######## spi_seg_scan_ctrl ########
**spi_seg_scan_ctrl: clock distribution**

Scale: 4 px per µm.
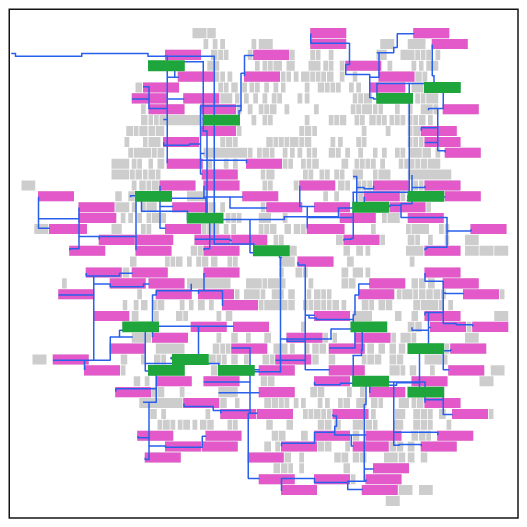
**spi_seg_scan_ctrl: clock routing**

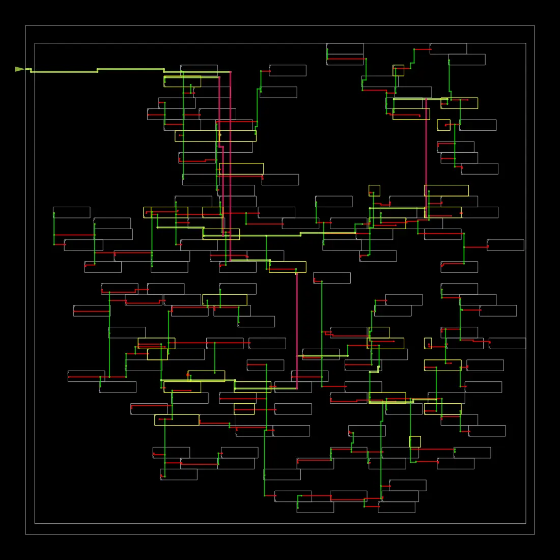
**spi_seg_scan_ctrl: signal wires on met3**

Scale: 4 px per µm.
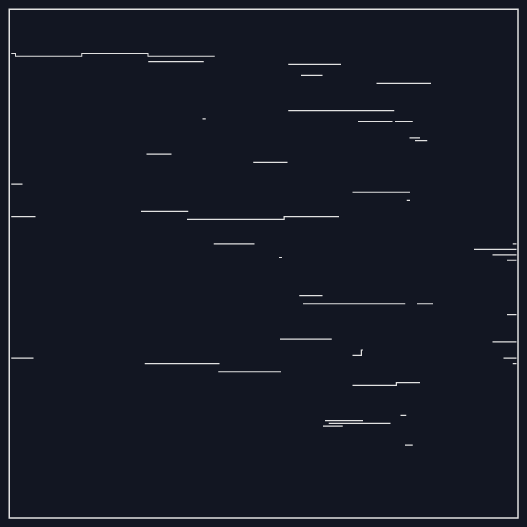
$ cat src/rtl/seg_ctrl_pkg.sv
// Shared constants, opcodes and scan-state type for the SPI-driven 4-digit
// 7-segment scan controller.
package seg_ctrl_pkg;

    localparam int NUM_DIGITS = 4;

    localparam logic [3:0] OP_WRITE_DIGIT = 4'h1;
    localparam logic [3:0] OP_WRITE_CTRL  = 4'h2;
    localparam logic [3:0] OP_CLEAR       = 4'h3;

    typedef enum logic {
        ST_DRIVE = 1'b0,
        ST_BLANK = 1'b1
    } scan_state_e;

    function automatic logic op_known(input logic [3:0] op);
        return (op == OP_WRITE_DIGIT) || (op == OP_WRITE_CTRL) || (op == OP_CLEAR);
    endfunction

endpackage

$ cat src/rtl/spi_frame_rx.sv
// SPI mode-0 receiver: synchronizes the asynchronous pins into clk, shifts MSB
// first and emits a 16-bit frame with a one-cycle frame_vld or frame_err.
module spi_frame_rx (
    input  logic        clk,
    input  logic        rst,
    input  logic        spi_sclk,
    input  logic        spi_cs_n,
    input  logic        spi_mosi,
    output logic [15:0] frame,
    output logic        frame_vld,
    output logic        frame_err
);

    logic [1:0]  sclk_sync;
    logic [1:0]  cs_sync;
    logic [1:0]  mosi_sync;
    logic        sclk_q;
    logic        cs_q;
    logic [1:0]  warm;
    logic        armed;
    logic [4:0]  bit_cnt;
    logic [15:0] shreg;

    logic sclk_rise;
    logic cs_fall;
    logic cs_rise;

    assign sclk_rise = sclk_sync[1] && !sclk_q;
    assign cs_fall   = cs_q && !cs_sync[1];
    assign cs_rise   = !cs_q && cs_sync[1];

    // armed is only set once cs_n has really been seen high after reset, so a
    // frame that was in flight across reset can never be accepted.
    always_ff @(posedge clk or posedge rst) begin
        if (rst) begin
            sclk_sync <= 2'b00;
            cs_sync   <= 2'b11;
            mosi_sync <= 2'b00;
            sclk_q    <= 1'b0;
            cs_q      <= 1'b1;
            warm      <= 2'b00;
            armed     <= 1'b0;
            bit_cnt   <= 5'd0;
            shreg     <= 16'h0000;
            frame     <= 16'h0000;
            frame_vld <= 1'b0;
            frame_err <= 1'b0;
        end else begin
            sclk_sync <= {sclk_sync[0], spi_sclk};
            cs_sync   <= {cs_sync[0], spi_cs_n};
            mosi_sync <= {mosi_sync[0], spi_mosi};
            sclk_q    <= sclk_sync[1];
            cs_q      <= cs_sync[1];
            warm      <= {warm[0], 1'b1};
            frame_vld <= 1'b0;
            frame_err <= 1'b0;
            if (warm[1] && cs_sync[1]) begin
                armed <= 1'b1;
            end
            if (cs_fall) begin
                bit_cnt <= 5'd0;
            end else if (sclk_rise && !cs_sync[1] && armed) begin
                shreg <= {shreg[14:0], mosi_sync[1]};
                if (bit_cnt != 5'd17) begin
                    bit_cnt <= bit_cnt + 5'd1;
                end
            end
            if (cs_rise) begin
                if (armed && bit_cnt == 5'd16) begin
                    frame     <= shreg;
                    frame_vld <= 1'b1;
                end else begin
                    frame_err <= 1'b1;
                end
            end
        end
    end

endmodule

$ cat src/rtl/spi_seg_scan_ctrl.sv
// SPI-programmed 4-digit multiplexed 7-segment controller with DRIVE/BLANK scan.
// Optional blinking is compiled in with the SEG_BLINK_EN macro.
module spi_seg_scan_ctrl
    import seg_ctrl_pkg::*;
#(
    parameter logic [23:0] SCAN_DIV  = 24'd10_000,
    parameter logic [7:0]  BLINK_DIV = 8'd100
) (
    input  logic        clk,
    input  logic        rst,
    input  logic        spi_sclk,
    input  logic        spi_cs_n,
    input  logic        spi_mosi,
    output logic [6:0]  seg_out,
    output logic        dp_out,
    output logic [3:0]  dig_en,
    output logic        frame_err,
    output scan_state_e scan_state
);

    logic [15:0] frame;
    logic        rx_vld;
    logic        rx_err;
    logic [7:0]  digit_buf [NUM_DIGITS];
    logic        disp_en;
    logic        blink_en;
    logic        blink_blank;

    scan_state_e state, state_nxt;
    logic [23:0] scan_cnt, scan_cnt_nxt;
    logic [1:0]  idx, idx_nxt;
    logic        wrap;

    logic unused_cmd_bits;
    assign unused_cmd_bits = ^frame[11:10];

    spi_frame_rx u_rx (
        .clk       (clk),
        .rst       (rst),
        .spi_sclk  (spi_sclk),
        .spi_cs_n  (spi_cs_n),
        .spi_mosi  (spi_mosi),
        .frame     (frame),
        .frame_vld (rx_vld),
        .frame_err (rx_err)
    );

    always_ff @(posedge clk or posedge rst) begin
        if (rst) begin
            for (int i = 0; i < NUM_DIGITS; i++) begin
                digit_buf[i] <= 8'h00;
            end
            disp_en   <= 1'b1;
            blink_en  <= 1'b0;
            frame_err <= 1'b0;
        end else begin
            frame_err <= rx_err || (rx_vld && !op_known(frame[15:12]));
            if (rx_vld) begin
                case (frame[15:12])
                    OP_WRITE_DIGIT: digit_buf[frame[9:8]] <= frame[7:0];
                    OP_WRITE_CTRL: begin
                        disp_en  <= frame[0];
                        blink_en <= frame[1];
                    end
                    OP_CLEAR: begin
                        for (int i = 0; i < NUM_DIGITS; i++) begin
                            digit_buf[i] <= 8'h00;
                        end
                    end
                    default: ;
                endcase
            end
        end
    end

    always_ff @(posedge clk or posedge rst) begin
        if (rst) begin
            state    <= ST_DRIVE;
            scan_cnt <= 24'd0;
            idx      <= 2'd0;
        end else begin
            state    <= state_nxt;
            scan_cnt <= scan_cnt_nxt;
            idx      <= idx_nxt;
        end
    end

    always_comb begin
        state_nxt    = state;
        scan_cnt_nxt = scan_cnt;
        idx_nxt      = idx;
        wrap         = 1'b0;
        if (state == ST_DRIVE) begin
            if (scan_cnt == SCAN_DIV - 24'd1) begin
                state_nxt    = ST_BLANK;
                scan_cnt_nxt = 24'd0;
            end else begin
                scan_cnt_nxt = scan_cnt + 24'd1;
            end
        end else begin
            state_nxt = ST_DRIVE;
            idx_nxt   = idx + 2'd1;
            wrap      = (idx == 2'd3);
        end
    end

`ifdef SEG_BLINK_EN
    logic [7:0] blink_cnt;
    logic       blink_phase;

    // The phase flips after BLINK_DIV full rotations, counted at the 3->0 wrap.
    always_ff @(posedge clk or posedge rst) begin
        if (rst) begin
            blink_cnt   <= 8'd0;
            blink_phase <= 1'b0;
        end else if (wrap) begin
            if (blink_cnt == BLINK_DIV - 8'd1) begin
                blink_cnt   <= 8'd0;
                blink_phase <= !blink_phase;
            end else begin
                blink_cnt <= blink_cnt + 8'd1;
            end
        end
    end

    assign blink_blank = blink_en && blink_phase;
`else
    logic unused_blink;
    assign unused_blink = blink_en ^ wrap;
    assign blink_blank  = 1'b0;
`endif

    always_ff @(posedge clk or posedge rst) begin
        if (rst) begin
            dig_en  <= 4'b0000;
            seg_out <= 7'h00;
            dp_out  <= 1'b0;
        end else if (state == ST_DRIVE && disp_en && !blink_blank) begin
            dig_en  <= 4'b0001 << idx;
            seg_out <= digit_buf[idx][6:0];
            dp_out  <= digit_buf[idx][7];
        end else begin
            dig_en  <= 4'b0000;
            seg_out <= 7'h00;
            dp_out  <= 1'b0;
        end
    end

    assign scan_state = state;

endmodule
$ cat config.mk
export PLATFORM = sky130hd
export DESIGN_NAME = spi_seg_scan_ctrl
export DESIGN_NICKNAME = d
export VERILOG_FILES = /design/src/rtl/seg_ctrl_pkg.sv /design/src/rtl/spi_frame_rx.sv /design/src/rtl/spi_seg_scan_ctrl.sv
export SDC_FILE = /design/constraint.sdc
export NUM_CORES = 1
export LEC_CHECK = 0
export ABC_AREA = 1
export CORE_MARGIN = 2
export CORE_UTILIZATION = 37
export CTS_CLUSTER_DIAMETER = 100
export DETAILED_ROUTE_END_ITERATION = 6
export PLACE_DENSITY = 0.59
export RECOVER_POWER = 25
export SKIP_CTS_REPAIR_TIMING = 1
export SLEW_MARGIN = 15
export SYNTH_ARGS = -nofsm -noshare
export SYNTH_HDL_FRONTEND = slang
export SYNTH_SLANG_ARGS = --single-unit
$ cat constraint.sdc
create_clock -name clk -period 5.1 [get_ports clk]
set_clock_uncertainty 0.1 [all_clocks]
set_input_delay 1.53 -clock clk [delete_from_list [all_inputs] [get_ports clk]]
set_output_delay 1.53 -clock clk [all_outputs]
set_load 0.01 [all_outputs]
==> results.txt <==
On the backend side, the flow ran end to end.

The core footprint stands at 14,640 µm². The Yosys step of the flow raised 0 warnings. The post-detailed-route DRC marker count stands at 0. The report gives the cell count of the worst hold path as 0.

Summed over all cells, the static leakage comes to 0.003009 µW. Per the hold report, the tightest min-delay path originates at u_rx.mosi_sync[0]. Leaving out fill and tap cells, the most frequent cell in the layout is nand2_1. The maximum level of the CTS H-tree stands at 4. The number of setup violations in the final report stands at 0.

For the completed layout, the total cell area is recorded as 6545 µm². The number of nets at the end of the flow stands at 695. The part of the total power dissipated in combinational logic stands at 3.9%.

Internal power comes to 1949 µW. The worst relative slew slack stands at 25.93%. TritonCTS built the clock tree.

VDD sags by at most 0.2379 mV. The detailed router finished its first iteration with 357 violations. Post-synth the commonest register cell is dfrtp_1. Ranked by power, first place goes to clock. The run finished with clean final reports. The fraction of power consumed by sequential logic stands at 41.7%. The first global-routing pass estimated 19.27 mm of wire. The met2 routing resource usage after global routing stands at 22.07%. The number of warnings in the stage logs stands at 31.
Notes on 'clock distribution' of spi_seg_scan_ctrl above:
Key: blue = clock wires [length 1,620 µm]; magenta = flip-flops [count 121]; green = clock-net drivers [count 17]
Position of the flops: widely spread. There are 18 routed clock nets.

Notes on 'clock routing' of spi_seg_scan_ctrl above:
num sequential: 121
clock distribution power: 1340 µW
later-pin clock latency in the skew report: 0.41 ns
Layout clock buffers: 21
Clock Sink Count: 121

Notes on 'signal wires on met3' of spi_seg_scan_ctrl above:
28 nets have wire on it. The layer holds 3.7% of the routed length. The longest straight run is 26.2 µm. The layer carries 408 µm of wire.
final WL: 10.99 mm
total number of vias: 4,190
GR met3 Demand/Resource: 4.513%

area by class of cell:
class / count / area [µm²]
Clock buffer: 21 / 480.5
Timing Repair Buffer: 19 / 200.2
Clock inverter: 11 / 191.4
Tap cell: 184 / 230.2
Sequential cell: 121 / 3033
Fill cell: 1390 / 8099
Multi-Input combinational cell: 420 / 2021
Inverter: 103 / 389.1
worst reg2reg max path: cells and delay by family (launching register included):
family	cells	cell delay, ns
AND-OR/OR-AND	1	0.08
adder cells (fa/ha/maj)	1	0.46
buffers and inverters	1	0.62
flip-flops	1	0.76
AND/OR/NAND/NOR	1	0.06

######## pc_fetch_unit ########
**pc_fetch_unit: clock distribution**

Scale: 4 px per µm.
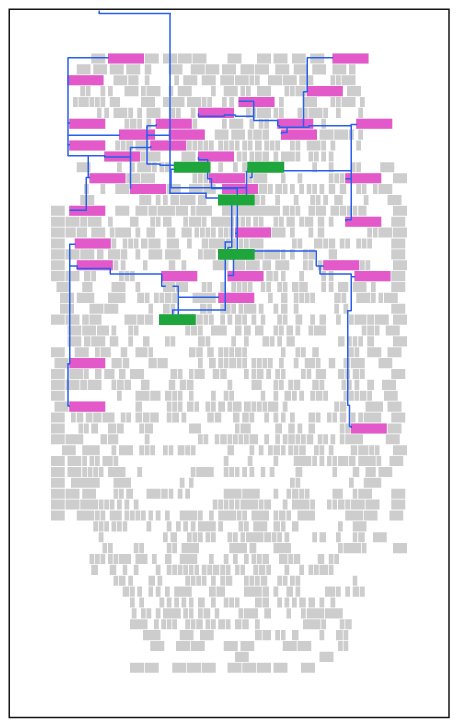
**pc_fetch_unit: signal wires on met3**

Scale: 4 px per µm.
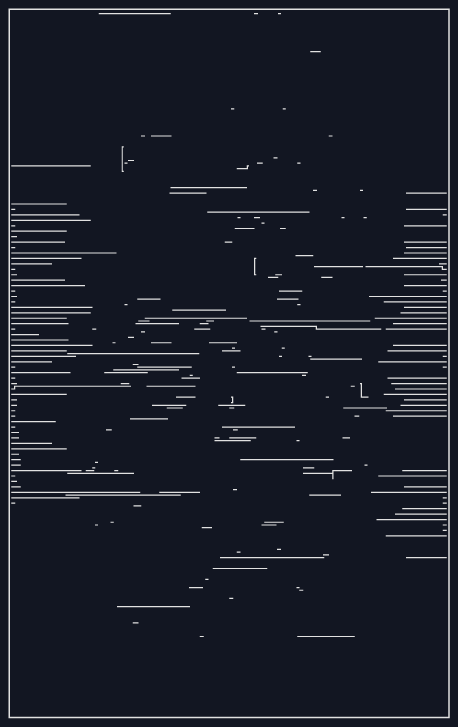
**pc_fetch_unit: selected gate families**

Scale: 2 px per µm.
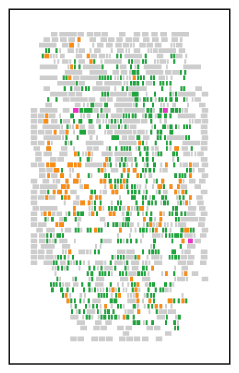
$ cat config.mk
export PLATFORM = sky130hd
export DESIGN_NAME = pc_fetch_unit
export DESIGN_NICKNAME = d
export VERILOG_FILES = /design/src/rtl/pc_fetch_unit.sv
export SDC_FILE = /design/constraint.sdc
export NUM_CORES = 1
export LEC_CHECK = 0
export ABC_AREA = 1
export CAP_MARGIN = 30
export CORE_ASPECT_RATIO = 1.75
export CORE_MARGIN = 10
export CORE_UTILIZATION = 40
export DETAILED_ROUTE_END_ITERATION = 10
export PLACE_DENSITY = 0.8
export SLEW_MARGIN = 25
export SYNTH_ARGS = -nofsm -noshare
export SYNTH_HDL_FRONTEND = slang
export SYNTH_SLANG_ARGS = --single-unit
$ cat constraint.sdc
create_clock -name Clk -period 4.75 [get_ports Clk]
set_input_delay 0.7125 -clock Clk [delete_from_list [all_inputs] [get_ports Clk]]
set_output_delay 0.7125 -clock Clk [all_outputs]
set_load 0.05 [all_outputs]
$ cat src/rtl/pc_fetch_unit.sv
// PC register and fetch sequencer: one imem request per PC, 2 cycles per fetch with zero-wait memory.
// Stall holds the PC and FetchValid in DONE; redirects are sampled only when DONE advances.
module pc_fetch_unit #(
  parameter logic [31:0] RESET_PC = 32'h0000_0000,
  parameter int          ADDR_W   = 32
) (
  input  logic              Clk,
  input  logic              Rst_n,
  input  logic              Stall,
  input  logic              Branch,
  input  logic [ADDR_W-1:0] BranchOffsetShifted,
  input  logic              Jump,
  input  logic [25:0]       JumpTarget26,
  input  logic              JumpReg,
  input  logic [ADDR_W-1:0] JumpRegAddr,
  output logic              ImemReq,
  output logic [ADDR_W-1:0] ImemAddr,
  input  logic              ImemAck,
  output logic [ADDR_W-1:0] PC,
  output logic [ADDR_W-1:0] PCPlus4,
  output logic              FetchValid,
  output logic              Misaligned
);

  typedef enum logic [1:0] {
    S_IDLE = 2'd0,
    S_REQ  = 2'd1,
    S_DONE = 2'd2
  } state_t;

  state_t            state_q, state_d;
  logic [ADDR_W-1:0] pc_q, pc_d;
  logic              misaligned_q, misaligned_d;
  logic [ADDR_W-1:0] pc_plus4;
  logic [ADDR_W-1:0] next_pc;

  assign pc_plus4 = pc_q + 32'd4;

  // Redirect priority: JumpReg > Jump > Branch > sequential.
  always_comb begin
    next_pc = pc_plus4;
    if (JumpReg) begin
      next_pc = {JumpRegAddr[ADDR_W-1:2], 2'b00};
    end else if (Jump) begin
      next_pc = {pc_plus4[ADDR_W-1:28], JumpTarget26, 2'b00};
    end else if (Branch) begin
      next_pc = pc_plus4 + BranchOffsetShifted;
    end
  end

  always_comb begin
    state_d      = state_q;
    pc_d         = pc_q;
    misaligned_d = misaligned_q;
    case (state_q)
      S_IDLE: state_d = S_REQ;
      S_REQ: begin
        if (ImemAck) state_d = S_DONE;
      end
      S_DONE: begin
        if (!Stall) begin
          pc_d    = next_pc;
          state_d = S_REQ;
          if (JumpReg && (JumpRegAddr[1:0] != 2'b00)) misaligned_d = 1'b1;
        end
      end
      default: state_d = S_IDLE;
    endcase
  end

  always_ff @(posedge Clk or negedge Rst_n) begin
    if (!Rst_n) begin
      state_q      <= S_IDLE;
      pc_q         <= RESET_PC;
      misaligned_q <= 1'b0;
    end else begin
      state_q      <= state_d;
      pc_q         <= pc_d;
      misaligned_q <= misaligned_d;
    end
  end

  assign ImemReq    = (state_q == S_REQ);
  assign ImemAddr   = pc_q;
  assign PC         = pc_q;
  assign PCPlus4    = pc_plus4;
  assign FetchValid = (state_q == S_DONE);
  assign Misaligned = misaligned_q;

endmodule

==> results.txt <==
On the backend side, the flow ran end to end.

Overall routing resource usage recorded by global route was 24.41%. The peak per-stage delay on the critical path stands at 0.96 ns. The flow ran to the end, and the final reports show no timing, DRC or antenna violations.

The CTS log lists the clock sinks for this run as 35. Including well taps, the total number of placed cells is 1,335. The number of antenna violations at the first check in global routing came to 0. The arrival time at the worst endpoint stands at 2.96 ns. The leakage component of the power was reported as 0.003944 µW. The worst-margin pin slew stands at 0.8722 ns. The cell sitting at the root of the clock tree is a clkbuf_16. Port buffering added 195 buffers. For this run, the script counts the antenna cells in the layout as 0. The number of nets at the end of the flow stands at 1,302. The first global-routing pass estimated 36.69 mm of wire. The post-synth register bit count is 35. In this run, power in the clock network comes to 390 µW. The total power stands at 5672 µW. The overall overflow remaining after global route stands at 0. The area taken by multi-input logic gates stands at 3864 µm². For the combinational group, total power comes out at 4590 µW.

The biggest slice of the total power is consumed by combinational logic. The sequential cell count stands at 35. The full die area stands at 19,350 µm².

The largest cell class by area is combinational gates. Once iteration 0 of detailed routing completed, the report listed 381 DRC markers. The clock slew seen by the registers of the worst setup and hold paths stands at 0.06 ns. The congestion estimate from routability-driven global placement came to 0.9673.
## Picture notes: 'clock distribution' of pc_fetch_unit
Key: green = clock-net drivers [count 5]; blue = clock wires [length 642 µm]; magenta = flip-flops [count 35]
There are 6 routed clock nets.

## Picture notes: 'signal wires on met3' of pc_fetch_unit
The layer carries 1,710 µm of wire. The wires run mostly horizontal.

## Picture notes: 'selected gate families' of pc_fetch_unit
Key: magenta = non-inverting ao/oa cells [cells 3, most used a21o_1]; green = nand cells [cells 450, most used nand2_1]; orange = aoi and oai cells [cells 114, most used a21oi_1]
multi-input gate share of the layout cell area: 50.33%
non-filler cells, final: 1,343
most used logic cell in the final layout: nand2_1

## logic make-up after synthesis
family                   Yosys count
buffers and inverters            197
XOR/XNOR                          19
AND-OR/OR-AND                    117
flip-flops                        35
AND/OR/NAND/NOR                  599
adder cells (fa/ha/maj)           40
## metal layers
metal	track usage (%)	share of wire [%]	routed length, µm
met3	4.303	7.0	1712
met4	15.03	7.0	1716
met2	45.58	52	12700
met1	23.64	34	8327
met5	0	0	0
## sequential cells by signal, summed over array words and instances (netlist names)
name	count
Misaligned	1
ImemAddr	32
state_q	2

######## gpio_debounce ########
===== src/rtl/gpio_pkg.sv =====
// Shared constants for the GPIO button-conditioning bank.
// Edge-mode encodings select which debounced transitions latch the sticky flag.
package gpio_pkg;

  localparam int EDGE_RISE = 0;
  localparam int EDGE_FALL = 1;
  localparam int EDGE_BOTH = 2;

  // Width for a counter spanning 0..n-1, never narrower than one bit.
  function automatic int count_width(input int n);
    int w;
    w = $clog2(n);
    return (w < 1) ? 1 : w;
  endfunction

endpackage


===== src/rtl/debounce_channel.sv =====
// One button conditioner: synchroniser, stability counter, debounced level,
// registered edge pulses and a sticky, software-clearable event flag.
module debounce_channel
  import gpio_pkg::*;
#(
  parameter int SYNC_STAGES   = 2,
  parameter int STABLE_CYCLES = 65536,
  parameter bit INVERT_BIT    = 1'b0,
  parameter int EDGE_MODE     = EDGE_RISE
) (
  input  logic clk,
  input  logic rst_n,
  input  logic raw,
  input  logic clear,
  output logic level,
  output logic rise,
  output logic fall,
  output logic pending
);

  localparam int COUNT_W = count_width(STABLE_CYCLES);
  localparam logic [COUNT_W-1:0] COUNT_MAX = COUNT_W'(STABLE_CYCLES - 1);
  localparam bit SET_ON_RISE = (EDGE_MODE == EDGE_RISE) || (EDGE_MODE == EDGE_BOTH);
  localparam bit SET_ON_FALL = (EDGE_MODE == EDGE_FALL) || (EDGE_MODE == EDGE_BOTH);

  logic [SYNC_STAGES-1:0] sync_q, sync_d;
  logic [COUNT_W-1:0]     count_q, count_d;
  logic                   level_q, level_d;
  logic                   rise_q, rise_d;
  logic                   fall_q, fall_d;
  logic                   pending_q, pending_d;
  logic                   sync_bit;
  logic                   flag_set;

  // Inversion is applied before the first stage so everything downstream is active-high.
  assign sync_bit = sync_q[SYNC_STAGES-1];

  always_comb begin
    sync_d = {sync_q[SYNC_STAGES-2:0], raw ^ INVERT_BIT};
  end

  always_comb begin
    count_d = count_q;
    level_d = level_q;
    rise_d  = 1'b0;
    fall_d  = 1'b0;
    if (sync_bit != level_q) begin
      if (count_q == COUNT_MAX) begin
        level_d = sync_bit;
        count_d = '0;
        rise_d  = sync_bit;
        fall_d  = ~sync_bit;
      end else begin
        count_d = count_q + 1'b1;
      end
    end else begin
      // Any return to the current level restarts qualification from zero.
      count_d = '0;
    end
  end

  always_comb begin
    flag_set  = (rise_d & SET_ON_RISE) | (fall_d & SET_ON_FALL);
    pending_d = pending_q;
    if (flag_set) begin
      pending_d = 1'b1;
    end else if (clear) begin
      pending_d = 1'b0;
    end
  end

  always_ff @(posedge clk or negedge rst_n) begin
    if (!rst_n) begin
      sync_q    <= '0;
      count_q   <= '0;
      level_q   <= 1'b0;
      rise_q    <= 1'b0;
      fall_q    <= 1'b0;
      pending_q <= 1'b0;
    end else begin
      sync_q    <= sync_d;
      count_q   <= count_d;
      level_q   <= level_d;
      rise_q    <= rise_d;
      fall_q    <= fall_d;
      pending_q <= pending_d;
    end
  end

  assign level   = level_q;
  assign rise    = rise_q;
  assign fall    = fall_q;
  assign pending = pending_q;

endmodule


===== src/rtl/gpio_debounce.sv =====
// Parametrised bank of independent button conditioners with a combined
// "any event pending" summary for interrupt generation.
module gpio_debounce
  import gpio_pkg::*;
#(
  parameter int                  CHANNELS      = 2,
  parameter int                  SYNC_STAGES   = 2,
  parameter int                  STABLE_CYCLES = 65536,
  parameter logic [CHANNELS-1:0] INVERT        = {CHANNELS{1'b0}},
  parameter int                  EDGE_MODE     = EDGE_RISE
) (
  input  logic                CLK,
  input  logic                BTN_N,
  input  logic [CHANNELS-1:0] btn_raw,
  input  logic [CHANNELS-1:0] clear,
  output logic [CHANNELS-1:0] level,
  output logic [CHANNELS-1:0] rise,
  output logic [CHANNELS-1:0] fall,
  output logic [CHANNELS-1:0] pending,
  output logic                any_pending
);

  genvar gi;
  generate
    for (gi = 0; gi < CHANNELS; gi++) begin : g_chan
      debounce_channel #(
        .SYNC_STAGES   (SYNC_STAGES),
        .STABLE_CYCLES (STABLE_CYCLES),
        .INVERT_BIT    (INVERT[gi]),
        .EDGE_MODE     (EDGE_MODE)
      ) u_chan (
        .clk     (CLK),
        .rst_n   (BTN_N),
        .raw     (btn_raw[gi]),
        .clear   (clear[gi]),
        .level   (level[gi]),
        .rise    (rise[gi]),
        .fall    (fall[gi]),
        .pending (pending[gi])
      );
    end
  endgenerate

  assign any_pending = |pending;

endmodule

===== config.mk =====
export PLATFORM = sky130hd
export DESIGN_NAME = gpio_debounce
export DESIGN_NICKNAME = d
export VERILOG_FILES = /design/src/rtl/gpio_pkg.sv /design/src/rtl/debounce_channel.sv /design/src/rtl/gpio_debounce.sv
export SDC_FILE = /design/constraint.sdc
export NUM_CORES = 1
export LEC_CHECK = 0
export ABC_AREA = 1
export CELL_PAD_IN_SITES_DETAIL_PLACEMENT = 1
export CELL_PAD_IN_SITES_GLOBAL_PLACEMENT = 1
export CORE_UTILIZATION = 51
export CTS_CLUSTER_SIZE = 14
export DETAILED_ROUTE_END_ITERATION = 12
export DONT_BUFFER_PORTS = 1
export PLACE_DENSITY = 0.87
export SETUP_SLACK_MARGIN = 0.4
export SYNTH_ARGS = -nofsm -noshare
export SYNTH_HDL_FRONTEND = slang
export SYNTH_SLANG_ARGS = --single-unit

===== constraint.sdc =====
create_clock -name CLK -period 2.17 [get_ports CLK]
set_input_delay 0.434 -clock CLK [delete_from_list [all_inputs] [get_ports CLK]]
set_output_delay 0.434 -clock CLK [all_outputs]
set_load 0.01 [all_outputs]

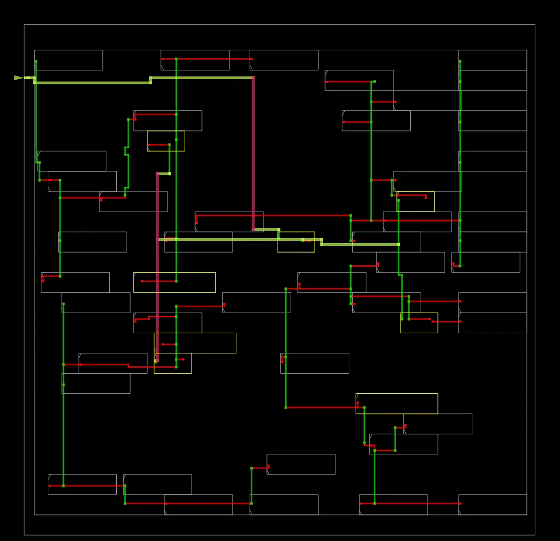
**Above:** gpio_debounce (clock routing).
worst-case clock skew: 0.007919 ns
Layout clock buffers: 5
later-pin clock latency in the skew report: 0.30 ns
clock distribution power: 864 µW
Clock Sink Count: 44

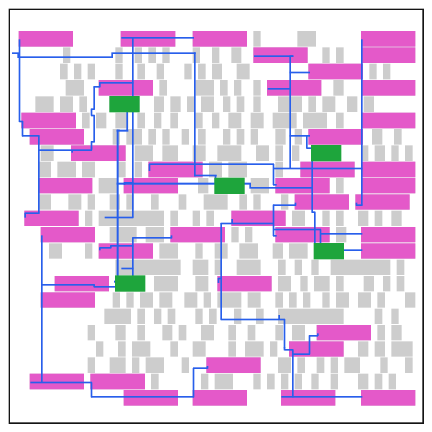
**Above:** gpio_debounce (clock distribution).
Scale: 6 px per µm.
Key: green = clock-net drivers [count 5]; blue = clock wires [length 572 µm]; magenta = flip-flops [count 44]
Position of the flops: widely spread. There are 6 routed clock nets.
Clock power frac: 48.7%

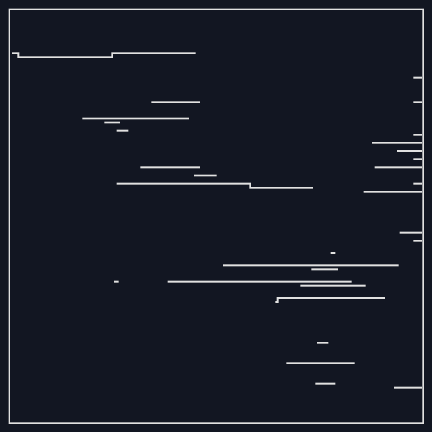
**Above:** gpio_debounce (signal wires on met3).
Scale: 6 px per µm.
The layer holds 5.2% of the routed length. 23 nets have wire on it.

==> results.txt <==
On the backend side, the flow ran end to end.

In this run the number of H-tree levels came out at 2. The total power stands at 1773 µW. TritonCTS built the clock tree. The number of nets in the synthesized netlist stands at 278. The final layout contains 279 nets. According to the Yosys statistics, the synthesized design has a chip area of 2271 µm². The placement report lists the number of port buffers as 0.

The flow ran to the end, and the final reports show no timing, DRC or antenna violations. The non-clock buffer instance count of the final layout stands at 2. The fraction of cell area in multi-input combinational cells is reported as 40.53%. Post-synth the commonest register cell is dfrtp_1.

Of all nets on the critical path, the largest fanout is 6. For this floorplan the total number of well-tap instances is 50. The arrival time at the worst endpoint stands at 1.69 ns. After the first detailed-routing iteration, the DRC count stood at 79.
repair_timing:
action,CTS,global route
hold buffers,2,0
buffers inserted,0,0
hold endpoints to repair,44,0
state kept, by name (all words and copies together), names as in the netlist:
register               flops
g_chan.u_chan.rise         2
g_chan.u_chan.level        2
g_chan.u_chan.pending      2
g_chan.u_chan.sync_q       4
g_chan.u_chan.fall         2
g_chan.u_chan.count_q     32
cell families after synthesis:
logic type,count (synthesis),share of synthesized area [%]
xor gates and xnor gates,16,6.171
adders and majority gates,2,1.102
and+or+nand+nor,161,33.77
AOI/OAI and AO/OA,12,3.030
DFF,44,48.49
buffers and inverters,35,7.438

######## dcache_ctrl ########
**dcache_ctrl: clock distribution**

Scale: 1 px per µm.
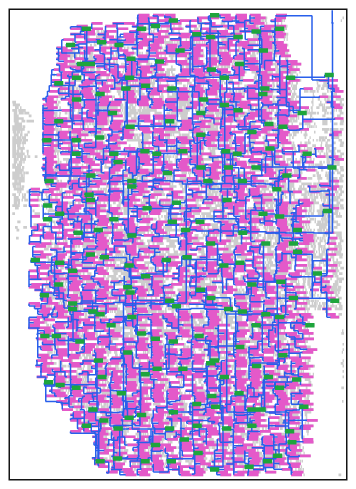
**dcache_ctrl: clock routing**

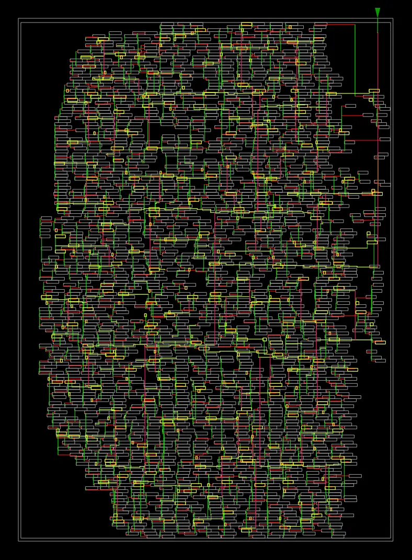
--- config.mk ---
export PLATFORM = sky130hd
export DESIGN_NAME = dcache_ctrl
export DESIGN_NICKNAME = d
export VERILOG_FILES = /design/src/rtl/dcache_pkg.sv /design/src/rtl/dcache_array.sv /design/src/rtl/dcache_ctrl.sv
export SDC_FILE = /design/constraint.sdc
export NUM_CORES = 2
export LEC_CHECK = 0
export ABC_AREA = 1
export ABC_CLOCK_PERIOD_IN_PS = 4330
export CORE_ASPECT_RATIO = 1.4
export CORE_MARGIN = 2
export CORE_UTILIZATION = 55
export CTS_CLUSTER_SIZE = 16
export DETAILED_ROUTE_END_ITERATION = 7
export MAX_ROUTING_LAYER = met4
export PLACE_DENSITY = 0.72
export SLEW_MARGIN = 0
export SYNTH_ARGS = -nofsm -noshare
export SYNTH_HDL_FRONTEND = slang
export SYNTH_SLANG_ARGS = --single-unit
--- constraint.sdc ---
create_clock -name clk -period 4.33 [get_ports clk]
set_clock_uncertainty 0.1 [all_clocks]
set_input_delay 0.433 -clock clk [delete_from_list [all_inputs] [get_ports clk]]
set_output_delay 0.433 -clock clk [all_outputs]
set_load 0.02 [all_outputs]
--- src/rtl/dcache_pkg.sv ---
// Shared types and default geometry for the direct-mapped write-back data cache.
package dcache_pkg;

  typedef enum logic [1:0] {
    IDLE = 2'd0,
    WB   = 2'd1,
    FILL = 2'd2,
    DONE = 2'd3
  } dcache_state_t;

  localparam int DEF_LINE_ADDR_LEN = 3;
  localparam int DEF_SET_ADDR_LEN  = 3;
  localparam int DEF_TAG_ADDR_LEN  = 6;
  localparam int LINE_SIZE         = 1 << DEF_LINE_ADDR_LEN;
  localparam int SET_SIZE          = 1 << DEF_SET_ADDR_LEN;

endpackage

--- src/rtl/dcache_array.sv ---
// Tag/valid/dirty/data storage: combinational lookup, one synchronous write port.
module dcache_array #(
  parameter int LINE_ADDR_LEN = 3,
  parameter int SET_ADDR_LEN  = 3,
  parameter int TAG_ADDR_LEN  = 6
) (
  input  logic                     clk,
  input  logic                     rst,
  input  logic [SET_ADDR_LEN-1:0]  set,
  input  logic [TAG_ADDR_LEN-1:0]  tag,
  input  logic [LINE_ADDR_LEN-1:0] rd_idx,
  input  logic [LINE_ADDR_LEN-1:0] wr_idx,
  input  logic                     we,
  input  logic [31:0]              wdata,
  input  logic                     mark_dirty,
  input  logic                     commit,
  output logic                     hit,
  output logic                     vic_valid,
  output logic                     vic_dirty,
  output logic [TAG_ADDR_LEN-1:0]  vic_tag,
  output logic [31:0]              rdata
);

  localparam int NWORDS = 1 << LINE_ADDR_LEN;
  localparam int NSETS  = 1 << SET_ADDR_LEN;

  logic [31:0]             data_mem [NSETS][NWORDS];
  logic [TAG_ADDR_LEN-1:0] tag_mem  [NSETS];
  logic [NSETS-1:0]        valid;
  logic [NSETS-1:0]        dirty;

  assign vic_valid = valid[set];
  assign vic_dirty = dirty[set];
  assign vic_tag   = tag_mem[set];
  assign hit       = valid[set] && (tag_mem[set] == tag);
  assign rdata     = data_mem[set][rd_idx];

  // Only the state bits are reset; stale tags are harmless behind valid=0.
  always_ff @(posedge clk or posedge rst) begin
    if (rst) begin
      valid <= '0;
      dirty <= '0;
    end else if (commit) begin
      valid[set] <= 1'b1;
      dirty[set] <= 1'b0;
    end else if (we && mark_dirty) begin
      dirty[set] <= 1'b1;
    end
  end

  always_ff @(posedge clk) begin
    if (we)
      data_mem[set][wr_idx] <= wdata;
    if (commit)
      tag_mem[set] <= tag;
  end

endmodule

--- src/rtl/dcache_ctrl.sv ---
// Direct-mapped write-back/write-allocate D-cache controller: miss FSM, beat
// counter, word-serial memory handshake and miss counter.
module dcache_ctrl
  import dcache_pkg::*;
#(
  parameter int LINE_ADDR_LEN = DEF_LINE_ADDR_LEN,
  parameter int SET_ADDR_LEN  = DEF_SET_ADDR_LEN,
  parameter int TAG_ADDR_LEN  = DEF_TAG_ADDR_LEN
) (
  input  logic        clk,
  input  logic        rst,
  input  logic        rd_req,
  input  logic        wr_req,
  input  logic [31:0] addr,
  input  logic [31:0] wr_data,
  output logic [31:0] rd_data,
  output logic        miss,
  output logic [31:0] miss_cnt,
  output logic        mem_req,
  output logic        mem_we,
  output logic [31:0] mem_addr,
  output logic [31:0] mem_wdata,
  input  logic [31:0] mem_rdata,
  input  logic        mem_gnt
);

  localparam int USED_W = TAG_ADDR_LEN + SET_ADDR_LEN + LINE_ADDR_LEN + 2;

  logic [LINE_ADDR_LEN-1:0] req_word, beat_q, beat_d, rd_idx, wr_idx;
  logic [SET_ADDR_LEN-1:0]  req_set;
  logic [TAG_ADDR_LEN-1:0]  req_tag, vic_tag;
  logic                     req, hit, vic_valid, vic_dirty;
  logic                     arr_we, arr_mark_dirty, arr_commit;
  logic [31:0]              arr_wdata, arr_rdata;
  logic                     unused_addr_bits;
  dcache_state_t            state_q, state_d;

  assign req_word = addr[LINE_ADDR_LEN+1:2];
  assign req_set  = addr[LINE_ADDR_LEN+SET_ADDR_LEN+1:LINE_ADDR_LEN+2];
  assign req_tag  = addr[USED_W-1:LINE_ADDR_LEN+SET_ADDR_LEN+2];
  assign unused_addr_bits = ^{addr[31:USED_W], addr[1:0]};

  assign req  = rd_req | wr_req;
  assign miss = (state_q != IDLE) | (req & ~hit);

  dcache_array #(
    .LINE_ADDR_LEN(LINE_ADDR_LEN),
    .SET_ADDR_LEN (SET_ADDR_LEN),
    .TAG_ADDR_LEN (TAG_ADDR_LEN)
  ) u_array (
    .clk       (clk),
    .rst       (rst),
    .set       (req_set),
    .tag       (req_tag),
    .rd_idx    (rd_idx),
    .wr_idx    (wr_idx),
    .we        (arr_we),
    .wdata     (arr_wdata),
    .mark_dirty(arr_mark_dirty),
    .commit    (arr_commit),
    .hit       (hit),
    .vic_valid (vic_valid),
    .vic_dirty (vic_dirty),
    .vic_tag   (vic_tag),
    .rdata     (arr_rdata)
  );

  always_comb begin
    state_d        = state_q;
    beat_d         = beat_q;
    arr_we         = 1'b0;
    arr_mark_dirty = 1'b0;
    arr_commit     = 1'b0;
    arr_wdata      = wr_data;
    rd_idx         = req_word;
    wr_idx         = req_word;
    case (state_q)
      IDLE: begin
        if (req && !hit) begin
          state_d = (vic_valid && vic_dirty) ? WB : FILL;
          beat_d  = '0;
        end else if (wr_req) begin
          arr_we         = 1'b1;
          arr_mark_dirty = 1'b1;
        end
      end
      WB: begin
        rd_idx = beat_q;
        if (mem_gnt) begin
          beat_d = beat_q + 1'b1;
          if (&beat_q)
            state_d = FILL;
        end
      end
      FILL: begin
        wr_idx    = beat_q;
        arr_wdata = mem_rdata;
        if (mem_gnt) begin
          arr_we = 1'b1;
          beat_d = beat_q + 1'b1;
          if (&beat_q)
            state_d = DONE;
        end
      end
      DONE: begin
        arr_commit = 1'b1;
        state_d    = IDLE;
      end
      default: state_d = IDLE;
    endcase
  end

  // Memory side is decoded from state, so an async reset drops mem_req at once.
  always_comb begin
    mem_req   = (state_q == WB) || (state_q == FILL);
    mem_we    = (state_q == WB);
    mem_addr  = '0;
    mem_wdata = '0;
    if (state_q == WB) begin
      mem_addr  = {{(32-USED_W){1'b0}}, vic_tag, req_set, beat_q, 2'b00};
      mem_wdata = arr_rdata;
    end else if (state_q == FILL) begin
      mem_addr  = {{(32-USED_W){1'b0}}, req_tag, req_set, beat_q, 2'b00};
    end
  end

  always_ff @(posedge clk or posedge rst) begin
    if (rst) begin
      state_q  <= IDLE;
      beat_q   <= '0;
      miss_cnt <= '0;
      rd_data  <= '0;
    end else begin
      state_q <= state_d;
      beat_q  <= beat_d;
      if (state_q == IDLE && req && !hit)
        miss_cnt <= miss_cnt + 32'd1;
      if (state_q == IDLE && rd_req && !wr_req && hit)
        rd_data <= arr_rdata;
    end
  end

  a_rd_wr_exclusive: assert property (@(posedge clk) disable iff (rst) !(rd_req && wr_req));

endmodule
==> results.txt <==
On the backend side, the flow ran end to end.

The number of warnings in the stage logs stands at 53. Across the VDD grid, the largest voltage drop is 0.7519 mV. The overall overflow remaining after global route stands at 0. Grouping stages by cell kind, the critical path spends the most delay in buffers and inverters. The area share of fa/ha/maj cells after synthesis stands at 0.1179%. The most frequently used library cell after synthesis is edfxtp_1. Among all flip-flop cells after synthesis, the most frequent one is edfxtp_1. The met2 layer wire length in the routed design stands at 123.6 mm.

OpenSTA lists the critical path startpoint as state_q[1]. The worst setup path is launched from a register. Sequential cells burn 49.6% of the power.

The total half-perimeter wirelength after legalization and detailed placement stands at 161.1 mm. In this run the core area contains 170 standard-cell rows. The required time at the worst-slack endpoint stands at 3.80 ns. The run finished with clean final reports. The summed negative setup slack over all endpoints stands at 0 ns.
## Picture notes: 'clock distribution' of dcache_ctrl
Key: green = clock-net drivers [count 190]; blue = clock wires [length 22.0 mm]; magenta = flip-flops [count 2,181]
There are 191 routed clock nets.
Clock power frac: 30.9%
later-pin clock latency in the skew report: 0.86 ns
clock distribution power: 16,400 µW

## Picture notes: 'clock routing' of dcache_ctrl
num sequential: 2,181
TritonCTS buffer count: 190
Layout clock buffers: 234
Clock Sink Count: 2,181

area by class of cell:
| cell class | count | area (µm²) | share of cell area (%) |
|---|---|---|---|
| repair buffers | 740 | 8318 | 8.232 |
| flip-flops and latches | 2181 | 65070 | 64.39 |
| well taps | 2064 | 2582 | 2.556 |
| multi-input cells | 3765 | 18110 | 17.93 |
| diodes | 9 | 22.52 | 0.02229 |
| clock buffers | 234 | 5047 | 4.995 |
| clock inverters | 111 | 865.8 | 0.8569 |
| inverters | 264 | 1028 | 1.018 |

######## pc_unit ########
**pc_unit: clock distribution**

Scale: 4 px per µm.
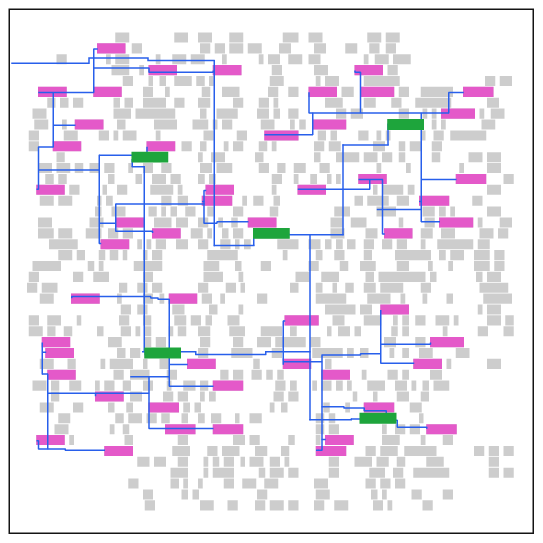
**pc_unit: clock routing**

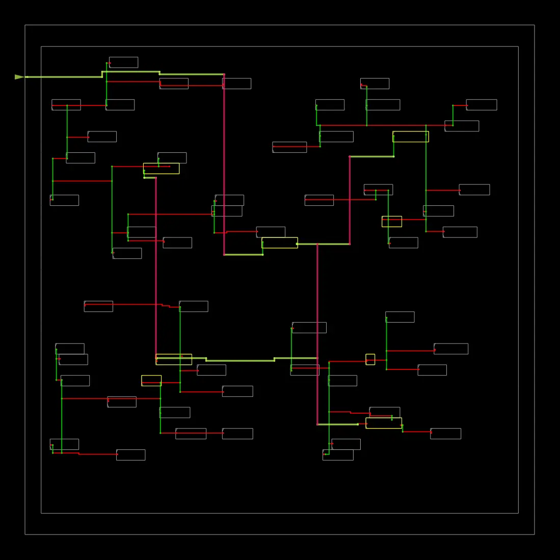
<file path="config.mk">
export PLATFORM = sky130hd
export DESIGN_NAME = pc_unit
export DESIGN_NICKNAME = d
export VERILOG_FILES = /design/src/rtl/cpu_pkg.sv /design/src/rtl/pc_unit_edge_rise.sv /design/src/rtl/pc_unit.sv
export SDC_FILE = /design/constraint.sdc
export NUM_CORES = 1
export LEC_CHECK = 0
export CELL_PAD_IN_SITES_DETAIL_PLACEMENT = 1
export CELL_PAD_IN_SITES_GLOBAL_PLACEMENT = 2
export CORE_MARGIN = 4
export CORE_UTILIZATION = 25
export CTS_CLUSTER_DIAMETER = 100
export DETAILED_ROUTE_END_ITERATION = 6
export HOLD_SLACK_MARGIN = 0.08
export PLACE_DENSITY_LB_ADDON = 0.1
export SETUP_SLACK_MARGIN = 0.1
export SYNTH_ARGS = -nofsm -noshare
export SYNTH_HDL_FRONTEND = slang
export SYNTH_HIERARCHICAL = 1
export SYNTH_SLANG_ARGS = --single-unit
</file>
<file path="constraint.sdc">
create_clock -name sys_clock -period 2 [get_ports sys_clock]
set_input_delay 0.4 -clock sys_clock [delete_from_list [all_inputs] [get_ports sys_clock]]
set_output_delay 0.4 -clock sys_clock [all_outputs]
set_load 0.05 [all_outputs]
</file>
<file path="src/rtl/cpu_pkg.sv">
// Shared widths, reset address and PC-unit state encoding for the 6502 datapath.
package cpu_pkg;
  localparam int BYTE_W = 8;
  localparam int ADDR_W = 16;
  localparam logic [15:0] RESET_ADDR = 16'h0000;

  typedef enum logic {IDLE, FIX} state_t;
endpackage

</file>
<file path="src/rtl/pc_unit_edge_rise.sv">
// Registered rising-edge detector: a level held for many cycles yields one rise pulse.
module edge_rise #(
  parameter int N = 6
) (
  input  logic         sys_clock,
  input  logic         reset,
  input  logic [N-1:0] level,
  output logic [N-1:0] rise
);
  logic [N-1:0] prev;

  always_ff @(posedge sys_clock) begin
    if (reset) prev <= '0;
    else       prev <= level;
  end

  assign rise = level & ~prev;
endmodule

</file>
<file path="src/rtl/pc_unit.sv">
// Program counter with split byte halves, relative branches with page-cross fix-up
// and vector loads; all PC updates commit only on phase_2_rising.
module pc_unit #(
  parameter int BYTE_W = cpu_pkg::BYTE_W,
  parameter int ADDR_W = cpu_pkg::ADDR_W,
  parameter logic [ADDR_W-1:0] RESET_ADDR = cpu_pkg::RESET_ADDR
) (
  input  logic              sys_clock,
  input  logic              reset,
  input  logic              phase_2_rising,
  input  logic              pcl_pcl,
  input  logic              adl_pcl,
  input  logic              pch_pch,
  input  logic              adh_pch,
  input  logic              increment_pc,
  input  logic              branch_take,
  input  logic [BYTE_W-1:0] branch_offset,
  input  logic              vec_load,
  input  logic [ADDR_W-1:0] vec_addr,
  input  logic [BYTE_W-1:0] address_l_in,
  input  logic [BYTE_W-1:0] address_h_in,
  input  logic              pcl_adl,
  input  logic              pch_adh,
  input  logic              pcl_db,
  input  logic              pch_db,
  output logic [BYTE_W-1:0] adl_out,
  output logic [BYTE_W-1:0] adh_out,
  output logic [BYTE_W-1:0] db_out,
  output logic              adl_oe,
  output logic              adh_oe,
  output logic              db_oe,
  output logic [ADDR_W-1:0] pc,
  output logic              branch_busy,
  output logic              page_cross
);
  import cpu_pkg::*;

  localparam int R_PCL = 0, R_ADL = 1, R_PCH = 2, R_ADH = 3, R_BR = 4, R_VEC = 5;

  logic [5:0]        rise;
  state_t            state, state_nx;
  logic [ADDR_W-1:0] pc_q, pc_nx, sel_q, sel_nx, sel_base;
  logic              vec_pend, vec_pend_nx, br_pend, br_pend_nx;
  logic [BYTE_W-1:0] offset_q, offset_nx;
  logic              dir_neg, dir_neg_nx, cross_nx;
  logic [BYTE_W:0]   lo_sum;

  edge_rise #(.N(6)) u_edge (
    .sys_clock (sys_clock),
    .reset     (reset),
    .level     ({vec_load, branch_take, adh_pch, pch_pch, adl_pcl, pcl_pcl}),
    .rise      (rise)
  );

  always_ff @(posedge sys_clock) begin
    if (reset) begin
      state      <= IDLE;
      pc_q       <= RESET_ADDR;
      sel_q      <= RESET_ADDR;
      vec_pend   <= 1'b0;
      br_pend    <= 1'b0;
      offset_q   <= '0;
      dir_neg    <= 1'b0;
      page_cross <= 1'b0;
    end else begin
      state      <= state_nx;
      pc_q       <= pc_nx;
      sel_q      <= sel_nx;
      vec_pend   <= vec_pend_nx;
      br_pend    <= br_pend_nx;
      offset_q   <= offset_nx;
      dir_neg    <= dir_neg_nx;
      page_cross <= cross_nx;
    end
  end

  always_comb begin
    state_nx    = state;
    pc_nx       = pc_q;
    dir_neg_nx  = dir_neg;
    cross_nx    = 1'b0;
    vec_pend_nx = vec_pend;
    br_pend_nx  = br_pend;
    offset_nx   = offset_q;
    lo_sum      = {1'b0, pc_q[BYTE_W-1:0]} + {1'b0, offset_q};

    if (phase_2_rising) begin
      case (state)
        IDLE: begin
          if (vec_pend) begin
            pc_nx       = vec_addr;
            vec_pend_nx = 1'b0;
          end else if (br_pend) begin
            pc_nx      = {pc_q[ADDR_W-1:BYTE_W], lo_sum[BYTE_W-1:0]};
            br_pend_nx = 1'b0;
            // Carry out with a positive offset, or no borrow-back with a negative one, leaves the page.
            if (offset_q[BYTE_W-1] != lo_sum[BYTE_W]) begin
              state_nx   = FIX;
              dir_neg_nx = offset_q[BYTE_W-1];
            end
          end else begin
            pc_nx = sel_q + ADDR_W'(increment_pc);
          end
        end
        FIX: begin
          pc_nx[ADDR_W-1:BYTE_W] = pc_q[ADDR_W-1:BYTE_W]
                                   + (dir_neg ? {BYTE_W{1'b1}} : BYTE_W'(1));
          state_nx = IDLE;
          cross_nx = 1'b1;
        end
        default: state_nx = IDLE;
      endcase
    end

    // Rises landing on a commit cycle still register so they are not lost.
    if (rise[R_VEC]) vec_pend_nx = 1'b1;
    if (rise[R_BR]) begin
      br_pend_nx = 1'b1;
      offset_nx  = branch_offset;
    end

    sel_base = phase_2_rising ? pc_nx : sel_q;
    sel_nx   = sel_base;
    if (rise[R_PCH])      sel_nx[ADDR_W-1:BYTE_W] = pc_q[ADDR_W-1:BYTE_W];
    else if (rise[R_ADH]) sel_nx[ADDR_W-1:BYTE_W] = address_h_in;
    if (rise[R_PCL])      sel_nx[BYTE_W-1:0] = pc_q[BYTE_W-1:0];
    else if (rise[R_ADL]) sel_nx[BYTE_W-1:0] = address_l_in;
  end

  assign pc          = pc_q;
  assign branch_busy = (state == FIX);
  assign adl_out     = pc_q[BYTE_W-1:0];
  assign adh_out     = pc_q[ADDR_W-1:BYTE_W];
  assign adl_oe      = pcl_adl;
  assign adh_oe      = pch_adh;
  assign db_out      = pch_db ? pc_q[ADDR_W-1:BYTE_W] : pc_q[BYTE_W-1:0];
  assign db_oe       = pcl_db | pch_db;
endmodule

</file>
==> results.txt <==
On the backend side, the flow ran end to end.

The worst relative slew slack stands at 63.72%. The die boundary height stands at 130.6 µm. The number of antenna cells inserted stands at 0. The number of nets at the end of the flow stands at 699. The number of well-tap cells placed stands at 184. The final reports fail on setup timing. The total half-perimeter wirelength after legalization and detailed placement stands at 12.55 mm. Total power normalized to cell area comes to 610.8 nW/µm². In this run the maximum-capacitance check reported violations numbering 0. The final worst setup slack stands at -0.1135 ns. For this run, the detailed router's first-pass iteration total came to 4. Per the finish-stage timing summary, setup violations number 7.

The worst hold slack stands at 0.5023 ns. The global placement routability congestion stands at 0.8550. Per the timing report, the most critical flop-to-flop path finishes at sel_q[6]. Per the detailed-route log, wirelength across all metal layers totals 16.06 mm. Measured on the final layout, buffering overhead outside the clock network stands at 28.74%. The clock tree synthesis step divided the H-tree into 2 levels. The number of non-filler instances in the completed layout stands at 812.

For the pin with the worst max-slew slack, the measured transition is 0.5384 ns. The count of placed standard cells including taps stands at 796. The number of clock buffers added by TritonCTS is 5. The run finished, with violations left. The worst reg2reg path depth stands at 10. Per the post-place timing report, worst setup slack is -0.5150 ns. The total area of sequential cells stands at 1061 µm².

The multi-input combinational area share stands at 45.41%. According to the timing report, the critical path is captured at sel_q[6].
About 'clock distribution' of pc_unit:
Key: magenta = flip-flops [count 51]; green = clock-net drivers [count 5]; blue = clock wires [length 998 µm]
Position of the flops: widely spread.
worst-case clock skew: 0.01189 ns
later-pin clock latency in the skew report: 0.32 ns
Clock power frac: 27.4%
clock distribution power: 991 µW

About 'clock routing' of pc_unit:
Clock Sink Count: 51
Layout clock buffers: 7

layer usage:
metal	global-route usage, %	part of all wire, %	vias up
met5	0	0	-
met4	4.598	1.2	0
met3	2.520	3.9	13
met2	30.08	46	80
met1	27.19	49	2030
li1	-	-	2008
worst max-delay path, stage by stage (launching register included):
cell and delay [ns]:
dfxtp_2 0.36, ha_4 0.16, inv_2 0.04, fa_2 0.34, nor2b_2 0.14, o21ai_2 0.09, a21oi_2 0.22, buf_4 0.15
nor2_1 0.05, xor2_2 0.17, o41ai_2 0.31
where the power goes:
group          internal (µW)  switching [µW]
Combinational            644             795
Sequential              1100            87.0
Clock                    536             455

######## msg_fsm_sequencer ########
**msg_fsm_sequencer: clock distribution**

Scale: 8 px per µm.
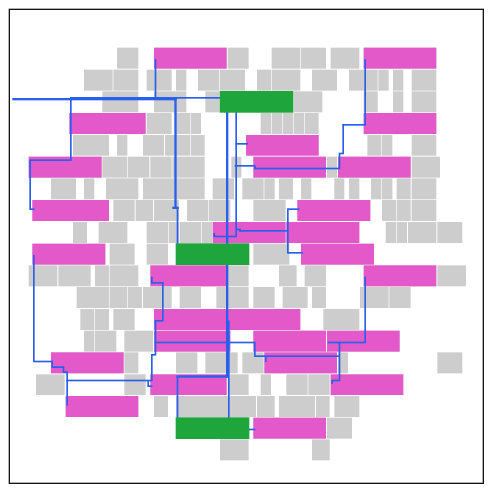
**msg_fsm_sequencer: wiring by layer**

Scale: 4 px per µm.
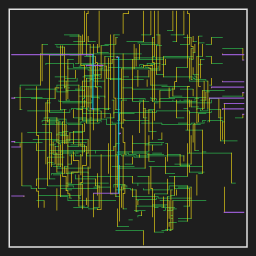
**msg_fsm_sequencer: selected gate families**

Scale: 4 px per µm.
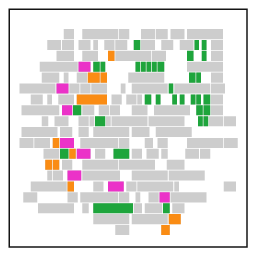
[src/rtl/msg_fsm_sequencer.sv]
// Message FSM sequencer: debounced button / auto timer to single advance
// pulses, character capture and counting, and message FSM reset control.
module msg_fsm_sequencer #(
    parameter int DEBOUNCE_CYCLES = 4,
    parameter int AUTO_PERIOD     = 16,
    parameter int MSG_LEN         = 6,
    parameter int SETTLE          = 1
) (
    input  logic                         clk,
    input  logic                         rst,
    input  logic                         btn,
    input  logic                         auto_en,
    input  logic                         restart,
    input  logic [7:0]                   msj_f,
    output logic                         m_adv,
    output logic                         fsm_rst,
    output logic [7:0]                   char_out,
    output logic                         char_valid,
    output logic [$clog2(MSG_LEN+1)-1:0] char_idx,
    output logic                         msg_done
);

    localparam int IW = $clog2(MSG_LEN + 1);
    localparam int DW = $clog2(DEBOUNCE_CYCLES + 1);
    localparam int AW = $clog2(AUTO_PERIOD);
    localparam int SW = $clog2(SETTLE + 1);

    localparam logic [DW-1:0] DB_LAST     = DW'(DEBOUNCE_CYCLES - 1);
    localparam logic [AW-1:0] AUTO_LAST   = AW'(AUTO_PERIOD - 1);
    localparam logic [SW-1:0] SETTLE_LAST = SW'(SETTLE - 1);
    localparam logic [IW-1:0] IDX_MAX     = IW'(MSG_LEN);

    typedef enum logic [2:0] {
        S_CLEAR,
        S_IDLE,
        S_ADVANCE,
        S_SETTLE,
        S_CAPTURE,
        S_DONE
    } state_t;

    state_t state;
    state_t state_nx;

    logic          sync1;
    logic          sync2;
    logic          db_level;
    logic [DW-1:0] db_cnt;
    logic [AW-1:0] auto_cnt;
    logic [SW-1:0] settle_cnt;
    logic          pend;
    logic          btn_evt;
    logic          auto_evt;
    logic          timer_run;
    logic          restart_any;
    logic [IW-1:0] idx_inc;

    assign btn_evt     = sync2 & ~db_level & (db_cnt == DB_LAST);
    assign timer_run   = auto_en & (state == S_IDLE);
    assign auto_evt    = timer_run & (auto_cnt == AUTO_LAST);
    assign restart_any = restart | pend;
    assign idx_inc     = (char_idx == IDX_MAX) ? char_idx : char_idx + 1'b1;

    // Two-flop synchronizer for the raw button
    always_ff @(posedge clk or negedge rst) begin
        if (!rst) begin
            sync1 <= 1'b0;
            sync2 <= 1'b0;
        end else begin
            sync1 <= btn;
            sync2 <= sync1;
        end
    end

    // Accept a new button level after enough consecutive differing samples
    always_ff @(posedge clk or negedge rst) begin
        if (!rst) begin
            db_cnt   <= '0;
            db_level <= 1'b0;
        end else if (sync2 == db_level) begin
            db_cnt <= '0;
        end else if (db_cnt == DB_LAST) begin
            db_cnt   <= '0;
            db_level <= sync2;
        end else begin
            db_cnt <= db_cnt + 1'b1;
        end
    end

    // Auto-advance timer, only running while idle and enabled
    always_ff @(posedge clk or negedge rst) begin
        if (!rst) begin
            auto_cnt <= '0;
        end else if (!timer_run || auto_evt) begin
            auto_cnt <= '0;
        end else begin
            auto_cnt <= auto_cnt + 1'b1;
        end
    end

    // State register
    always_ff @(posedge clk or negedge rst) begin
        if (!rst) begin
            state <= S_CLEAR;
        end else begin
            state <= state_nx;
        end
    end

    // Next-state and strobe outputs
    always_comb begin
        state_nx   = state;
        m_adv      = 1'b0;
        fsm_rst    = 1'b0;
        char_valid = 1'b0;
        unique case (state)
            S_CLEAR: begin
                fsm_rst  = rst;
                state_nx = S_IDLE;
            end
            S_IDLE: begin
                if (restart_any) begin
                    state_nx = S_CLEAR;
                end else if (btn_evt || auto_evt) begin
                    state_nx = S_ADVANCE;
                end
            end
            S_ADVANCE: begin
                m_adv    = 1'b1;
                state_nx = S_SETTLE;
            end
            S_SETTLE: begin
                if (settle_cnt == SETTLE_LAST) begin
                    state_nx = S_CAPTURE;
                end
            end
            S_CAPTURE: begin
                char_valid = 1'b1;
                if (restart_any) begin
                    state_nx = S_CLEAR;
                end else if (idx_inc == IDX_MAX) begin
                    state_nx = S_DONE;
                end else begin
                    state_nx = S_IDLE;
                end
            end
            S_DONE: begin
                if (restart_any) begin
                    state_nx = S_CLEAR;
                end
            end
            default: state_nx = S_CLEAR;
        endcase
    end

    // Settle wait, pending restart, captured character and count
    always_ff @(posedge clk or negedge rst) begin
        if (!rst) begin
            settle_cnt <= '0;
            pend       <= 1'b0;
            char_out   <= '0;
            char_idx   <= '0;
            msg_done   <= 1'b0;
        end else begin
            settle_cnt <= (state == S_SETTLE) ? settle_cnt + 1'b1 : '0;
            if (state == S_CLEAR) begin
                pend <= 1'b0;
            end else if (restart &&
                         (state == S_ADVANCE || state == S_SETTLE)) begin
                pend <= 1'b1;
            end
            if (state == S_CAPTURE) begin
                char_out <= msj_f;
                char_idx <= idx_inc;
                msg_done <= (idx_inc == IDX_MAX);
            end else if (state == S_CLEAR) begin
                char_out <= '0;
                char_idx <= '0;
                msg_done <= 1'b0;
            end
        end
    end

endmodule
[config.mk]
export PLATFORM = sky130hd
export DESIGN_NAME = msg_fsm_sequencer
export DESIGN_NICKNAME = d
export VERILOG_FILES = /design/src/rtl/msg_fsm_sequencer.sv
export SDC_FILE = /design/constraint.sdc
export NUM_CORES = 1
export LEC_CHECK = 0
export CORE_MARGIN = 2
export CORE_UTILIZATION = 41
export CTS_BUF_LIST = sky130_fd_sc_hd__clkbuf_16
export CTS_CLUSTER_DIAMETER = 200
export DETAILED_ROUTE_END_ITERATION = 10
export PLACE_DENSITY = 0.74
export SLEW_MARGIN = 15
export SYNTH_ARGS = -nofsm -noshare
export SYNTH_HDL_FRONTEND = slang
export SYNTH_SLANG_ARGS = --single-unit
[constraint.sdc]
create_clock -name clk -period 1.5 [get_ports clk]
set_input_delay 0.3 -clock clk [delete_from_list [all_inputs] [get_ports clk]]
set_output_delay 0.3 -clock clk [all_outputs]
set_load 0.03 [all_outputs]
==> results.txt <==
On the backend side, the flow ran end to end.

The flow ran to the end, but the final reports show violations. The checks that failed: setup timing. The final timing report counts setup violations totalling 4. The final worst setup slack stands at -0.01004 ns.

The total non-filler cell area in the finished layout stands at 1787 µm². The worst hold slack stands at 0.2358 ns. The global placement routability congestion stands at 0.8084. The root buffer cell chosen for the clock tree is clkbuf_16.

The yosys cell count stands at 117. Per the layout area report, the sequential fraction of cell area is 38.17%. Setup repair after global routing could not meet its margin everywhere. The worst setup path is launched from a register. The core footprint stands at 2829 µm². The layout-stage area growth over the synthesis result stands at 43.66%. The proportion of layout cells with a drive suffix above 1 stands at 25.93%. Once layout is complete, the utilization of the core stands at 63.16%. The fraction of the yosys area taken by sequential cells stands at 54.33%. The first-pass GRT wire length stands at 4.602 mm. At the pin with the least slew margin, the transition time is 0.4320 ns.

The met3 track demand over resource stands at 1.965%.
Notes on 'clock distribution' of msg_fsm_sequencer above:
Key: green = clock-net drivers [count 3]; blue = clock wires [length 313 µm]; magenta = flip-flops [count 27]
There are 4 routed clock nets.

Notes on 'wiring by layer' of msg_fsm_sequencer above:
Key: purple = M3 [wire length 80.5 µm]; cyan = M4 [wire length 47.6 µm]; yellow = M2 [wire length 1,360 µm]; green = M1 [wire length 1,190 µm]
gr usage total: 17.39%
total number of vias: 1,024
Routed wire per std cell: 13.88 µm
final WL: 2.678 mm

Notes on 'selected gate families' of msg_fsm_sequencer above:
Key: orange = aoi and oai cells [cells 11, most used a21oi_1]; magenta = non-inverting ao/oa cells [cells 8]; green = nand cells [cells 32, most used nand2_1]
multi-input gate share of the layout cell area: 31.86%
non-filler cells, final: 193
most used logic cell in the final layout: dfrtp_1

==> critical path: stages (launching register included) <==
cell and delay [ns]:
dfrtp_2 0.43, or2_4 0.28, nor2_4 0.10, buf_6 0.14
==> kinds of logic after synthesis <==
family | count (synthesis)
simple gates | 54
xor+xnor | 1
mux | 1
fa+ha+maj | 5
compound gates | 19
flops | 27
buf+inv | 10
==> flip-flops by register name (all words and copies together) (netlist names) <==
name and cells:
auto_cnt 4, char_idx 3, char_out 8, db_cnt 3, db_level 1, msg_done 1, pend 1, settle_cnt 1
state 3, sync1 1, sync2 1

######## spm_seq ########
<file path="src/rtl/spm_seq.sv">
// Handshaked serial/parallel multiplier: x is streamed LSB-first through a carry-save adder array and the product is deserialised.
// Optional build macro SPM_SEQ_SIGNED_EN adds the signed_mode port for two's-complement operands.
module spm_seq #(
  parameter int unsigned BITS     = 32,
  parameter int unsigned XBITS    = 32,
  parameter int unsigned RST_SYNC = 2
) (
  input  logic                  clk,
  input  logic                  rst,
  input  logic                  in_valid,
  output logic                  in_ready,
  input  logic [BITS-1:0]       a,
  input  logic [XBITS-1:0]      x,
`ifdef SPM_SEQ_SIGNED_EN
  input  logic                  signed_mode,
`endif
  output logic                  out_valid,
  input  logic                  out_ready,
  output logic [BITS+XBITS-1:0] y,
  output logic                  busy
);

  localparam int unsigned N   = BITS + XBITS;
  localparam int unsigned LAT = XBITS + 2 * BITS;
  localparam int unsigned CW  = $clog2(LAT);

  typedef enum logic [1:0] {IDLE, RUN, DONE} state_t;

  state_t               state, state_d;
  logic [CW-1:0]        cnt, cnt_d;
  logic                 in_ready_d, out_valid_d, busy_d;
  logic [N-1:0]         y_d;
  logic                 accept, capture;

  logic [RST_SYNC-1:0]  sync_q, sync_d;
  logic                 arr_rst_n, rel_d;

  logic [BITS-1:0]      a_q, s_q, c_q, s_d, c_d, s_up;
  logic [XBITS-1:0]     x_sh;
  logic [N-1:0]         prod;
  logic                 xbit, cap_bit;
  logic [BITS-1:0]      a_in;
  logic [XBITS-1:0]     x_in;

  // Reset-release synchronizer; its MSB is the array reset
  if (RST_SYNC > 1) begin : g_sync
    assign sync_d = {sync_q[RST_SYNC-2:0], 1'b1};
  end else begin : g_sync1
    assign sync_d = 1'b1;
  end

  always_ff @(posedge clk or negedge rst) begin
    if (!rst) sync_q <= '0;
    else      sync_q <= sync_d;
  end

  assign arr_rst_n = sync_q[RST_SYNC-1];
  assign rel_d     = sync_d[RST_SYNC-1];

`ifdef SPM_SEQ_SIGNED_EN
  logic neg_q, seen_q, neg_in;
  assign neg_in  = signed_mode & (a[BITS-1] ^ x[XBITS-1]);
  assign a_in    = (signed_mode && a[BITS-1])  ? BITS'(~a + BITS'(1))   : a;
  assign x_in    = (signed_mode && x[XBITS-1]) ? XBITS'(~x + XBITS'(1)) : x;
  // Serial two's-complement negate: copy up to the first 1, invert after it
  assign cap_bit = (neg_q && seen_q) ? ~s_d[0] : s_d[0];
`else
  assign a_in    = a;
  assign x_in    = x;
  assign cap_bit = s_d[0];
`endif

  // One carry-save column per multiplier bit; sums shift toward stage 0
  assign xbit = x_sh[0];
  assign s_up = s_q >> 1;

  always_comb begin
    s_d = '0;
    c_d = '0;
    for (int i = 0; i < int'(BITS); i++) begin
      s_d[i] = (a_q[i] & xbit) ^ s_up[i] ^ c_q[i];
      c_d[i] = ((a_q[i] & xbit) & s_up[i]) | ((a_q[i] & xbit) & c_q[i]) | (s_up[i] & c_q[i]);
    end
  end

  always_ff @(posedge clk or negedge arr_rst_n) begin
    if (!arr_rst_n) begin
      a_q  <= '0;
      x_sh <= '0;
      s_q  <= '0;
      c_q  <= '0;
      prod <= '0;
`ifdef SPM_SEQ_SIGNED_EN
      neg_q  <= 1'b0;
      seen_q <= 1'b0;
`endif
    end else if (accept) begin
      a_q  <= a_in;
      x_sh <= x_in;
      s_q  <= '0;
      c_q  <= '0;
      prod <= '0;
`ifdef SPM_SEQ_SIGNED_EN
      neg_q  <= neg_in;
      seen_q <= 1'b0;
`endif
    end else if (state == RUN) begin
      s_q  <= s_d;
      c_q  <= c_d;
      x_sh <= x_sh >> 1;
      if (capture) begin
        prod <= {cap_bit, prod[N-1:1]};
`ifdef SPM_SEQ_SIGNED_EN
        seen_q <= seen_q | s_d[0];
`endif
      end
    end
  end

  // Control state and registered outputs
  always_ff @(posedge clk or negedge rst) begin
    if (!rst) begin
      state     <= IDLE;
      cnt       <= '0;
      in_ready  <= 1'b0;
      out_valid <= 1'b0;
      y         <= '0;
      busy      <= 1'b0;
    end else begin
      state     <= state_d;
      cnt       <= cnt_d;
      in_ready  <= in_ready_d;
      out_valid <= out_valid_d;
      y         <= y_d;
      busy      <= busy_d;
    end
  end

  always_comb begin
    state_d     = state;
    cnt_d       = cnt;
    in_ready_d  = 1'b0;
    out_valid_d = out_valid;
    y_d         = y;
    busy_d      = 1'b0;
    accept      = 1'b0;
    capture     = 1'b0;
    case (state)
      IDLE: begin
        in_ready_d = rel_d;
        if (in_valid && in_ready) begin
          accept     = 1'b1;
          cnt_d      = '0;
          state_d    = RUN;
          in_ready_d = 1'b0;
          busy_d     = 1'b1;
        end
      end
      RUN: begin
        busy_d  = 1'b1;
        capture = (cnt < CW'(N));
        cnt_d   = cnt + CW'(1);
        if (cnt == CW'(LAT - 1)) state_d = DONE;
      end
      DONE: begin
        busy_d = 1'b1;
        if (!out_valid) begin
          out_valid_d = 1'b1;
          y_d         = prod;
        end else if (out_ready) begin
          out_valid_d = 1'b0;
          state_d     = IDLE;
          busy_d      = 1'b0;
        end
      end
      default: state_d = IDLE;
    endcase
  end

endmodule

</file>
<file path="config.mk">
export PLATFORM = sky130hd
export DESIGN_NAME = spm_seq
export DESIGN_NICKNAME = d
export VERILOG_FILES = /design/src/rtl/spm_seq.sv
export SDC_FILE = /design/constraint.sdc
export NUM_CORES = 1
export LEC_CHECK = 0
export CAP_MARGIN = 25
export CORE_MARGIN = 1.5
export CORE_UTILIZATION = 50
export DETAILED_ROUTE_END_ITERATION = 8
export GPL_ROUTABILITY_DRIVEN = 0
export HOLD_SLACK_MARGIN = 0.03
export PLACE_DENSITY_LB_ADDON = 0.05
export SLEW_MARGIN = 20
export SYNTH_ARGS = -nofsm -noshare
export SYNTH_HDL_FRONTEND = slang
export SYNTH_SLANG_ARGS = --single-unit
</file>
<file path="constraint.sdc">
create_clock -name clk -period 6 [get_ports clk]
set_clock_uncertainty 0.05 [all_clocks]
set_input_delay 1.8 -clock clk [delete_from_list [all_inputs] [get_ports clk]]
set_output_delay 1.8 -clock clk [all_outputs]
set_load 0.05 [all_outputs]
</file>
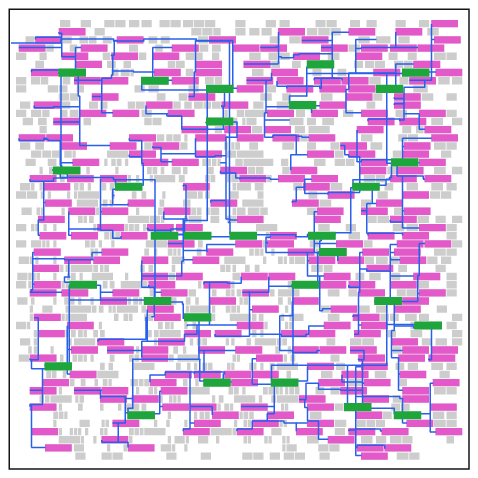
**Above:** spm_seq (clock distribution).
Scale: 3 px per µm.
Key: magenta = flip-flops [count 269]; blue = clock wires [length 3,250 µm]; green = clock-net drivers [count 29]
There are 30 routed clock nets. Position of the flops: widely spread.
Clock power frac: 30.1%
clock distribution power: 1620 µW
later-pin clock latency in the skew report: 0.52 ns

==> results.txt <==
On the backend side, the flow ran end to end.

The run finished with clean final reports. The total half-perimeter wirelength after legalization and detailed placement stands at 12.39 mm. The main area contributors are dfrtp_1 60%, a22o_1 7.3%, mux2_2 5.9%.

Per the CTS log, the maximum H-tree level is 1. In the final timing run, aggregate negative setup slack is 0 ns. The number of setup violations in the final report stands at 0. Synthesis produced 922 cells. Per the detail_route log, the uppermost layer with routed signals is met4.

The worst setup path is launched from a register. The cell area after synthesis stands at 11,220 µm². The met2 routing resource usage after global routing stands at 28.64%. Warnings raised by the tools during the run amount to 26.

The total wirelength of the detailed-routed design stands at 20.34 mm. The register-to-register setup slack stands at 3.85 ns. For this design, the sink count on the clock tree is 269. The core utilization of the finished layout stands at 61.90%. The largest cell class by area is sequential cells. The count of different cell masters after synthesis stands at 37.

OpenROAD reports that the post-layout worst path occupies 61.94% of the period. The register fraction of the total cell area stands at 49.70%. Power spread over the standard cell area amounts to 396.7 nW/µm².
==> power by group <==
part	total [µW]	leakage, µW	internal [µW]	switching (µW)
Sequential	2480	0.00362	2230	257
Clock	1620	0.000419	952	668
Combinational	1270	0.00238	499	773
==> worst register-to-register path, delay by kind of cell (launching register included) <==
| family | cells | cell delay (ns) |
|---|---|---|
| buffers and inverters | 1 | 0.68 |
| DFF | 1 | 0.55 |
| and+or+nand+nor | 1 | 0.51 |
| AOI/OAI and AO/OA | 1 | 0.21 |

######## fetch_line_buffer ########
**fetch_line_buffer: clock distribution**

Scale: 1.5 px per µm.
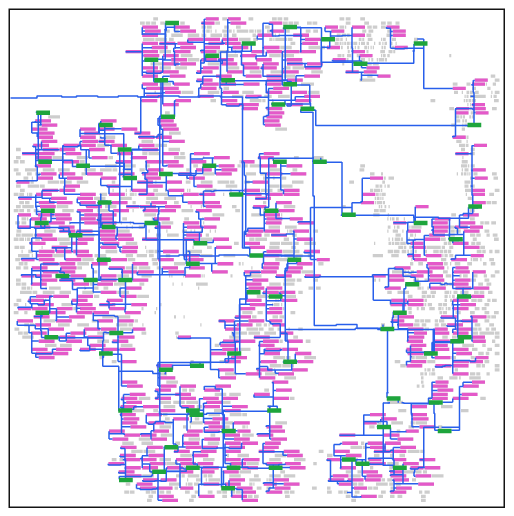
**fetch_line_buffer: clock routing**

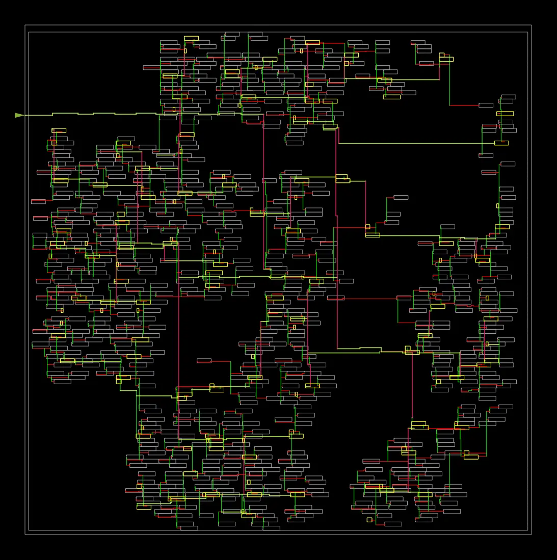
**config.mk**
```make
export PLATFORM = sky130hd
export DESIGN_NAME = fetch_line_buffer
export DESIGN_NICKNAME = d
export VERILOG_FILES = /design/src/rtl/fetch_line_buffer.sv
export SDC_FILE = /design/constraint.sdc
export NUM_CORES = 1
export LEC_CHECK = 0
export CAP_MARGIN = 0
export CORE_AREA = 2 2 327 329
export CTS_CLUSTER_SIZE = 40
export DETAILED_ROUTE_END_ITERATION = 7
export DIE_AREA = 0 0 329 331
export GPL_TIMING_DRIVEN = 0
export HOLD_SLACK_MARGIN = 0.08
export SYNTH_ARGS = -nofsm -noshare
export SYNTH_HDL_FRONTEND = slang
export SYNTH_SLANG_ARGS = --single-unit
```
**constraint.sdc**
```tcl
create_clock -name clk -period 12.9 [get_ports clk]
set_clock_uncertainty 0.15 [all_clocks]
set_input_delay 2.58 -clock clk [delete_from_list [all_inputs] [get_ports clk]]
set_output_delay 2.58 -clock clk [all_outputs]
set_load 0.05 [all_outputs]
```
**src/rtl/fetch_line_buffer.sv**
```systemverilog
// Direct-mapped line buffer between a CPU fetch/load port and a line-wide RAM.
// Hits answer one cycle after acceptance; misses fetch a full line, fill it, then answer.
module fetch_line_buffer #(
    parameter int ADDR_W     = 32,
    parameter int WORD_W     = 32,
    parameter int LINE_WORDS = 4,
    parameter int ENTRIES    = 4
) (
    input  logic                         clk,
    input  logic                         rstn,
    input  logic                         cpu_req_valid,
    input  logic [ADDR_W-1:0]            cpu_req_addr,
    output logic                         cpu_req_ready,
    output logic                         cpu_rsp_valid,
    output logic [WORD_W-1:0]            cpu_rsp_data,
    input  logic                         flush,
    output logic                         ram_req_valid,
    output logic [ADDR_W-1:0]            ram_req_addr,
    input  logic                         ram_req_ready,
    input  logic                         ram_rsp_valid,
    input  logic [WORD_W*LINE_WORDS-1:0] ram_rsp_data,
    output logic [15:0]                  hit_count,
    output logic [15:0]                  miss_count,
    output logic [1:0]                   dbg_state
);

    // Handshakes: a transfer happens on the rising edge where valid && ready;
    // a raised valid keeps its payload stable until that edge.

    localparam int BO     = $clog2(WORD_W / 8);
    localparam int WO     = $clog2(LINE_WORDS);
    localparam int IX     = $clog2(ENTRIES);
    localparam int IXW    = (IX > 0) ? IX : 1;
    localparam int TAG_W  = ADDR_W - BO - WO - IX;
    localparam int LINE_W = WORD_W * LINE_WORDS;

    typedef enum logic [1:0] {
        IDLE = 2'd0,
        REQ  = 2'd1,
        WAIT = 2'd2,
        RESP = 2'd3
    } state_t;

    function automatic logic [IXW-1:0] idx_of(input logic [ADDR_W-1:0] a);
        if (IX == 0) return '0;
        return IXW'(a >> (BO + WO));
    endfunction

    function automatic logic [TAG_W-1:0] tag_of(input logic [ADDR_W-1:0] a);
        return TAG_W'(a >> (BO + WO + IX));
    endfunction

    function automatic logic [WO-1:0] off_of(input logic [ADDR_W-1:0] a);
        return WO'(a >> BO);
    endfunction

    function automatic logic [ADDR_W-1:0] line_addr_of(input logic [ADDR_W-1:0] a);
        return (a >> (BO + WO)) << (BO + WO);
    endfunction

    function automatic logic [WORD_W-1:0] sel_word(input logic [LINE_W-1:0] line,
                                                   input logic [WO-1:0]     off);
        return line[int'(off)*WORD_W +: WORD_W];
    endfunction

    function automatic logic [15:0] sat_inc(input logic [15:0] c);
        return (c == 16'hFFFF) ? c : c + 16'd1;
    endfunction

    // Storage arrays; only the valid bits carry reset state.
    logic [LINE_W-1:0]  data_q [ENTRIES];
    logic [TAG_W-1:0]   tag_q  [ENTRIES];
    logic [ENTRIES-1:0] valid_q, valid_d;

    state_t              state_q, state_d;
    logic [ADDR_W-1:0]   addr_q, addr_d;
    logic                flush_pending_q, flush_pending_d;
    logic                rsp_valid_q, rsp_valid_d;
    logic [WORD_W-1:0]   rsp_data_q, rsp_data_d;
    logic                ram_req_valid_q, ram_req_valid_d;
    logic [ADDR_W-1:0]   ram_req_addr_q, ram_req_addr_d;
    logic [15:0]         hit_cnt_q, hit_cnt_d;
    logic [15:0]         miss_cnt_q, miss_cnt_d;
    logic                fill_we;

    logic [IXW-1:0]   req_idx;
    logic [TAG_W-1:0] req_tag;
    logic [WO-1:0]    req_off;
    logic             req_hit;
    logic [IXW-1:0]   fill_idx;

    assign req_idx  = idx_of(cpu_req_addr);
    assign req_tag  = tag_of(cpu_req_addr);
    assign req_off  = off_of(cpu_req_addr);
    assign req_hit  = valid_q[req_idx] && (tag_q[req_idx] == req_tag);
    assign fill_idx = idx_of(addr_q);

    always_comb begin
        state_d         = state_q;
        addr_d          = addr_q;
        flush_pending_d = flush_pending_q;
        rsp_valid_d     = 1'b0;
        rsp_data_d      = rsp_data_q;
        ram_req_valid_d = ram_req_valid_q;
        ram_req_addr_d  = ram_req_addr_q;
        hit_cnt_d       = hit_cnt_q;
        miss_cnt_d      = miss_cnt_q;
        valid_d         = valid_q;
        fill_we         = 1'b0;
        cpu_req_ready   = 1'b0;

        case (state_q)
            IDLE: begin
                cpu_req_ready = !flush && !flush_pending_q;
                // A deferred flush takes effect here, so the just-filled line is dropped too.
                if (flush || flush_pending_q) begin
                    valid_d         = '0;
                    flush_pending_d = 1'b0;
                end else if (cpu_req_valid) begin
                    if (req_hit) begin
                        rsp_valid_d = 1'b1;
                        rsp_data_d  = sel_word(data_q[req_idx], req_off);
                        hit_cnt_d   = sat_inc(hit_cnt_q);
                    end else begin
                        addr_d          = cpu_req_addr;
                        miss_cnt_d      = sat_inc(miss_cnt_q);
                        ram_req_valid_d = 1'b1;
                        ram_req_addr_d  = line_addr_of(cpu_req_addr);
                        state_d         = REQ;
                    end
                end
            end
            REQ: begin
                if (flush) flush_pending_d = 1'b1;
                if (ram_req_ready) begin
                    ram_req_valid_d = 1'b0;
                    state_d         = WAIT;
                end
            end
            WAIT: begin
                if (flush) flush_pending_d = 1'b1;
                if (ram_rsp_valid) begin
                    fill_we           = 1'b1;
                    valid_d[fill_idx] = 1'b1;
                    rsp_valid_d       = 1'b1;
                    rsp_data_d        = sel_word(ram_rsp_data, off_of(addr_q));
                    state_d           = RESP;
                end
            end
            RESP: begin
                if (flush) flush_pending_d = 1'b1;
                state_d = IDLE;
            end
            default: state_d = IDLE;
        endcase
    end

    always_ff @(posedge clk or negedge rstn) begin
        if (!rstn) begin
            state_q         <= IDLE;
            addr_q          <= '0;
            flush_pending_q <= 1'b0;
            rsp_valid_q     <= 1'b0;
            rsp_data_q      <= '0;
            ram_req_valid_q <= 1'b0;
            ram_req_addr_q  <= '0;
            hit_cnt_q       <= '0;
            miss_cnt_q      <= '0;
            valid_q         <= '0;
        end else begin
            state_q         <= state_d;
            addr_q          <= addr_d;
            flush_pending_q <= flush_pending_d;
            rsp_valid_q     <= rsp_valid_d;
            rsp_data_q      <= rsp_data_d;
            ram_req_valid_q <= ram_req_valid_d;
            ram_req_addr_q  <= ram_req_addr_d;
            hit_cnt_q       <= hit_cnt_d;
            miss_cnt_q      <= miss_cnt_d;
            valid_q         <= valid_d;
        end
    end

    always_ff @(posedge clk) begin
        if (fill_we) begin
            data_q[fill_idx] <= ram_rsp_data;
            tag_q[fill_idx]  <= tag_of(addr_q);
        end
    end

    assign cpu_rsp_valid = rsp_valid_q;
    assign cpu_rsp_data  = rsp_data_q;
    assign ram_req_valid = ram_req_valid_q;
    assign ram_req_addr  = ram_req_addr_q;
    assign hit_count     = hit_cnt_q;
    assign miss_count    = miss_cnt_q;
    assign dbg_state     = state_q;

endmodule

```
==> results.txt <==
On the backend side, the flow ran end to end.

The peak per-stage delay on the critical path stands at 0.83 ns. After synthesis, the largest family of logic cells by area is multiplexers. The number of buffers and inverters on the critical path is 2. The worst hold slack stands at 0.3416 ns. Per the detail_route report, vias per standard cell equal 4.795.

The arrival time at the worst endpoint stands at 4.34 ns. The total power stands at 7060 µW. For reference, simple AND, OR, NAND and NOR cells occupy 2.714% of the area reported after synthesis.

The worst-margin pin slew stands at 1.276 ns. The number of standard-cell rows in the floorplan stands at 119. Sorting the Yosys area breakdown by cell type puts at the top edfxtp_1. The report puts the hold buffer count at CTS at 0. For reference, the critical path is launched at flush. The count of different cell masters after synthesis stands at 56. In this run the biggest area consumer among cell types represents 63.29% of the synthesized area.

Per the power-grid run, VDD falls by no more than 0.1541 mV. Sequential cells burn 43.3% of the power. Per the post-route antenna check, the number of violating nets is 0.

In this build the clock could be raised as far as 141.5 MHz. The run finished with clean final reports. Looking at the hold checks, the worst path lands on hit_count[14]. For reference, the top cells by area after synthesis are edfxtp_1 63%, mux4_2 16%, dfrtp_1 8.8%. OpenSTA lists the critical path endpoint as cpu_req_ready. Looking at the group totals, the largest power group turns out to be sequential cells.
Notes on 'clock distribution' of fetch_line_buffer above:
Key: blue = clock wires [length 9,360 µm]; green = clock-net drivers [count 81]; magenta = flip-flops [count 719]
Position of the flops: widely spread. There are 82 routed clock nets.

Notes on 'clock routing' of fetch_line_buffer above:
num sequential: 719
later-pin clock latency in the skew report: 0.64 ns
Layout clock buffers: 109

final cells by class:
class                           instances  area (µm²)
Multi-Input combinational cell        593        7538
Antenna cell                            6       15.01
Clock inverter                         40       407.9
Inverter                               13       48.80
Sequential cell                       719       21080
Tap cell                             1391        1740
Clock buffer                          109        2205
Buffer                                112       603.1
Timing Repair Buffer                  309        3333
Fill cell                            9769       68000
routing by layer:
metal | GRT usage, % | share of wire [%] | vias up
met5 | 0.6522 | 0.29 | -
met4 | 3.812 | 1.7 | 40
met3 | 4.981 | 9.1 | 128
met2 | 24.61 | 49 | 596
met1 | 18.93 | 40 | 8327
li1 | - | - | 6693

######## cam_ctrl_flat ########
**cam_ctrl_flat: clock distribution**

Scale: 6 px per µm.
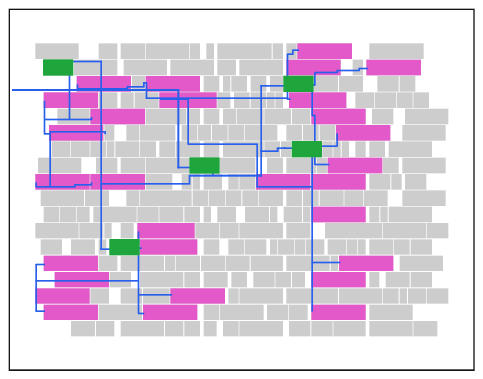
**cam_ctrl_flat: clock routing**

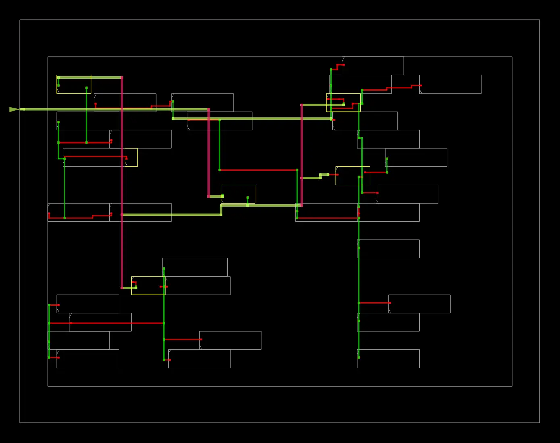
**cam_ctrl_flat: wiring by layer**

Scale: 4 px per µm.
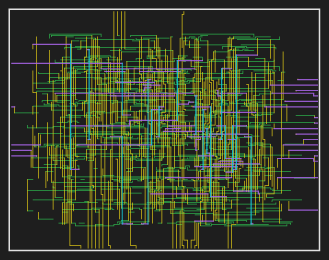
File: config.mk
export PLATFORM = sky130hd
export DESIGN_NAME = cam_ctrl_flat
export DESIGN_NICKNAME = d
export VERILOG_FILES = /design/src/rtl/cam_ctrl_if.sv /design/src/rtl/cam_ctrl.sv /design/src/flat_wrapper.sv
export SDC_FILE = /design/constraint.sdc
export NUM_CORES = 1
export LEC_CHECK = 0
export CAP_MARGIN = 10
export CORE_ASPECT_RATIO = 0.75
export CORE_MARGIN = 4
export CORE_UTILIZATION = 42
export DETAILED_ROUTE_END_ITERATION = 7
export PLACE_DENSITY_LB_ADDON = 0.3
export SLEW_MARGIN = 40
export SYNTH_ARGS = -nofsm -noshare
export SYNTH_HDL_FRONTEND = slang
export SYNTH_SLANG_ARGS = --single-unit
File: constraint.sdc
create_clock -name clk -period 1.52 [get_ports clk]
set_input_delay 0.152 -clock clk [delete_from_list [all_inputs] [get_ports clk]]
set_output_delay 0.152 -clock clk [all_outputs]
set_load 0.1 [all_outputs]
File: src/rtl/cam_ctrl_if.sv
// cam_ctrl_if: request/response handshake and CAM port bundle for cam_ctrl
//  master : the environment side (requester, response consumer, CAM device)
//  slave  : the controller side (cam_ctrl)
//  flush, req_*  : lookup requests and re-initialisation
//  rsp_*, full   : lookup results and occupancy status
//  cam_*         : write/search strobes to the CAM and its registered match result
interface cam_ctrl_if #(
    parameter int DATA_W = 8,
    parameter int IDX_W  = 5
);
    logic              flush;
    logic              req_valid;
    logic              req_ready;
    logic [DATA_W-1:0] req_data;
    logic              req_insert;
    logic              rsp_valid;
    logic              rsp_ready;
    logic [IDX_W-1:0]  rsp_index;
    logic              rsp_hit;
    logic              rsp_new;
    logic              full;
    logic              cam_enable;
    logic              cam_write;
    logic [IDX_W-1:0]  cam_addr;
    logic [DATA_W-1:0] cam_data;
    logic [IDX_W-1:0]  cam_out;
    logic              cam_found;

    modport master (
        output flush, req_valid, req_data, req_insert, rsp_ready, cam_out, cam_found,
        input  req_ready, rsp_valid, rsp_index, rsp_hit, rsp_new, full,
               cam_enable, cam_write, cam_addr, cam_data
    );

    modport slave (
        input  flush, req_valid, req_data, req_insert, rsp_ready, cam_out, cam_found,
        output req_ready, rsp_valid, rsp_index, rsp_hit, rsp_new, full,
               cam_enable, cam_write, cam_addr, cam_data
    );
endinterface

File: src/rtl/cam_ctrl.sv
// cam_ctrl: initiator for a 16-entry CAM: init, lookup, insert-on-miss, valid/ready response
//  clk, rst : clock and asynchronous active-high reset
//  bus      : cam_ctrl_if slave view
//             flush/req_* in, req_ready out (IDLE only)
//             rsp_index/rsp_hit/rsp_new held with rsp_valid until rsp_ready
//             full when every entry is allocated
//             cam_enable/cam_write/cam_addr/cam_data drive the CAM, cam_out/cam_found come back
module cam_ctrl #(
    parameter int         NB_MEM    = 16,
    parameter int         SIZE_ADDR = 4,
    parameter logic [7:0] FILL      = 8'hFF
) (
    input logic       clk,
    input logic       rst,
    cam_ctrl_if.slave bus
);
    typedef enum logic [2:0] {
        S_INIT,
        S_IDLE,
        S_SEARCH,
        S_WAIT,
        S_WRITE,
        S_RESP
    } state_t;

    state_t               state_q, state_d;
    logic [SIZE_ADDR-1:0] ptr_q, ptr_d;
    logic [SIZE_ADDR:0]   count_q, count_d;
    logic [7:0]           key_q, key_d;
    logic                 ins_q, ins_d;
    logic [SIZE_ADDR:0]   idx_q, idx_d;
    logic                 hit_q, hit_d;
    logic                 new_q, new_d;
    logic                 live_q;
    logic                 full_w;

    assign full_w = count_q == (SIZE_ADDR+1)'(NB_MEM);

    // live_q keeps the INIT write strobe low while rst is held, so every output
    // sits at its reset value; the first INIT write happens on the cycle after release.
    always_ff @(posedge clk or posedge rst) begin
        if (rst) live_q <= 1'b0;
        else     live_q <= 1'b1;
    end

    always_ff @(posedge clk or posedge rst) begin
        if (rst) state_q <= S_INIT;
        else     state_q <= state_d;
    end

    always_ff @(posedge clk or posedge rst) begin
        if (rst) begin
            ptr_q   <= '0;
            count_q <= '0;
            key_q   <= '0;
            ins_q   <= 1'b0;
            idx_q   <= '0;
            hit_q   <= 1'b0;
            new_q   <= 1'b0;
        end else begin
            ptr_q   <= ptr_d;
            count_q <= count_d;
            key_q   <= key_d;
            ins_q   <= ins_d;
            idx_q   <= idx_d;
            hit_q   <= hit_d;
            new_q   <= new_d;
        end
    end

    always_comb begin
        state_d = state_q;
        ptr_d   = ptr_q;
        count_d = count_q;
        key_d   = key_q;
        ins_d   = ins_q;
        idx_d   = idx_q;
        hit_d   = hit_q;
        new_d   = new_q;
        case (state_q)
            S_INIT: begin
                if (live_q) begin
                    // ptr wraps back to 0 after the last entry
                    ptr_d   = ptr_q + 1'b1;
                    state_d = (ptr_q == SIZE_ADDR'(NB_MEM-1)) ? S_IDLE : S_INIT;
                end
            end
            S_IDLE: begin
                if (bus.flush) begin
                    state_d = S_INIT;
                    count_d = '0;
                end else if (bus.req_valid) begin
                    key_d   = bus.req_data;
                    ins_d   = bus.req_insert;
                    idx_d   = '0;
                    hit_d   = 1'b0;
                    new_d   = 1'b0;
                    // FILL marks empty entries, so it can never be a stored key
                    state_d = (bus.req_data == FILL) ? S_RESP : S_SEARCH;
                end
            end
            S_SEARCH: state_d = S_WAIT;
            S_WAIT: begin
                if (bus.cam_found) begin
                    hit_d   = 1'b1;
                    idx_d   = bus.cam_out;
                    state_d = S_RESP;
                end else begin
                    state_d = (ins_q && !full_w) ? S_WRITE : S_RESP;
                end
            end
            S_WRITE: begin
                // entries fill in order, so the occupancy count is the next free slot
                count_d = count_q + 1'b1;
                idx_d   = count_q;
                new_d   = 1'b1;
                state_d = S_RESP;
            end
            S_RESP:  state_d = bus.rsp_ready ? S_IDLE : S_RESP;
            default: state_d = S_INIT;
        endcase
    end

    assign bus.req_ready  = state_q == S_IDLE;
    assign bus.rsp_valid  = state_q == S_RESP;
    assign bus.rsp_index  = idx_q;
    assign bus.rsp_hit    = hit_q;
    assign bus.rsp_new    = new_q;
    assign bus.full       = full_w;
    assign bus.cam_enable = state_q == S_SEARCH;
    assign bus.cam_write  = (state_q == S_INIT && live_q) || state_q == S_WRITE;
    assign bus.cam_addr   = (state_q == S_WRITE) ? count_q : {1'b0, ptr_q};
    assign bus.cam_data   = (state_q == S_SEARCH || state_q == S_WRITE) ? key_q : FILL;
endmodule

File: src/flat_wrapper.sv
// flat-port wrapper written by rule: the top's interface ports become plain ports
module cam_ctrl_flat 
#(
    parameter int         NB_MEM    = 16,
    parameter int         SIZE_ADDR = 4,
    parameter logic [7:0] FILL      = 8'hFF
)
  (clk, rst, bus_flush, bus_req_valid, bus_req_data, bus_req_insert, bus_rsp_ready, bus_cam_out, bus_cam_found, bus_req_ready, bus_rsp_valid, bus_rsp_index, bus_rsp_hit, bus_rsp_new, bus_full, bus_cam_enable, bus_cam_write, bus_cam_addr, bus_cam_data);
  cam_ctrl_if bus_i ();
  input logic clk;
  input logic rst;
  input wire logic [$bits(bus_i.flush)-1:0] bus_flush;
  input wire logic [$bits(bus_i.req_valid)-1:0] bus_req_valid;
  input wire logic [$bits(bus_i.req_data)-1:0] bus_req_data;
  input wire logic [$bits(bus_i.req_insert)-1:0] bus_req_insert;
  input wire logic [$bits(bus_i.rsp_ready)-1:0] bus_rsp_ready;
  input wire logic [$bits(bus_i.cam_out)-1:0] bus_cam_out;
  input wire logic [$bits(bus_i.cam_found)-1:0] bus_cam_found;
  output wire logic [$bits(bus_i.req_ready)-1:0] bus_req_ready;
  output wire logic [$bits(bus_i.rsp_valid)-1:0] bus_rsp_valid;
  output wire logic [$bits(bus_i.rsp_index)-1:0] bus_rsp_index;
  output wire logic [$bits(bus_i.rsp_hit)-1:0] bus_rsp_hit;
  output wire logic [$bits(bus_i.rsp_new)-1:0] bus_rsp_new;
  output wire logic [$bits(bus_i.full)-1:0] bus_full;
  output wire logic [$bits(bus_i.cam_enable)-1:0] bus_cam_enable;
  output wire logic [$bits(bus_i.cam_write)-1:0] bus_cam_write;
  output wire logic [$bits(bus_i.cam_addr)-1:0] bus_cam_addr;
  output wire logic [$bits(bus_i.cam_data)-1:0] bus_cam_data;
  assign bus_i.flush = bus_flush;
  assign bus_i.req_valid = bus_req_valid;
  assign bus_i.req_data = bus_req_data;
  assign bus_i.req_insert = bus_req_insert;
  assign bus_i.rsp_ready = bus_rsp_ready;
  assign bus_i.cam_out = bus_cam_out;
  assign bus_i.cam_found = bus_cam_found;
  assign bus_req_ready = bus_i.req_ready;
  assign bus_rsp_valid = bus_i.rsp_valid;
  assign bus_rsp_index = bus_i.rsp_index;
  assign bus_rsp_hit = bus_i.rsp_hit;
  assign bus_rsp_new = bus_i.rsp_new;
  assign bus_full = bus_i.full;
  assign bus_cam_enable = bus_i.cam_enable;
  assign bus_cam_write = bus_i.cam_write;
  assign bus_cam_addr = bus_i.cam_addr;
  assign bus_cam_data = bus_i.cam_data;
  cam_ctrl #(.NB_MEM(NB_MEM), .SIZE_ADDR(SIZE_ADDR), .FILL(FILL)) u_core (.clk(clk), .rst(rst), .bus(bus_i));
endmodule
==> results.txt <==
On the backend side, the flow ran end to end.

The flow ran to the end, but the final reports show violations. The checks that failed: setup timing. Yosys attributes the largest share of cell area to dfrtp_1 48%, mux2_2 7.5%, nand2_1 5.2%.

The maximum resistive drop on vdd stands at 2.098 mV. The global placement routability congestion stands at 0.8163. The first-pass GRT wire length stands at 9.142 mm. Per the synthesis report, the number of distinct cell types is 37. Registers represent a cell area share of 24.32%. The final worst setup slack stands at -0.3512 ns. The max-capacitance violation count stands at 0. The cell area after synthesis stands at 1509 µm². The total area of sequential cells stands at 730.7 µm². At the worst endpoint, the required time is 1.37 ns. According to the floorplan report, the total die area is 4626 µm². The number of setup violations in the final report stands at 44.

The number of standard-cell rows in the floorplan stands at 18. In this run the power spent charging and discharging nets is 2967 µW. The layout-stage area growth over the synthesis result stands at 99.09%. The peak per-stage delay on the critical path stands at 0.48 ns. The layout report lists the non-clock buffer share of cell area as 37.90%. The pin count of the biggest net entering global routing stands at 30. In this run the deepest clock path goes through 2 buffers. The number of warnings in the stage logs stands at 30. In the synthesized netlist the dominant register cell turns out to be dfrtp_1. The floorplan step records an initial core utilization of 44.67%. STA reports a reg2reg setup slack of -0.28 ns.
## Picture notes: 'clock distribution' of cam_ctrl_flat
Key: blue = clock wires [length 408 µm]; magenta = flip-flops [count 29]; green = clock-net drivers [count 5]
Position of the flops: widely spread.
clock distribution power: 592 µW
later-pin clock latency in the skew report: 0.29 ns
Clock power frac: 9.8%
worst-case clock skew: 0.01213 ns

## Picture notes: 'clock routing' of cam_ctrl_flat
Clock Sink Count: 29
num sequential: 29
Layout clock buffers: 5

## Picture notes: 'wiring by layer' of cam_ctrl_flat
Key: cyan = M4 [wire length 297 µm]; purple = M3 [wire length 523 µm]; green = M1 [wire length 2,510 µm]; yellow = M2 [wire length 3,030 µm]

==> metal layers <==
metal  track usage, %  share of wire [%]  up-vias  routed length (µm)
met3            8.584                8.2       36                 522
met1            30.43                 39      820                2511
met5                0                  0        -                   0
met4            11.42                4.7        0                 296
li1                 -                  -      710                   -
met2            46.74                 48      110                3030
==> registers in the layout, summed over array words and instances (netlist names) <==
signal / cells
u_core.state_q: 3
u_core.bus.rsp_hit: 1
u_core.bus.rsp_index: 5
u_core.ins_q: 1
u_core.ptr_q: 4
u_core.live_q: 1
u_core.count_q: 5
u_core.key_q: 8
u_core.bus.rsp_new: 1

######## dec_round_key_sequencer ########
**dec_round_key_sequencer: clock routing**

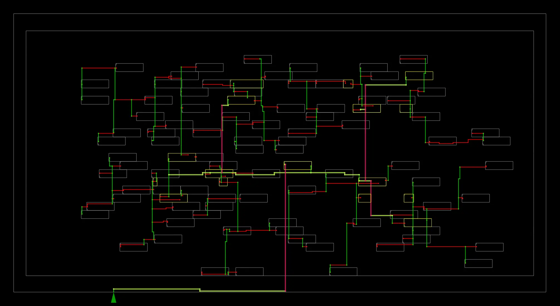
**dec_round_key_sequencer: wiring by layer**

Scale: 2 px per µm.
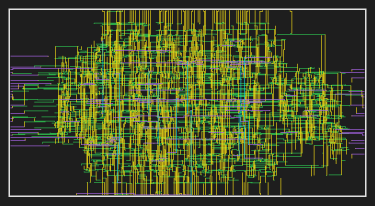
**dec_round_key_sequencer: selected gate families**

Scale: 2 px per µm.
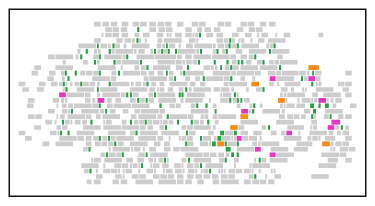
==> src/rtl/boron_pkg.sv <==
// Shared constants, S-box tables and FSM state encoding for the BORON key-supply path.
package boron_pkg;

  localparam int KEY_W  = 80;
  localparam int RK_W   = 64;
  localparam int ROUNDS = 25;
  localparam int ROT    = 13;
  localparam int CTR_W  = 5;

  // Nibble i of each table sits at bits [4*i+3:4*i].
  localparam logic [63:0] SBOX     = 64'h6358_F02D_AC97_1B4E;
  localparam logic [63:0] INV_SBOX = 64'hB086_275C_4FD1_E93A;

  typedef enum logic [1:0] {IDLE, EXPAND, EMIT, DONE} state_t;

  function automatic logic [3:0] sbox4(input logic [3:0] x);
    return SBOX[{x, 2'b00} +: 4];
  endfunction

  function automatic logic [3:0] inv_sbox4(input logic [3:0] x);
    return INV_SBOX[{x, 2'b00} +: 4];
  endfunction

endpackage

==> src/rtl/dec_key_scheduler.sv <==
// Combinational backward key-schedule step: maps K_r back to K_{r-1} for round_counter = r.
module dec_key_scheduler
  import boron_pkg::*;
(
  input  logic [KEY_W-1:0] key_in,
  input  logic [CTR_W-1:0] round_counter,
  output logic [KEY_W-1:0] key_out
);

  logic [KEY_W-1:0] t;
  logic [CTR_W-1:0] rc;

  always_comb begin
    rc       = round_counter - CTR_W'(1);
    t        = key_in;
    t[63:59] = key_in[63:59] ^ rc;
    t[3:0]   = inv_sbox4(key_in[3:0]);
    key_out  = {t[ROT-1:0], t[KEY_W-1:ROT]};
  end

endmodule

==> src/rtl/enc_key_step.sv <==
// Combinational forward key-schedule step: K_r = F(K_{r-1}, r).
module enc_key_step
  import boron_pkg::*;
(
  input  logic [KEY_W-1:0] key_in,
  input  logic [CTR_W-1:0] round_idx,
  output logic [KEY_W-1:0] key_out
);

  logic [KEY_W-1:0] rot;
  logic [CTR_W-1:0] rc;

  always_comb begin
    rot            = {key_in[KEY_W-1-ROT:0], key_in[KEY_W-1:KEY_W-ROT]};
    rc             = round_idx - CTR_W'(1);
    key_out        = rot;
    key_out[3:0]   = sbox4(rot[3:0]);
    key_out[63:59] = rot[63:59] ^ rc;
  end

endmodule

==> src/rtl/dec_round_key_sequencer.sv <==
// Expands the master key forward to K_ROUNDS, then streams round keys K_ROUNDS..K0 to the
// decryption rounds. Handshake: a key transfers on a rising edge where rk_valid & rk_ready;
// while rk_valid=1 and rk_ready=0 the key and index stay frozen, and rk_valid never depends on rk_ready.
module dec_round_key_sequencer
  import boron_pkg::*;
(
  input  logic             clk,
  input  logic             rst,
  input  logic             key_load,
  input  logic [KEY_W-1:0] i_key,
  output logic             busy,
  output logic             rk_valid,
  input  logic             rk_ready,
  output logic [RK_W-1:0]  o_round_key,
  output logic [CTR_W-1:0] o_round_idx,
  output logic             done,
  output state_t           dbg_state
);

  state_t           state;
  logic [KEY_W-1:0] key_reg;
  logic [CTR_W-1:0] ctr;
  logic [KEY_W-1:0] fwd_key;
  logic [KEY_W-1:0] bwd_key;

  enc_key_step u_enc_step (
    .key_in    (key_reg),
    .round_idx (ctr),
    .key_out   (fwd_key)
  );

  dec_key_scheduler u_dec_step (
    .key_in        (key_reg),
    .round_counter (ctr),
    .key_out       (bwd_key)
  );

  always_ff @(posedge clk or negedge rst) begin
    if (!rst) begin
      state   <= IDLE;
      key_reg <= '0;
      ctr     <= '0;
    end else begin
      case (state)
        IDLE: begin
          if (key_load) begin
            key_reg <= i_key;
            ctr     <= CTR_W'(1);
            state   <= EXPAND;
          end
        end
        EXPAND: begin
          key_reg <= fwd_key;
          // ctr stays at ROUNDS so the first emitted index is ROUNDS.
          if (ctr == CTR_W'(ROUNDS)) state <= EMIT;
          else                       ctr   <= ctr + CTR_W'(1);
        end
        EMIT: begin
          if (rk_ready) begin
            if (ctr != '0) begin
              key_reg <= bwd_key;
              ctr     <= ctr - CTR_W'(1);
            end else begin
              state <= DONE;
            end
          end
        end
        DONE:    state <= IDLE;
        default: state <= IDLE;
      endcase
    end
  end

  assign busy        = (state == EXPAND) || (state == EMIT);
  assign rk_valid    = (state == EMIT);
  assign done        = (state == DONE);
  assign o_round_key = key_reg[RK_W-1:0];
  assign o_round_idx = ctr;
  assign dbg_state   = state;

endmodule
==> config.mk <==
export PLATFORM = sky130hd
export DESIGN_NAME = dec_round_key_sequencer
export DESIGN_NICKNAME = d
export VERILOG_FILES = /design/src/rtl/boron_pkg.sv /design/src/rtl/dec_key_scheduler.sv /design/src/rtl/enc_key_step.sv /design/src/rtl/dec_round_key_sequencer.sv
export SDC_FILE = /design/constraint.sdc
export NUM_CORES = 1
export LEC_CHECK = 0
export CAP_MARGIN = 20
export CORE_ASPECT_RATIO = 0.5
export CORE_MARGIN = 4
export CORE_UTILIZATION = 40
export CTS_BUF_LIST = sky130_fd_sc_hd__clkbuf_16
export DETAILED_ROUTE_END_ITERATION = 8
export PLACE_DENSITY = 0.78
export SLEW_MARGIN = 0
export SYNTH_ARGS = -nofsm -noshare
export SYNTH_HDL_FRONTEND = slang
export SYNTH_SLANG_ARGS = --single-unit
==> constraint.sdc <==
create_clock -name clk -period 4.52 [get_ports clk]
set_input_delay 0.904 -clock clk [delete_from_list [all_inputs] [get_ports clk]]
set_output_delay 0.904 -clock clk [all_outputs]
set_load 0.02 [all_outputs]
==> results.txt <==
On the backend side, the flow ran end to end.

The peak per-stage delay on the critical path stands at 0.69 ns. Tap insertion was completed with 192 tapcells. The met2 routing resource usage after global routing stands at 38.64%.

The worst-skew pair later-pin latency stands at 0.34 ns. The flow ran to the end, and the final reports show no timing, DRC or antenna violations. Counting plain and timing-repair buffers in the layout gives 165. Buffers inserted during clock tree synthesis total 9. The full die area stands at 16,470 µm².

The yosys cell count stands at 675. Counting endpoints that fail hold in the final report gives 0. The remaining number of nets flagged by the antenna check after routing stands at 0. Final hold analysis gives a worst-case slack of 0.5116 ns. For this design the static power due to leakage is 0.002933 µW. Signal nets in the final route climb as high as met4.

The global routing met1 resource utilization stands at 28.75%. The clock buffers instantiated in the layout total 9. The registers of the reported paths see a clock transition of 0.07 ns. For this run, the final setup violation count is recorded as 0. Looking at hold timing, the worst path starts from key_reg[76]. The number of antenna violations at the first check in global routing is 0.

The clock network fraction of design power stands at 10.9%. The number of multi-input combinational cells in the layout is 460. Across the run, the number of max-cap violations was 0.
## Picture notes: 'clock routing' of dec_round_key_sequencer
num sequential: 87
worst-case clock skew: 0.006407 ns

## Picture notes: 'wiring by layer' of dec_round_key_sequencer
Key: purple = M3 [wire length 1,250 µm]; yellow = M2 [wire length 9,360 µm]; green = M1 [wire length 7,660 µm]; cyan = M4 [wire length 352 µm]
gr usage total: 22.56%
final WL: 18.62 mm
Routed wire per std cell: 19.98 µm
total number of vias: 5,306

## Picture notes: 'selected gate families' of dec_round_key_sequencer
Key: green = nand cells [cells 127, most used nand2_1]; orange = mux cells [cells 7, most used mux2_2]; magenta = non-inverting ao/oa cells [cells 12]

-- stage by stage --
stage	power, µW	util [%]	setup slack [ns]
after detailed placement	6287	50.52	1.675
after CTS	7084	52.74	1.453
final	7072	52.74	1.493
after floorplan	5061	-	2.062
after global routing	7633	52.74	1.375
after global placement	6169	50.52	1.812
-- worst max-delay path by stage --
stage,end,cells past startpoint
floorplan,o_round_idx[3],8
global placement,o_round_idx[1],6
detailed placement,o_round_idx[1],6
CTS,busy,3
global route,busy,3
finish,busy,3

######## fix_tx_session_arbiter ########
===== src/rtl/fix_pkg.sv =====
// rtl/fix_pkg.sv - shared state type, EOM constant and round-robin pick function for the FIX TX arbiter
package fix_pkg;

    typedef enum logic [1:0] {
        IDLE  = 2'd0,
        XFER  = 2'd1,
        ABORT = 2'd2
    } arb_state_t;

    localparam logic [7:0] FIX_EOM      = 8'h3B;
    localparam int         FIX_MAX_SESS = 8;

    // First set bit of req at or after ptr, wrapping within the n live requesters.
    function automatic logic [2:0] rr_pick(input logic [7:0] req, input logic [2:0] ptr, input int n);
        logic [2:0] pick;
        logic       found;
        int         idx;
        pick  = 3'd0;
        found = 1'b0;
        for (int i = 0; i < FIX_MAX_SESS; i++) begin
            idx = int'(ptr) + i;
            if (idx >= n) begin
                idx = idx - n;
            end
            if ((i < n) && !found && req[idx[2:0]]) begin
                pick  = idx[2:0];
                found = 1'b1;
            end
        end
        return pick;
    endfunction

endpackage


===== src/rtl/fix_rr_picker.sv =====
// rtl/fix_rr_picker.sv - combinational round-robin priority pick over the session request mask
module fix_rr_picker
    import fix_pkg::*;
#(
    parameter int N = 4,
    parameter int W = $clog2(N)
) (
    input  logic [N-1:0] req_i,
    input  logic [W-1:0] ptr_i,
    output logic [W-1:0] gnt_o,
    output logic         any_o
);

    logic [7:0] req_ext;
    logic [2:0] ptr_ext;
    logic [2:0] pick;

    // Widen to the package function's fixed eight-requester form, then pick.
    always_comb begin
        req_ext          = '0;
        req_ext[N-1:0]   = req_i;
        ptr_ext          = '0;
        ptr_ext[W-1:0]   = ptr_i;
        pick             = rr_pick(req_ext, ptr_ext, N);
        gnt_o            = W'(pick);
        any_o            = |req_i;
    end

endmodule


===== src/rtl/fix_tx_session_arbiter.sv =====
// rtl/fix_tx_session_arbiter.sv - message-granular round-robin arbiter of FIX sessions onto the TX byte channel (optional FIX_ARB_STATS_EN)
module fix_tx_session_arbiter
    import fix_pkg::*;
#(
    parameter int              N_SESS      = 4,
    parameter int              DW          = 8,
    parameter logic [DW-1:0]   EOM_BYTE    = DW'(FIX_EOM),
    parameter int              MAX_MSG_LEN = 256
) (
    input  logic                         clk,
    input  logic                         rst,
    input  logic [N_SESS-1:0]            sess_valid_i,
    input  logic [N_SESS*DW-1:0]         sess_data_i,
    output logic [N_SESS-1:0]            sess_ready_o,
    input  logic [N_SESS-1:0]            connected_i,
    input  logic                         message_ready_i,
    output logic                         send_message_valid_o,
    output logic [DW-1:0]                message_o,
    output logic [$clog2(N_SESS)-1:0]    host_num_o,
    output logic                         msg_start_o,
    output logic                         abort_o
`ifdef FIX_ARB_STATS_EN
    ,
    output logic [N_SESS*16-1:0]         msg_count_o
`endif
);

    localparam int HW = $clog2(N_SESS);
    localparam int CW = $clog2(MAX_MSG_LEN);
    localparam logic [CW-1:0] CNT_LAST = CW'(MAX_MSG_LEN - 1);
    localparam logic [HW-1:0] GNT_LAST = HW'(N_SESS - 1);

    arb_state_t     state_q, state_d;
    logic [HW-1:0]  gnt_q, gnt_d;
    logic [HW-1:0]  rr_ptr_q, rr_ptr_d;
    logic [CW-1:0]  cnt_q, cnt_d;

    logic [DW-1:0]  sess_data_a [N_SESS];
    logic [N_SESS-1:0] req;
    logic [HW-1:0]  pick_gnt;
    logic           pick_any;

    logic           cur_valid;
    logic [DW-1:0]  cur_data;
    logic           cur_conn;
    logic           xfer_fire;
    logic           xfer_eom;
    logic [HW-1:0]  gnt_next;
    logic [CW-1:0]  cnt_inc;

    for (genvar k = 0; k < N_SESS; k++) begin : g_unpack
        assign sess_data_a[k] = sess_data_i[k*DW +: DW];
    end

    // Only connected sessions with a byte ready may win the channel.
    assign req = sess_valid_i & connected_i;

    fix_rr_picker #(
        .N (N_SESS),
        .W (HW)
    ) u_picker (
        .req_i (req),
        .ptr_i (rr_ptr_q),
        .gnt_o (pick_gnt),
        .any_o (pick_any)
    );

    assign cur_valid = sess_valid_i[gnt_q];
    assign cur_data  = sess_data_a[gnt_q];
    assign cur_conn  = connected_i[gnt_q];
    assign xfer_fire = (state_q == XFER) && cur_valid && message_ready_i;
    assign xfer_eom  = xfer_fire && (cur_data == EOM_BYTE);
    assign gnt_next  = (gnt_q == GNT_LAST) ? '0 : gnt_q + 1'b1;
    assign cnt_inc   = cnt_q + 1'b1;

    // Next-state and output decode: pass-through in XFER, injected EOM in ABORT.
    always_comb begin
        state_d              = state_q;
        gnt_d                = gnt_q;
        rr_ptr_d             = rr_ptr_q;
        cnt_d                = cnt_q;
        sess_ready_o         = '0;
        send_message_valid_o = 1'b0;
        message_o            = '0;
        host_num_o           = '0;
        msg_start_o          = 1'b0;
        abort_o              = 1'b0;
        case (state_q)
            IDLE: begin
                if (pick_any) begin
                    gnt_d   = pick_gnt;
                    cnt_d   = '0;
                    state_d = XFER;
                end
            end
            XFER: begin
                send_message_valid_o = cur_valid;
                message_o            = cur_data;
                host_num_o           = gnt_q;
                msg_start_o          = cur_valid && (cnt_q == '0);
                sess_ready_o[gnt_q]  = message_ready_i;
                if (xfer_fire) begin
                    cnt_d = cnt_inc;
                    if (xfer_eom) begin
                        rr_ptr_d = gnt_next;
                        state_d  = IDLE;
                    end else if (cnt_inc == CNT_LAST) begin
                        state_d = ABORT;
                    end
                end
                // A lost connection ends the message unless this very byte closes it.
                if (!cur_conn && !xfer_eom) begin
                    state_d = ABORT;
                end
            end
            ABORT: begin
                send_message_valid_o = 1'b1;
                message_o            = EOM_BYTE;
                host_num_o           = gnt_q;
                if (message_ready_i) begin
                    abort_o  = 1'b1;
                    rr_ptr_d = gnt_next;
                    state_d  = IDLE;
                end
            end
            default: begin
                state_d = IDLE;
            end
        endcase
    end

    // State, grant, round-robin pointer and byte counter registers.
    always_ff @(posedge clk or negedge rst) begin
        if (!rst) begin
            state_q  <= IDLE;
            gnt_q    <= '0;
            rr_ptr_q <= '0;
            cnt_q    <= '0;
        end else begin
            state_q  <= state_d;
            gnt_q    <= gnt_d;
            rr_ptr_q <= rr_ptr_d;
            cnt_q    <= cnt_d;
        end
    end

`ifdef FIX_ARB_STATS_EN
    logic [15:0] msg_cnt_q [N_SESS];

    // Count messages closed by their own EOM; forced aborts are not counted.
    always_ff @(posedge clk or negedge rst) begin
        if (!rst) begin
            for (int k = 0; k < N_SESS; k++) begin
                msg_cnt_q[k] <= '0;
            end
        end else if (xfer_eom) begin
            msg_cnt_q[gnt_q] <= msg_cnt_q[gnt_q] + 16'd1;
        end
    end

    for (genvar k = 0; k < N_SESS; k++) begin : g_stats
        assign msg_count_o[k*16 +: 16] = msg_cnt_q[k];
    end
`endif

endmodule


===== config.mk =====
export PLATFORM = sky130hd
export DESIGN_NAME = fix_tx_session_arbiter
export DESIGN_NICKNAME = d
export VERILOG_FILES = /design/src/rtl/fix_pkg.sv /design/src/rtl/fix_rr_picker.sv /design/src/rtl/fix_tx_session_arbiter.sv
export SDC_FILE = /design/constraint.sdc
export NUM_CORES = 1
export LEC_CHECK = 0
export ABC_AREA = 0
export CORE_MARGIN = 4
export CORE_UTILIZATION = 40
export DETAILED_ROUTE_END_ITERATION = 10
export PLACE_DENSITY = 0.82
export SKIP_CTS_REPAIR_TIMING = 1
export SLEW_MARGIN = 20
export SYNTH_ARGS = -nofsm -noshare
export SYNTH_HDL_FRONTEND = slang
export SYNTH_SLANG_ARGS = --single-unit

===== constraint.sdc =====
create_clock -name clk -period 2.1 [get_ports clk]
set_input_delay 0.42 -clock clk [delete_from_list [all_inputs] [get_ports clk]]
set_output_delay 0.42 -clock clk [all_outputs]
set_load 0.02 [all_outputs]

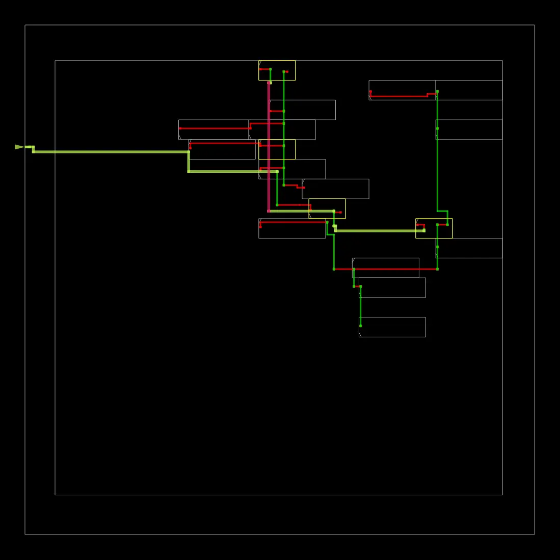
**Above:** fix_tx_session_arbiter (clock routing).
worst-case clock skew: 0.005843 ns
num sequential: 14
Clock Sink Count: 14

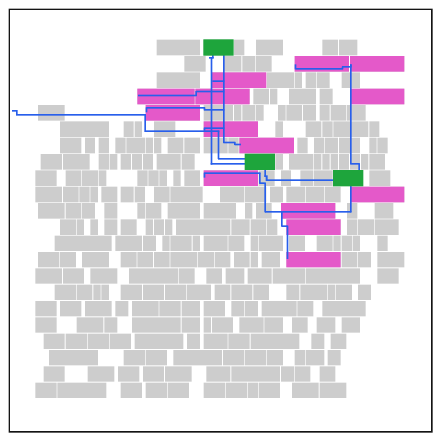
**Above:** fix_tx_session_arbiter (clock distribution).
Scale: 6 px per µm.
Key: magenta = flip-flops [count 14]; green = clock-net drivers [count 3]; blue = clock wires [length 227 µm]
There are 4 routed clock nets.

==> results.txt <==
On the backend side, the flow ran end to end.

The run finished, with violations left. The final reports fail on setup timing. The via count of the first global-routing pass is 1,693. Across all setup checks in the final design, the least slack found is -0.2774 ns.

The proportion of layout cells with a drive suffix above 1 stands at 36.40%. CTS built an H-tree with a depth of 1. The arrival time at the worst endpoint stands at 2.51 ns. The area taken by multi-input combinational cells is reported as 1149 µm².

The register with the most flip-flops in the layout has 8 of them. The slowest stage of the critical path is the or4_4 cell. Adding up every negative setup slack in the final design gives -3.369 ns. Per the Yosys statistics, synthesis produced 173 cells. For the worst reg-to-reg path, the startpoint reported by OpenROAD is gnt_q[0]. The die covers 4925 µm². The final timing report counts setup violations totalling 21. Per report_power, the top consumer among the power groups is combinational logic.

Sequential cells make up 13.12% of the cell area. The core utilization of the finished layout stands at 72.63%. RePlAce ended its routability-driven mode at a weighted congestion of 0.8164. The synthesis report lists the most area-consuming cells as dfrtp_1 23%, mux4_1 15%, ha_1 8.1%.

The number of antenna cells inserted stands at 0.
==> per-layer routing <==
layer / wire [µm] / GRT usage (%) / vias to the layer above
li1: - / - / 833
met1: 2303 / 24.47 / 893
met2: 2797 / 33.79 / 59
met3: 272 / 4.173 / 8
met4: 75 / 3.830 / 0
met5: 0 / 0 / -
==> worst paths after layout <==
path,to,slack (ns),depth (start not counted)
worst max-delay path,rr_ptr_q[1],-0.28,9
worst min-delay path,state_q[0],0.57,1
worst max register to register,rr_ptr_q[1],-0.28,9
worst min register to register,cnt_q[7],0.59,2
max in group asynchronous,gnt_q[0],1.06,1
min in group clk,cnt_q[7],0.59,2

######## mux_nx1_rr_reg ########
[src/rtl/mux_pkg.sv]
// Shared constants and width helpers for the registered N:1 channel multiplexer.
package mux_pkg;
    localparam int MODE_RR    = 0;
    localparam int MODE_FIXED = 1;

    function automatic int clog2(input int value);
        int r;
        r = 0;
        while ((1 << r) < value) r++;
        return r;
    endfunction

    // Channel index width; a single bit is kept even for degenerate sizes.
    function automatic int sel_width(input int channels);
        return (clog2(channels) < 1) ? 1 : clog2(channels);
    endfunction
endpackage

[src/rtl/mux_rr_arbiter.sv]
// Round-robin request arbiter: first requester at or after the pointer wins.
module mux_rr_arbiter
    import mux_pkg::*;
#(
    parameter int CHANNELS = 4,
    parameter int SELW     = sel_width(CHANNELS)
) (
    input  logic [CHANNELS-1:0] i_req,
    input  logic [SELW-1:0]     i_ptr,
    input  logic                i_en,
    output logic [CHANNELS-1:0] o_gnt,
    output logic [SELW-1:0]     o_idx
);
    logic            w_found;
    logic [SELW-1:0] w_idx;
    int              w_k;

    // Walk ptr, ptr+1, ... with a manual modulo so non-power-of-2 counts wrap correctly.
    always_comb begin
        o_gnt   = '0;
        o_idx   = '0;
        w_found = 1'b0;
        w_idx   = '0;
        w_k     = 0;
        for (int i = 0; i < CHANNELS; i++) begin
            w_k = int'(i_ptr) + i;
            if (w_k >= CHANNELS) w_k = w_k - CHANNELS;
            w_idx = w_k[SELW-1:0];
            if (i_en && !w_found && i_req[w_idx]) begin
                w_found      = 1'b1;
                o_gnt[w_idx] = 1'b1;
                o_idx        = w_idx;
            end
        end
    end
endmodule

[src/rtl/mux_nx1_rr_reg.sv]
// Registered N:1 valid/ready channel mux with round-robin or software-selected arbitration.
module mux_nx1_rr_reg
    import mux_pkg::*;
#(
    parameter int  WIDTH    = 8,
    parameter int  CHANNELS = 4,
    parameter int  MODE     = MODE_RR,
    localparam int SELW     = sel_width(CHANNELS)
) (
    input  logic                      clk_311,
    input  logic                      rst_n_311,
    input  logic [CHANNELS*WIDTH-1:0] in_data_311,
    input  logic [CHANNELS-1:0]       in_valid_311,
    output logic [CHANNELS-1:0]       in_ready_311,
    input  logic [SELW-1:0]           sel_311,
    output logic [WIDTH-1:0]          out_data_311,
    output logic                      out_valid_311,
    input  logic                      out_ready_311,
    output logic [SELW-1:0]           out_chan_311
);
    logic [SELW-1:0]     r_ptr;
    logic                r_out_valid;
    logic [WIDTH-1:0]    r_out_data;
    logic [SELW-1:0]     r_out_chan;
    logic                w_load;
    logic [CHANNELS-1:0] w_rr_gnt;
    logic [CHANNELS-1:0] w_fix_gnt;
    logic [CHANNELS-1:0] w_gnt;
    logic [SELW-1:0]     w_rr_idx;
    logic [SELW-1:0]     w_idx;
    logic [WIDTH-1:0]    w_data;

    assign w_load = !r_out_valid || out_ready_311;

    mux_rr_arbiter #(
        .CHANNELS (CHANNELS),
        .SELW     (SELW)
    ) u_arb (
        .i_req (in_valid_311),
        .i_ptr (r_ptr),
        .i_en  (MODE == MODE_RR),
        .o_gnt (w_rr_gnt),
        .o_idx (w_rr_idx)
    );

    // Out-of-range select values simply match no channel.
    always_comb begin
        w_fix_gnt = '0;
        for (int k = 0; k < CHANNELS; k++)
            w_fix_gnt[k] = in_valid_311[k] && (sel_311 == k[SELW-1:0]);
    end

    always_comb begin
        if (MODE == MODE_RR) begin
            w_gnt = w_rr_gnt;
            w_idx = w_rr_idx;
        end else begin
            w_gnt = w_fix_gnt;
            w_idx = sel_311;
        end
        w_data = '0;
        for (int k = 0; k < CHANNELS; k++)
            if (w_gnt[k]) w_data = in_data_311[k*WIDTH +: WIDTH];
    end

    assign in_ready_311 = (w_load && rst_n_311) ? w_gnt : '0;

    always_ff @(posedge clk_311 or negedge rst_n_311) begin
        if (!rst_n_311) begin
            r_ptr       <= '0;
            r_out_valid <= 1'b0;
            r_out_data  <= '0;
            r_out_chan  <= '0;
        end else if (w_load) begin
            if (|w_gnt) begin
                r_out_valid <= 1'b1;
                r_out_data  <= w_data;
                r_out_chan  <= w_idx;
                if (MODE == MODE_RR)
                    r_ptr <= (w_idx == SELW'(CHANNELS-1)) ? '0 : w_idx + SELW'(1);
            end else begin
                r_out_valid <= 1'b0;
            end
        end
    end

    assign out_data_311  = r_out_data;
    assign out_valid_311 = r_out_valid;
    assign out_chan_311  = r_out_chan;
endmodule
[config.mk]
export PLATFORM = sky130hd
export DESIGN_NAME = mux_nx1_rr_reg
export DESIGN_NICKNAME = d
export VERILOG_FILES = /design/src/rtl/mux_pkg.sv /design/src/rtl/mux_rr_arbiter.sv /design/src/rtl/mux_nx1_rr_reg.sv
export SDC_FILE = /design/constraint.sdc
export NUM_CORES = 1
export LEC_CHECK = 0
export CAP_MARGIN = 15
export CORE_ASPECT_RATIO = 2
export CORE_MARGIN = 5
export CORE_UTILIZATION = 45
export DETAILED_ROUTE_END_ITERATION = 7
export PLACE_DENSITY = 0.82
export SLEW_MARGIN = 20
export SYNTH_ARGS = -nofsm -noshare
export SYNTH_HDL_FRONTEND = slang
export SYNTH_SLANG_ARGS = --single-unit
[constraint.sdc]
create_clock -name clk_311 -period 7.15 [get_ports clk_311]
set_input_delay 1.43 -clock clk_311 [delete_from_list [all_inputs] [get_ports clk_311]]
set_output_delay 1.43 -clock clk_311 [all_outputs]
set_load 0.05 [all_outputs]
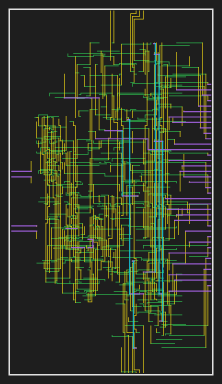
**Above:** mux_nx1_rr_reg (wiring by layer).
Scale: 4 px per µm.
Key: green = M1 [wire length 1,520 µm]; cyan = M4 [wire length 243 µm]; purple = M3 [wire length 300 µm]; yellow = M2 [wire length 2,200 µm]
final WL: 4.265 mm
Routed wire per std cell: 18.87 µm
total number of vias: 1,428
gr usage total: 18.84%

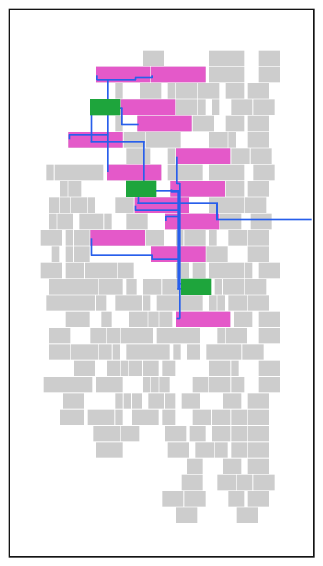
**Above:** mux_nx1_rr_reg (clock distribution).
Scale: 6 px per µm.
Key: green = clock-net drivers [count 3]; blue = clock wires [length 191 µm]; magenta = flip-flops [count 13]
There are 4 routed clock nets.

==> results.txt <==
On the backend side, the flow ran end to end.

The number of antenna violations at the first check in global routing is 0. The cell sequence reported for the critical path is clkdlybuf4s50_1 -> mux4_2 -> nor4b_2 -> buf_4 -> and2_1 -> or2_1 -> nor2b_1 -> clkdlybuf4s50_1. The number of synthesized flops with an enable pin stands at 0. The first global-routing pass estimated 6.982 mm of wire. After layout, the worst path uses 85.88% of the clock period. Per the final report, max-transition violations number 0.

In this run the static leakage power is 0.0007668 µW. The CTS log lists the clock sinks for this run as 13. The highest achievable clock rate stands at 162.9 MHz. The share of total power dissipated in sequential elements is 14.4%. By instance count, the leading cell after synthesis is nand2_1. The simple-gate share of the synthesized area stands at 14.32%.

The worst-skew pair later-pin latency stands at 0.25 ns. Counting the warning lines in the Yosys log gives 0. Among the non-sequential cells, AND-OR/OR-AND gates take the most area. The initialized floorplan defines 29 standard-cell rows. The run finished with clean final reports. In this run, the synthesized area fraction spent on xor and xnor cells is recorded as 0.5932%. Per the post-synthesis stats, the area per cell is 9.778 µm². Synthesis produced 151 cells.
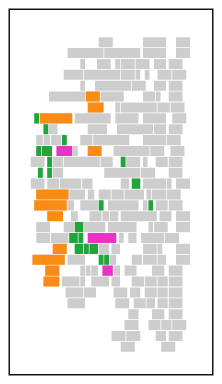
**Above:** mux_nx1_rr_reg (selected gate families).
Scale: 4 px per µm.
Key: orange = mux cells [cells 11]; green = nand cells [cells 20, most used nand2_1]; magenta = non-inverting ao/oa cells [cells 3]
multi-input gate share of the layout cell area: 50.19%
most used logic cell in the final layout: clkdlybuf4s50_1
non-filler cells, final: 226

==> layout make-up <==
cell class              instances  area, µm²
flip-flops and latches         13      325.3
repair buffers                 54      538.0
inverters                      13      48.80
multi-input cells             111       1003
well taps                      31      38.79
fillers                       260       1157
clock buffers                   4      45.04
==> routing by layer <==
| layer | share of wire (%) | vias to the layer above | global-route usage (%) |
|---|---|---|---|
| met2 | 52 | 63 | 33.20 |
| met1 | 36 | 674 | 18.52 |
| met3 | 7.0 | 12 | 6.066 |
| li1 | - | 679 | - |
| met5 | 0 | - | 0 |
| met4 | 5.7 | 0 | 10.02 |


==> layout pictures side by side <==
Signal wires on met3.
picture 1
Scale: 6 px per µm.
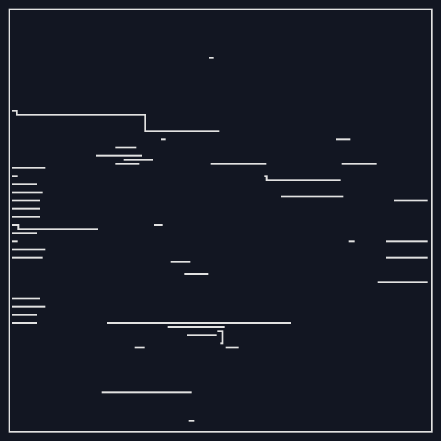
picture 2
Scale: 6 px per µm.
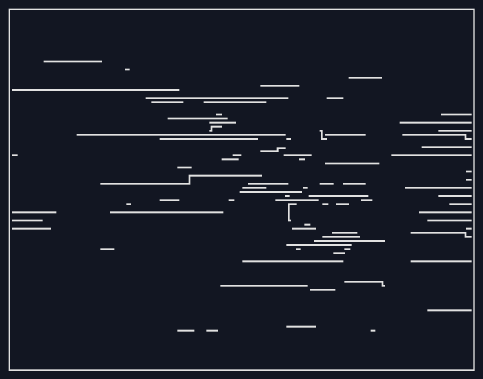
picture 3
Scale: 1.5 px per µm.
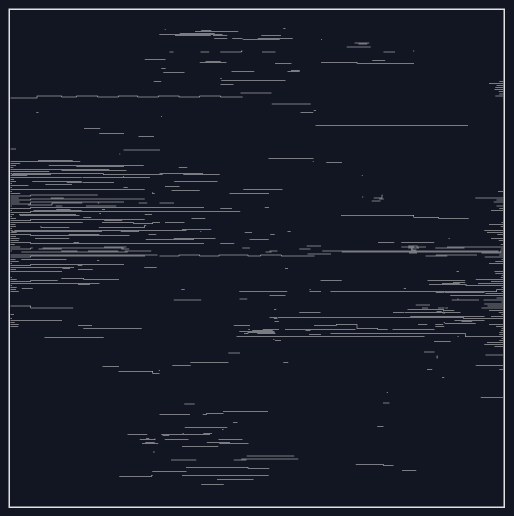
picture 4
Scale: 3 px per µm.
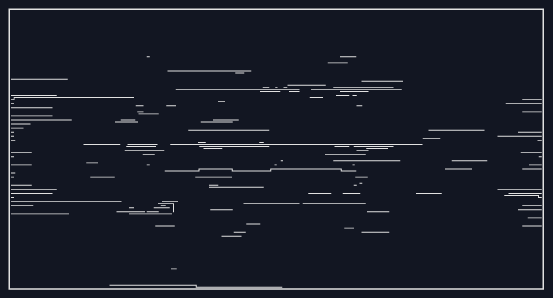
picture 5
Scale: 4 px per µm.
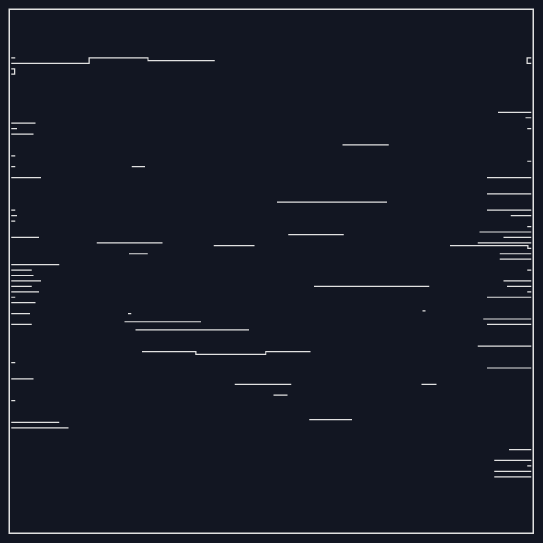
picture 6
Scale: 8 px per µm.
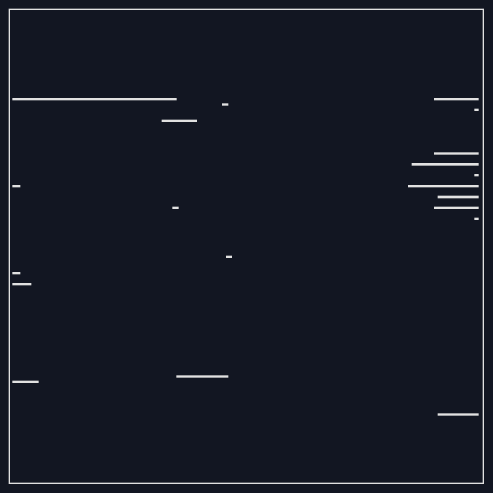
Picture 4 is dec_round_key_sequencer.
Picture 6 is msg_fsm_sequencer.
Picture 3 is fetch_line_buffer.
Picture 1 is fix_tx_session_arbiter.
Picture 2 is cam_ctrl_flat.
Picture 5 is pc_unit.


==> gallery <==
Wiring by layer.
(a)
Scale: 2 px per µm.
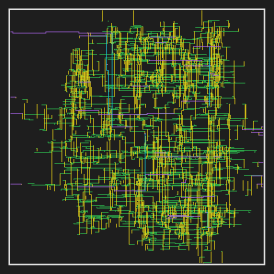
(b)
Scale: 4 px per µm.
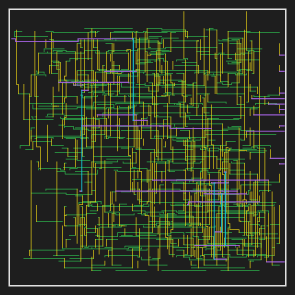
(c)
Scale: 2 px per µm.
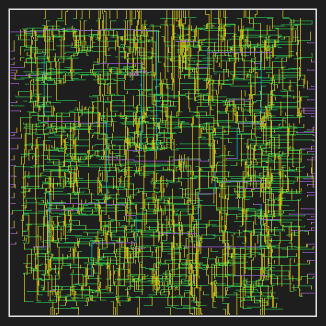
(d)
Scale: 2 px per µm.
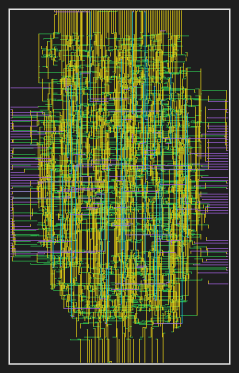
(e)
Scale: 4 px per µm.
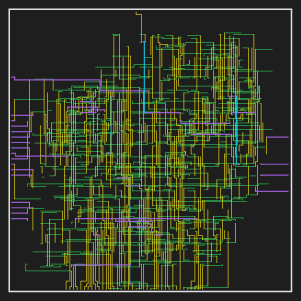
(f)
Scale: 1 px per µm.
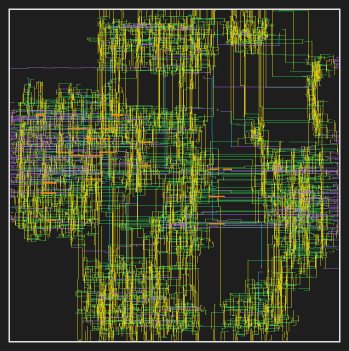
gpio_debounce: (b)
spm_seq: (c)
pc_fetch_unit: (d)
fix_tx_session_arbiter: (e)
fetch_line_buffer: (f)
spi_seg_scan_ctrl: (a)
The one with the largest die is (f).
The one with the most wire is (f).

Key to (e):
Key: purple = M3 [wire length 272 µm]; cyan = M4 [wire length 75.5 µm]; green = M1 [wire length 2,300 µm]; yellow = M2 [wire length 2,800 µm]

Power figures rest on the tool's default switching activity, not on a simulated workload.
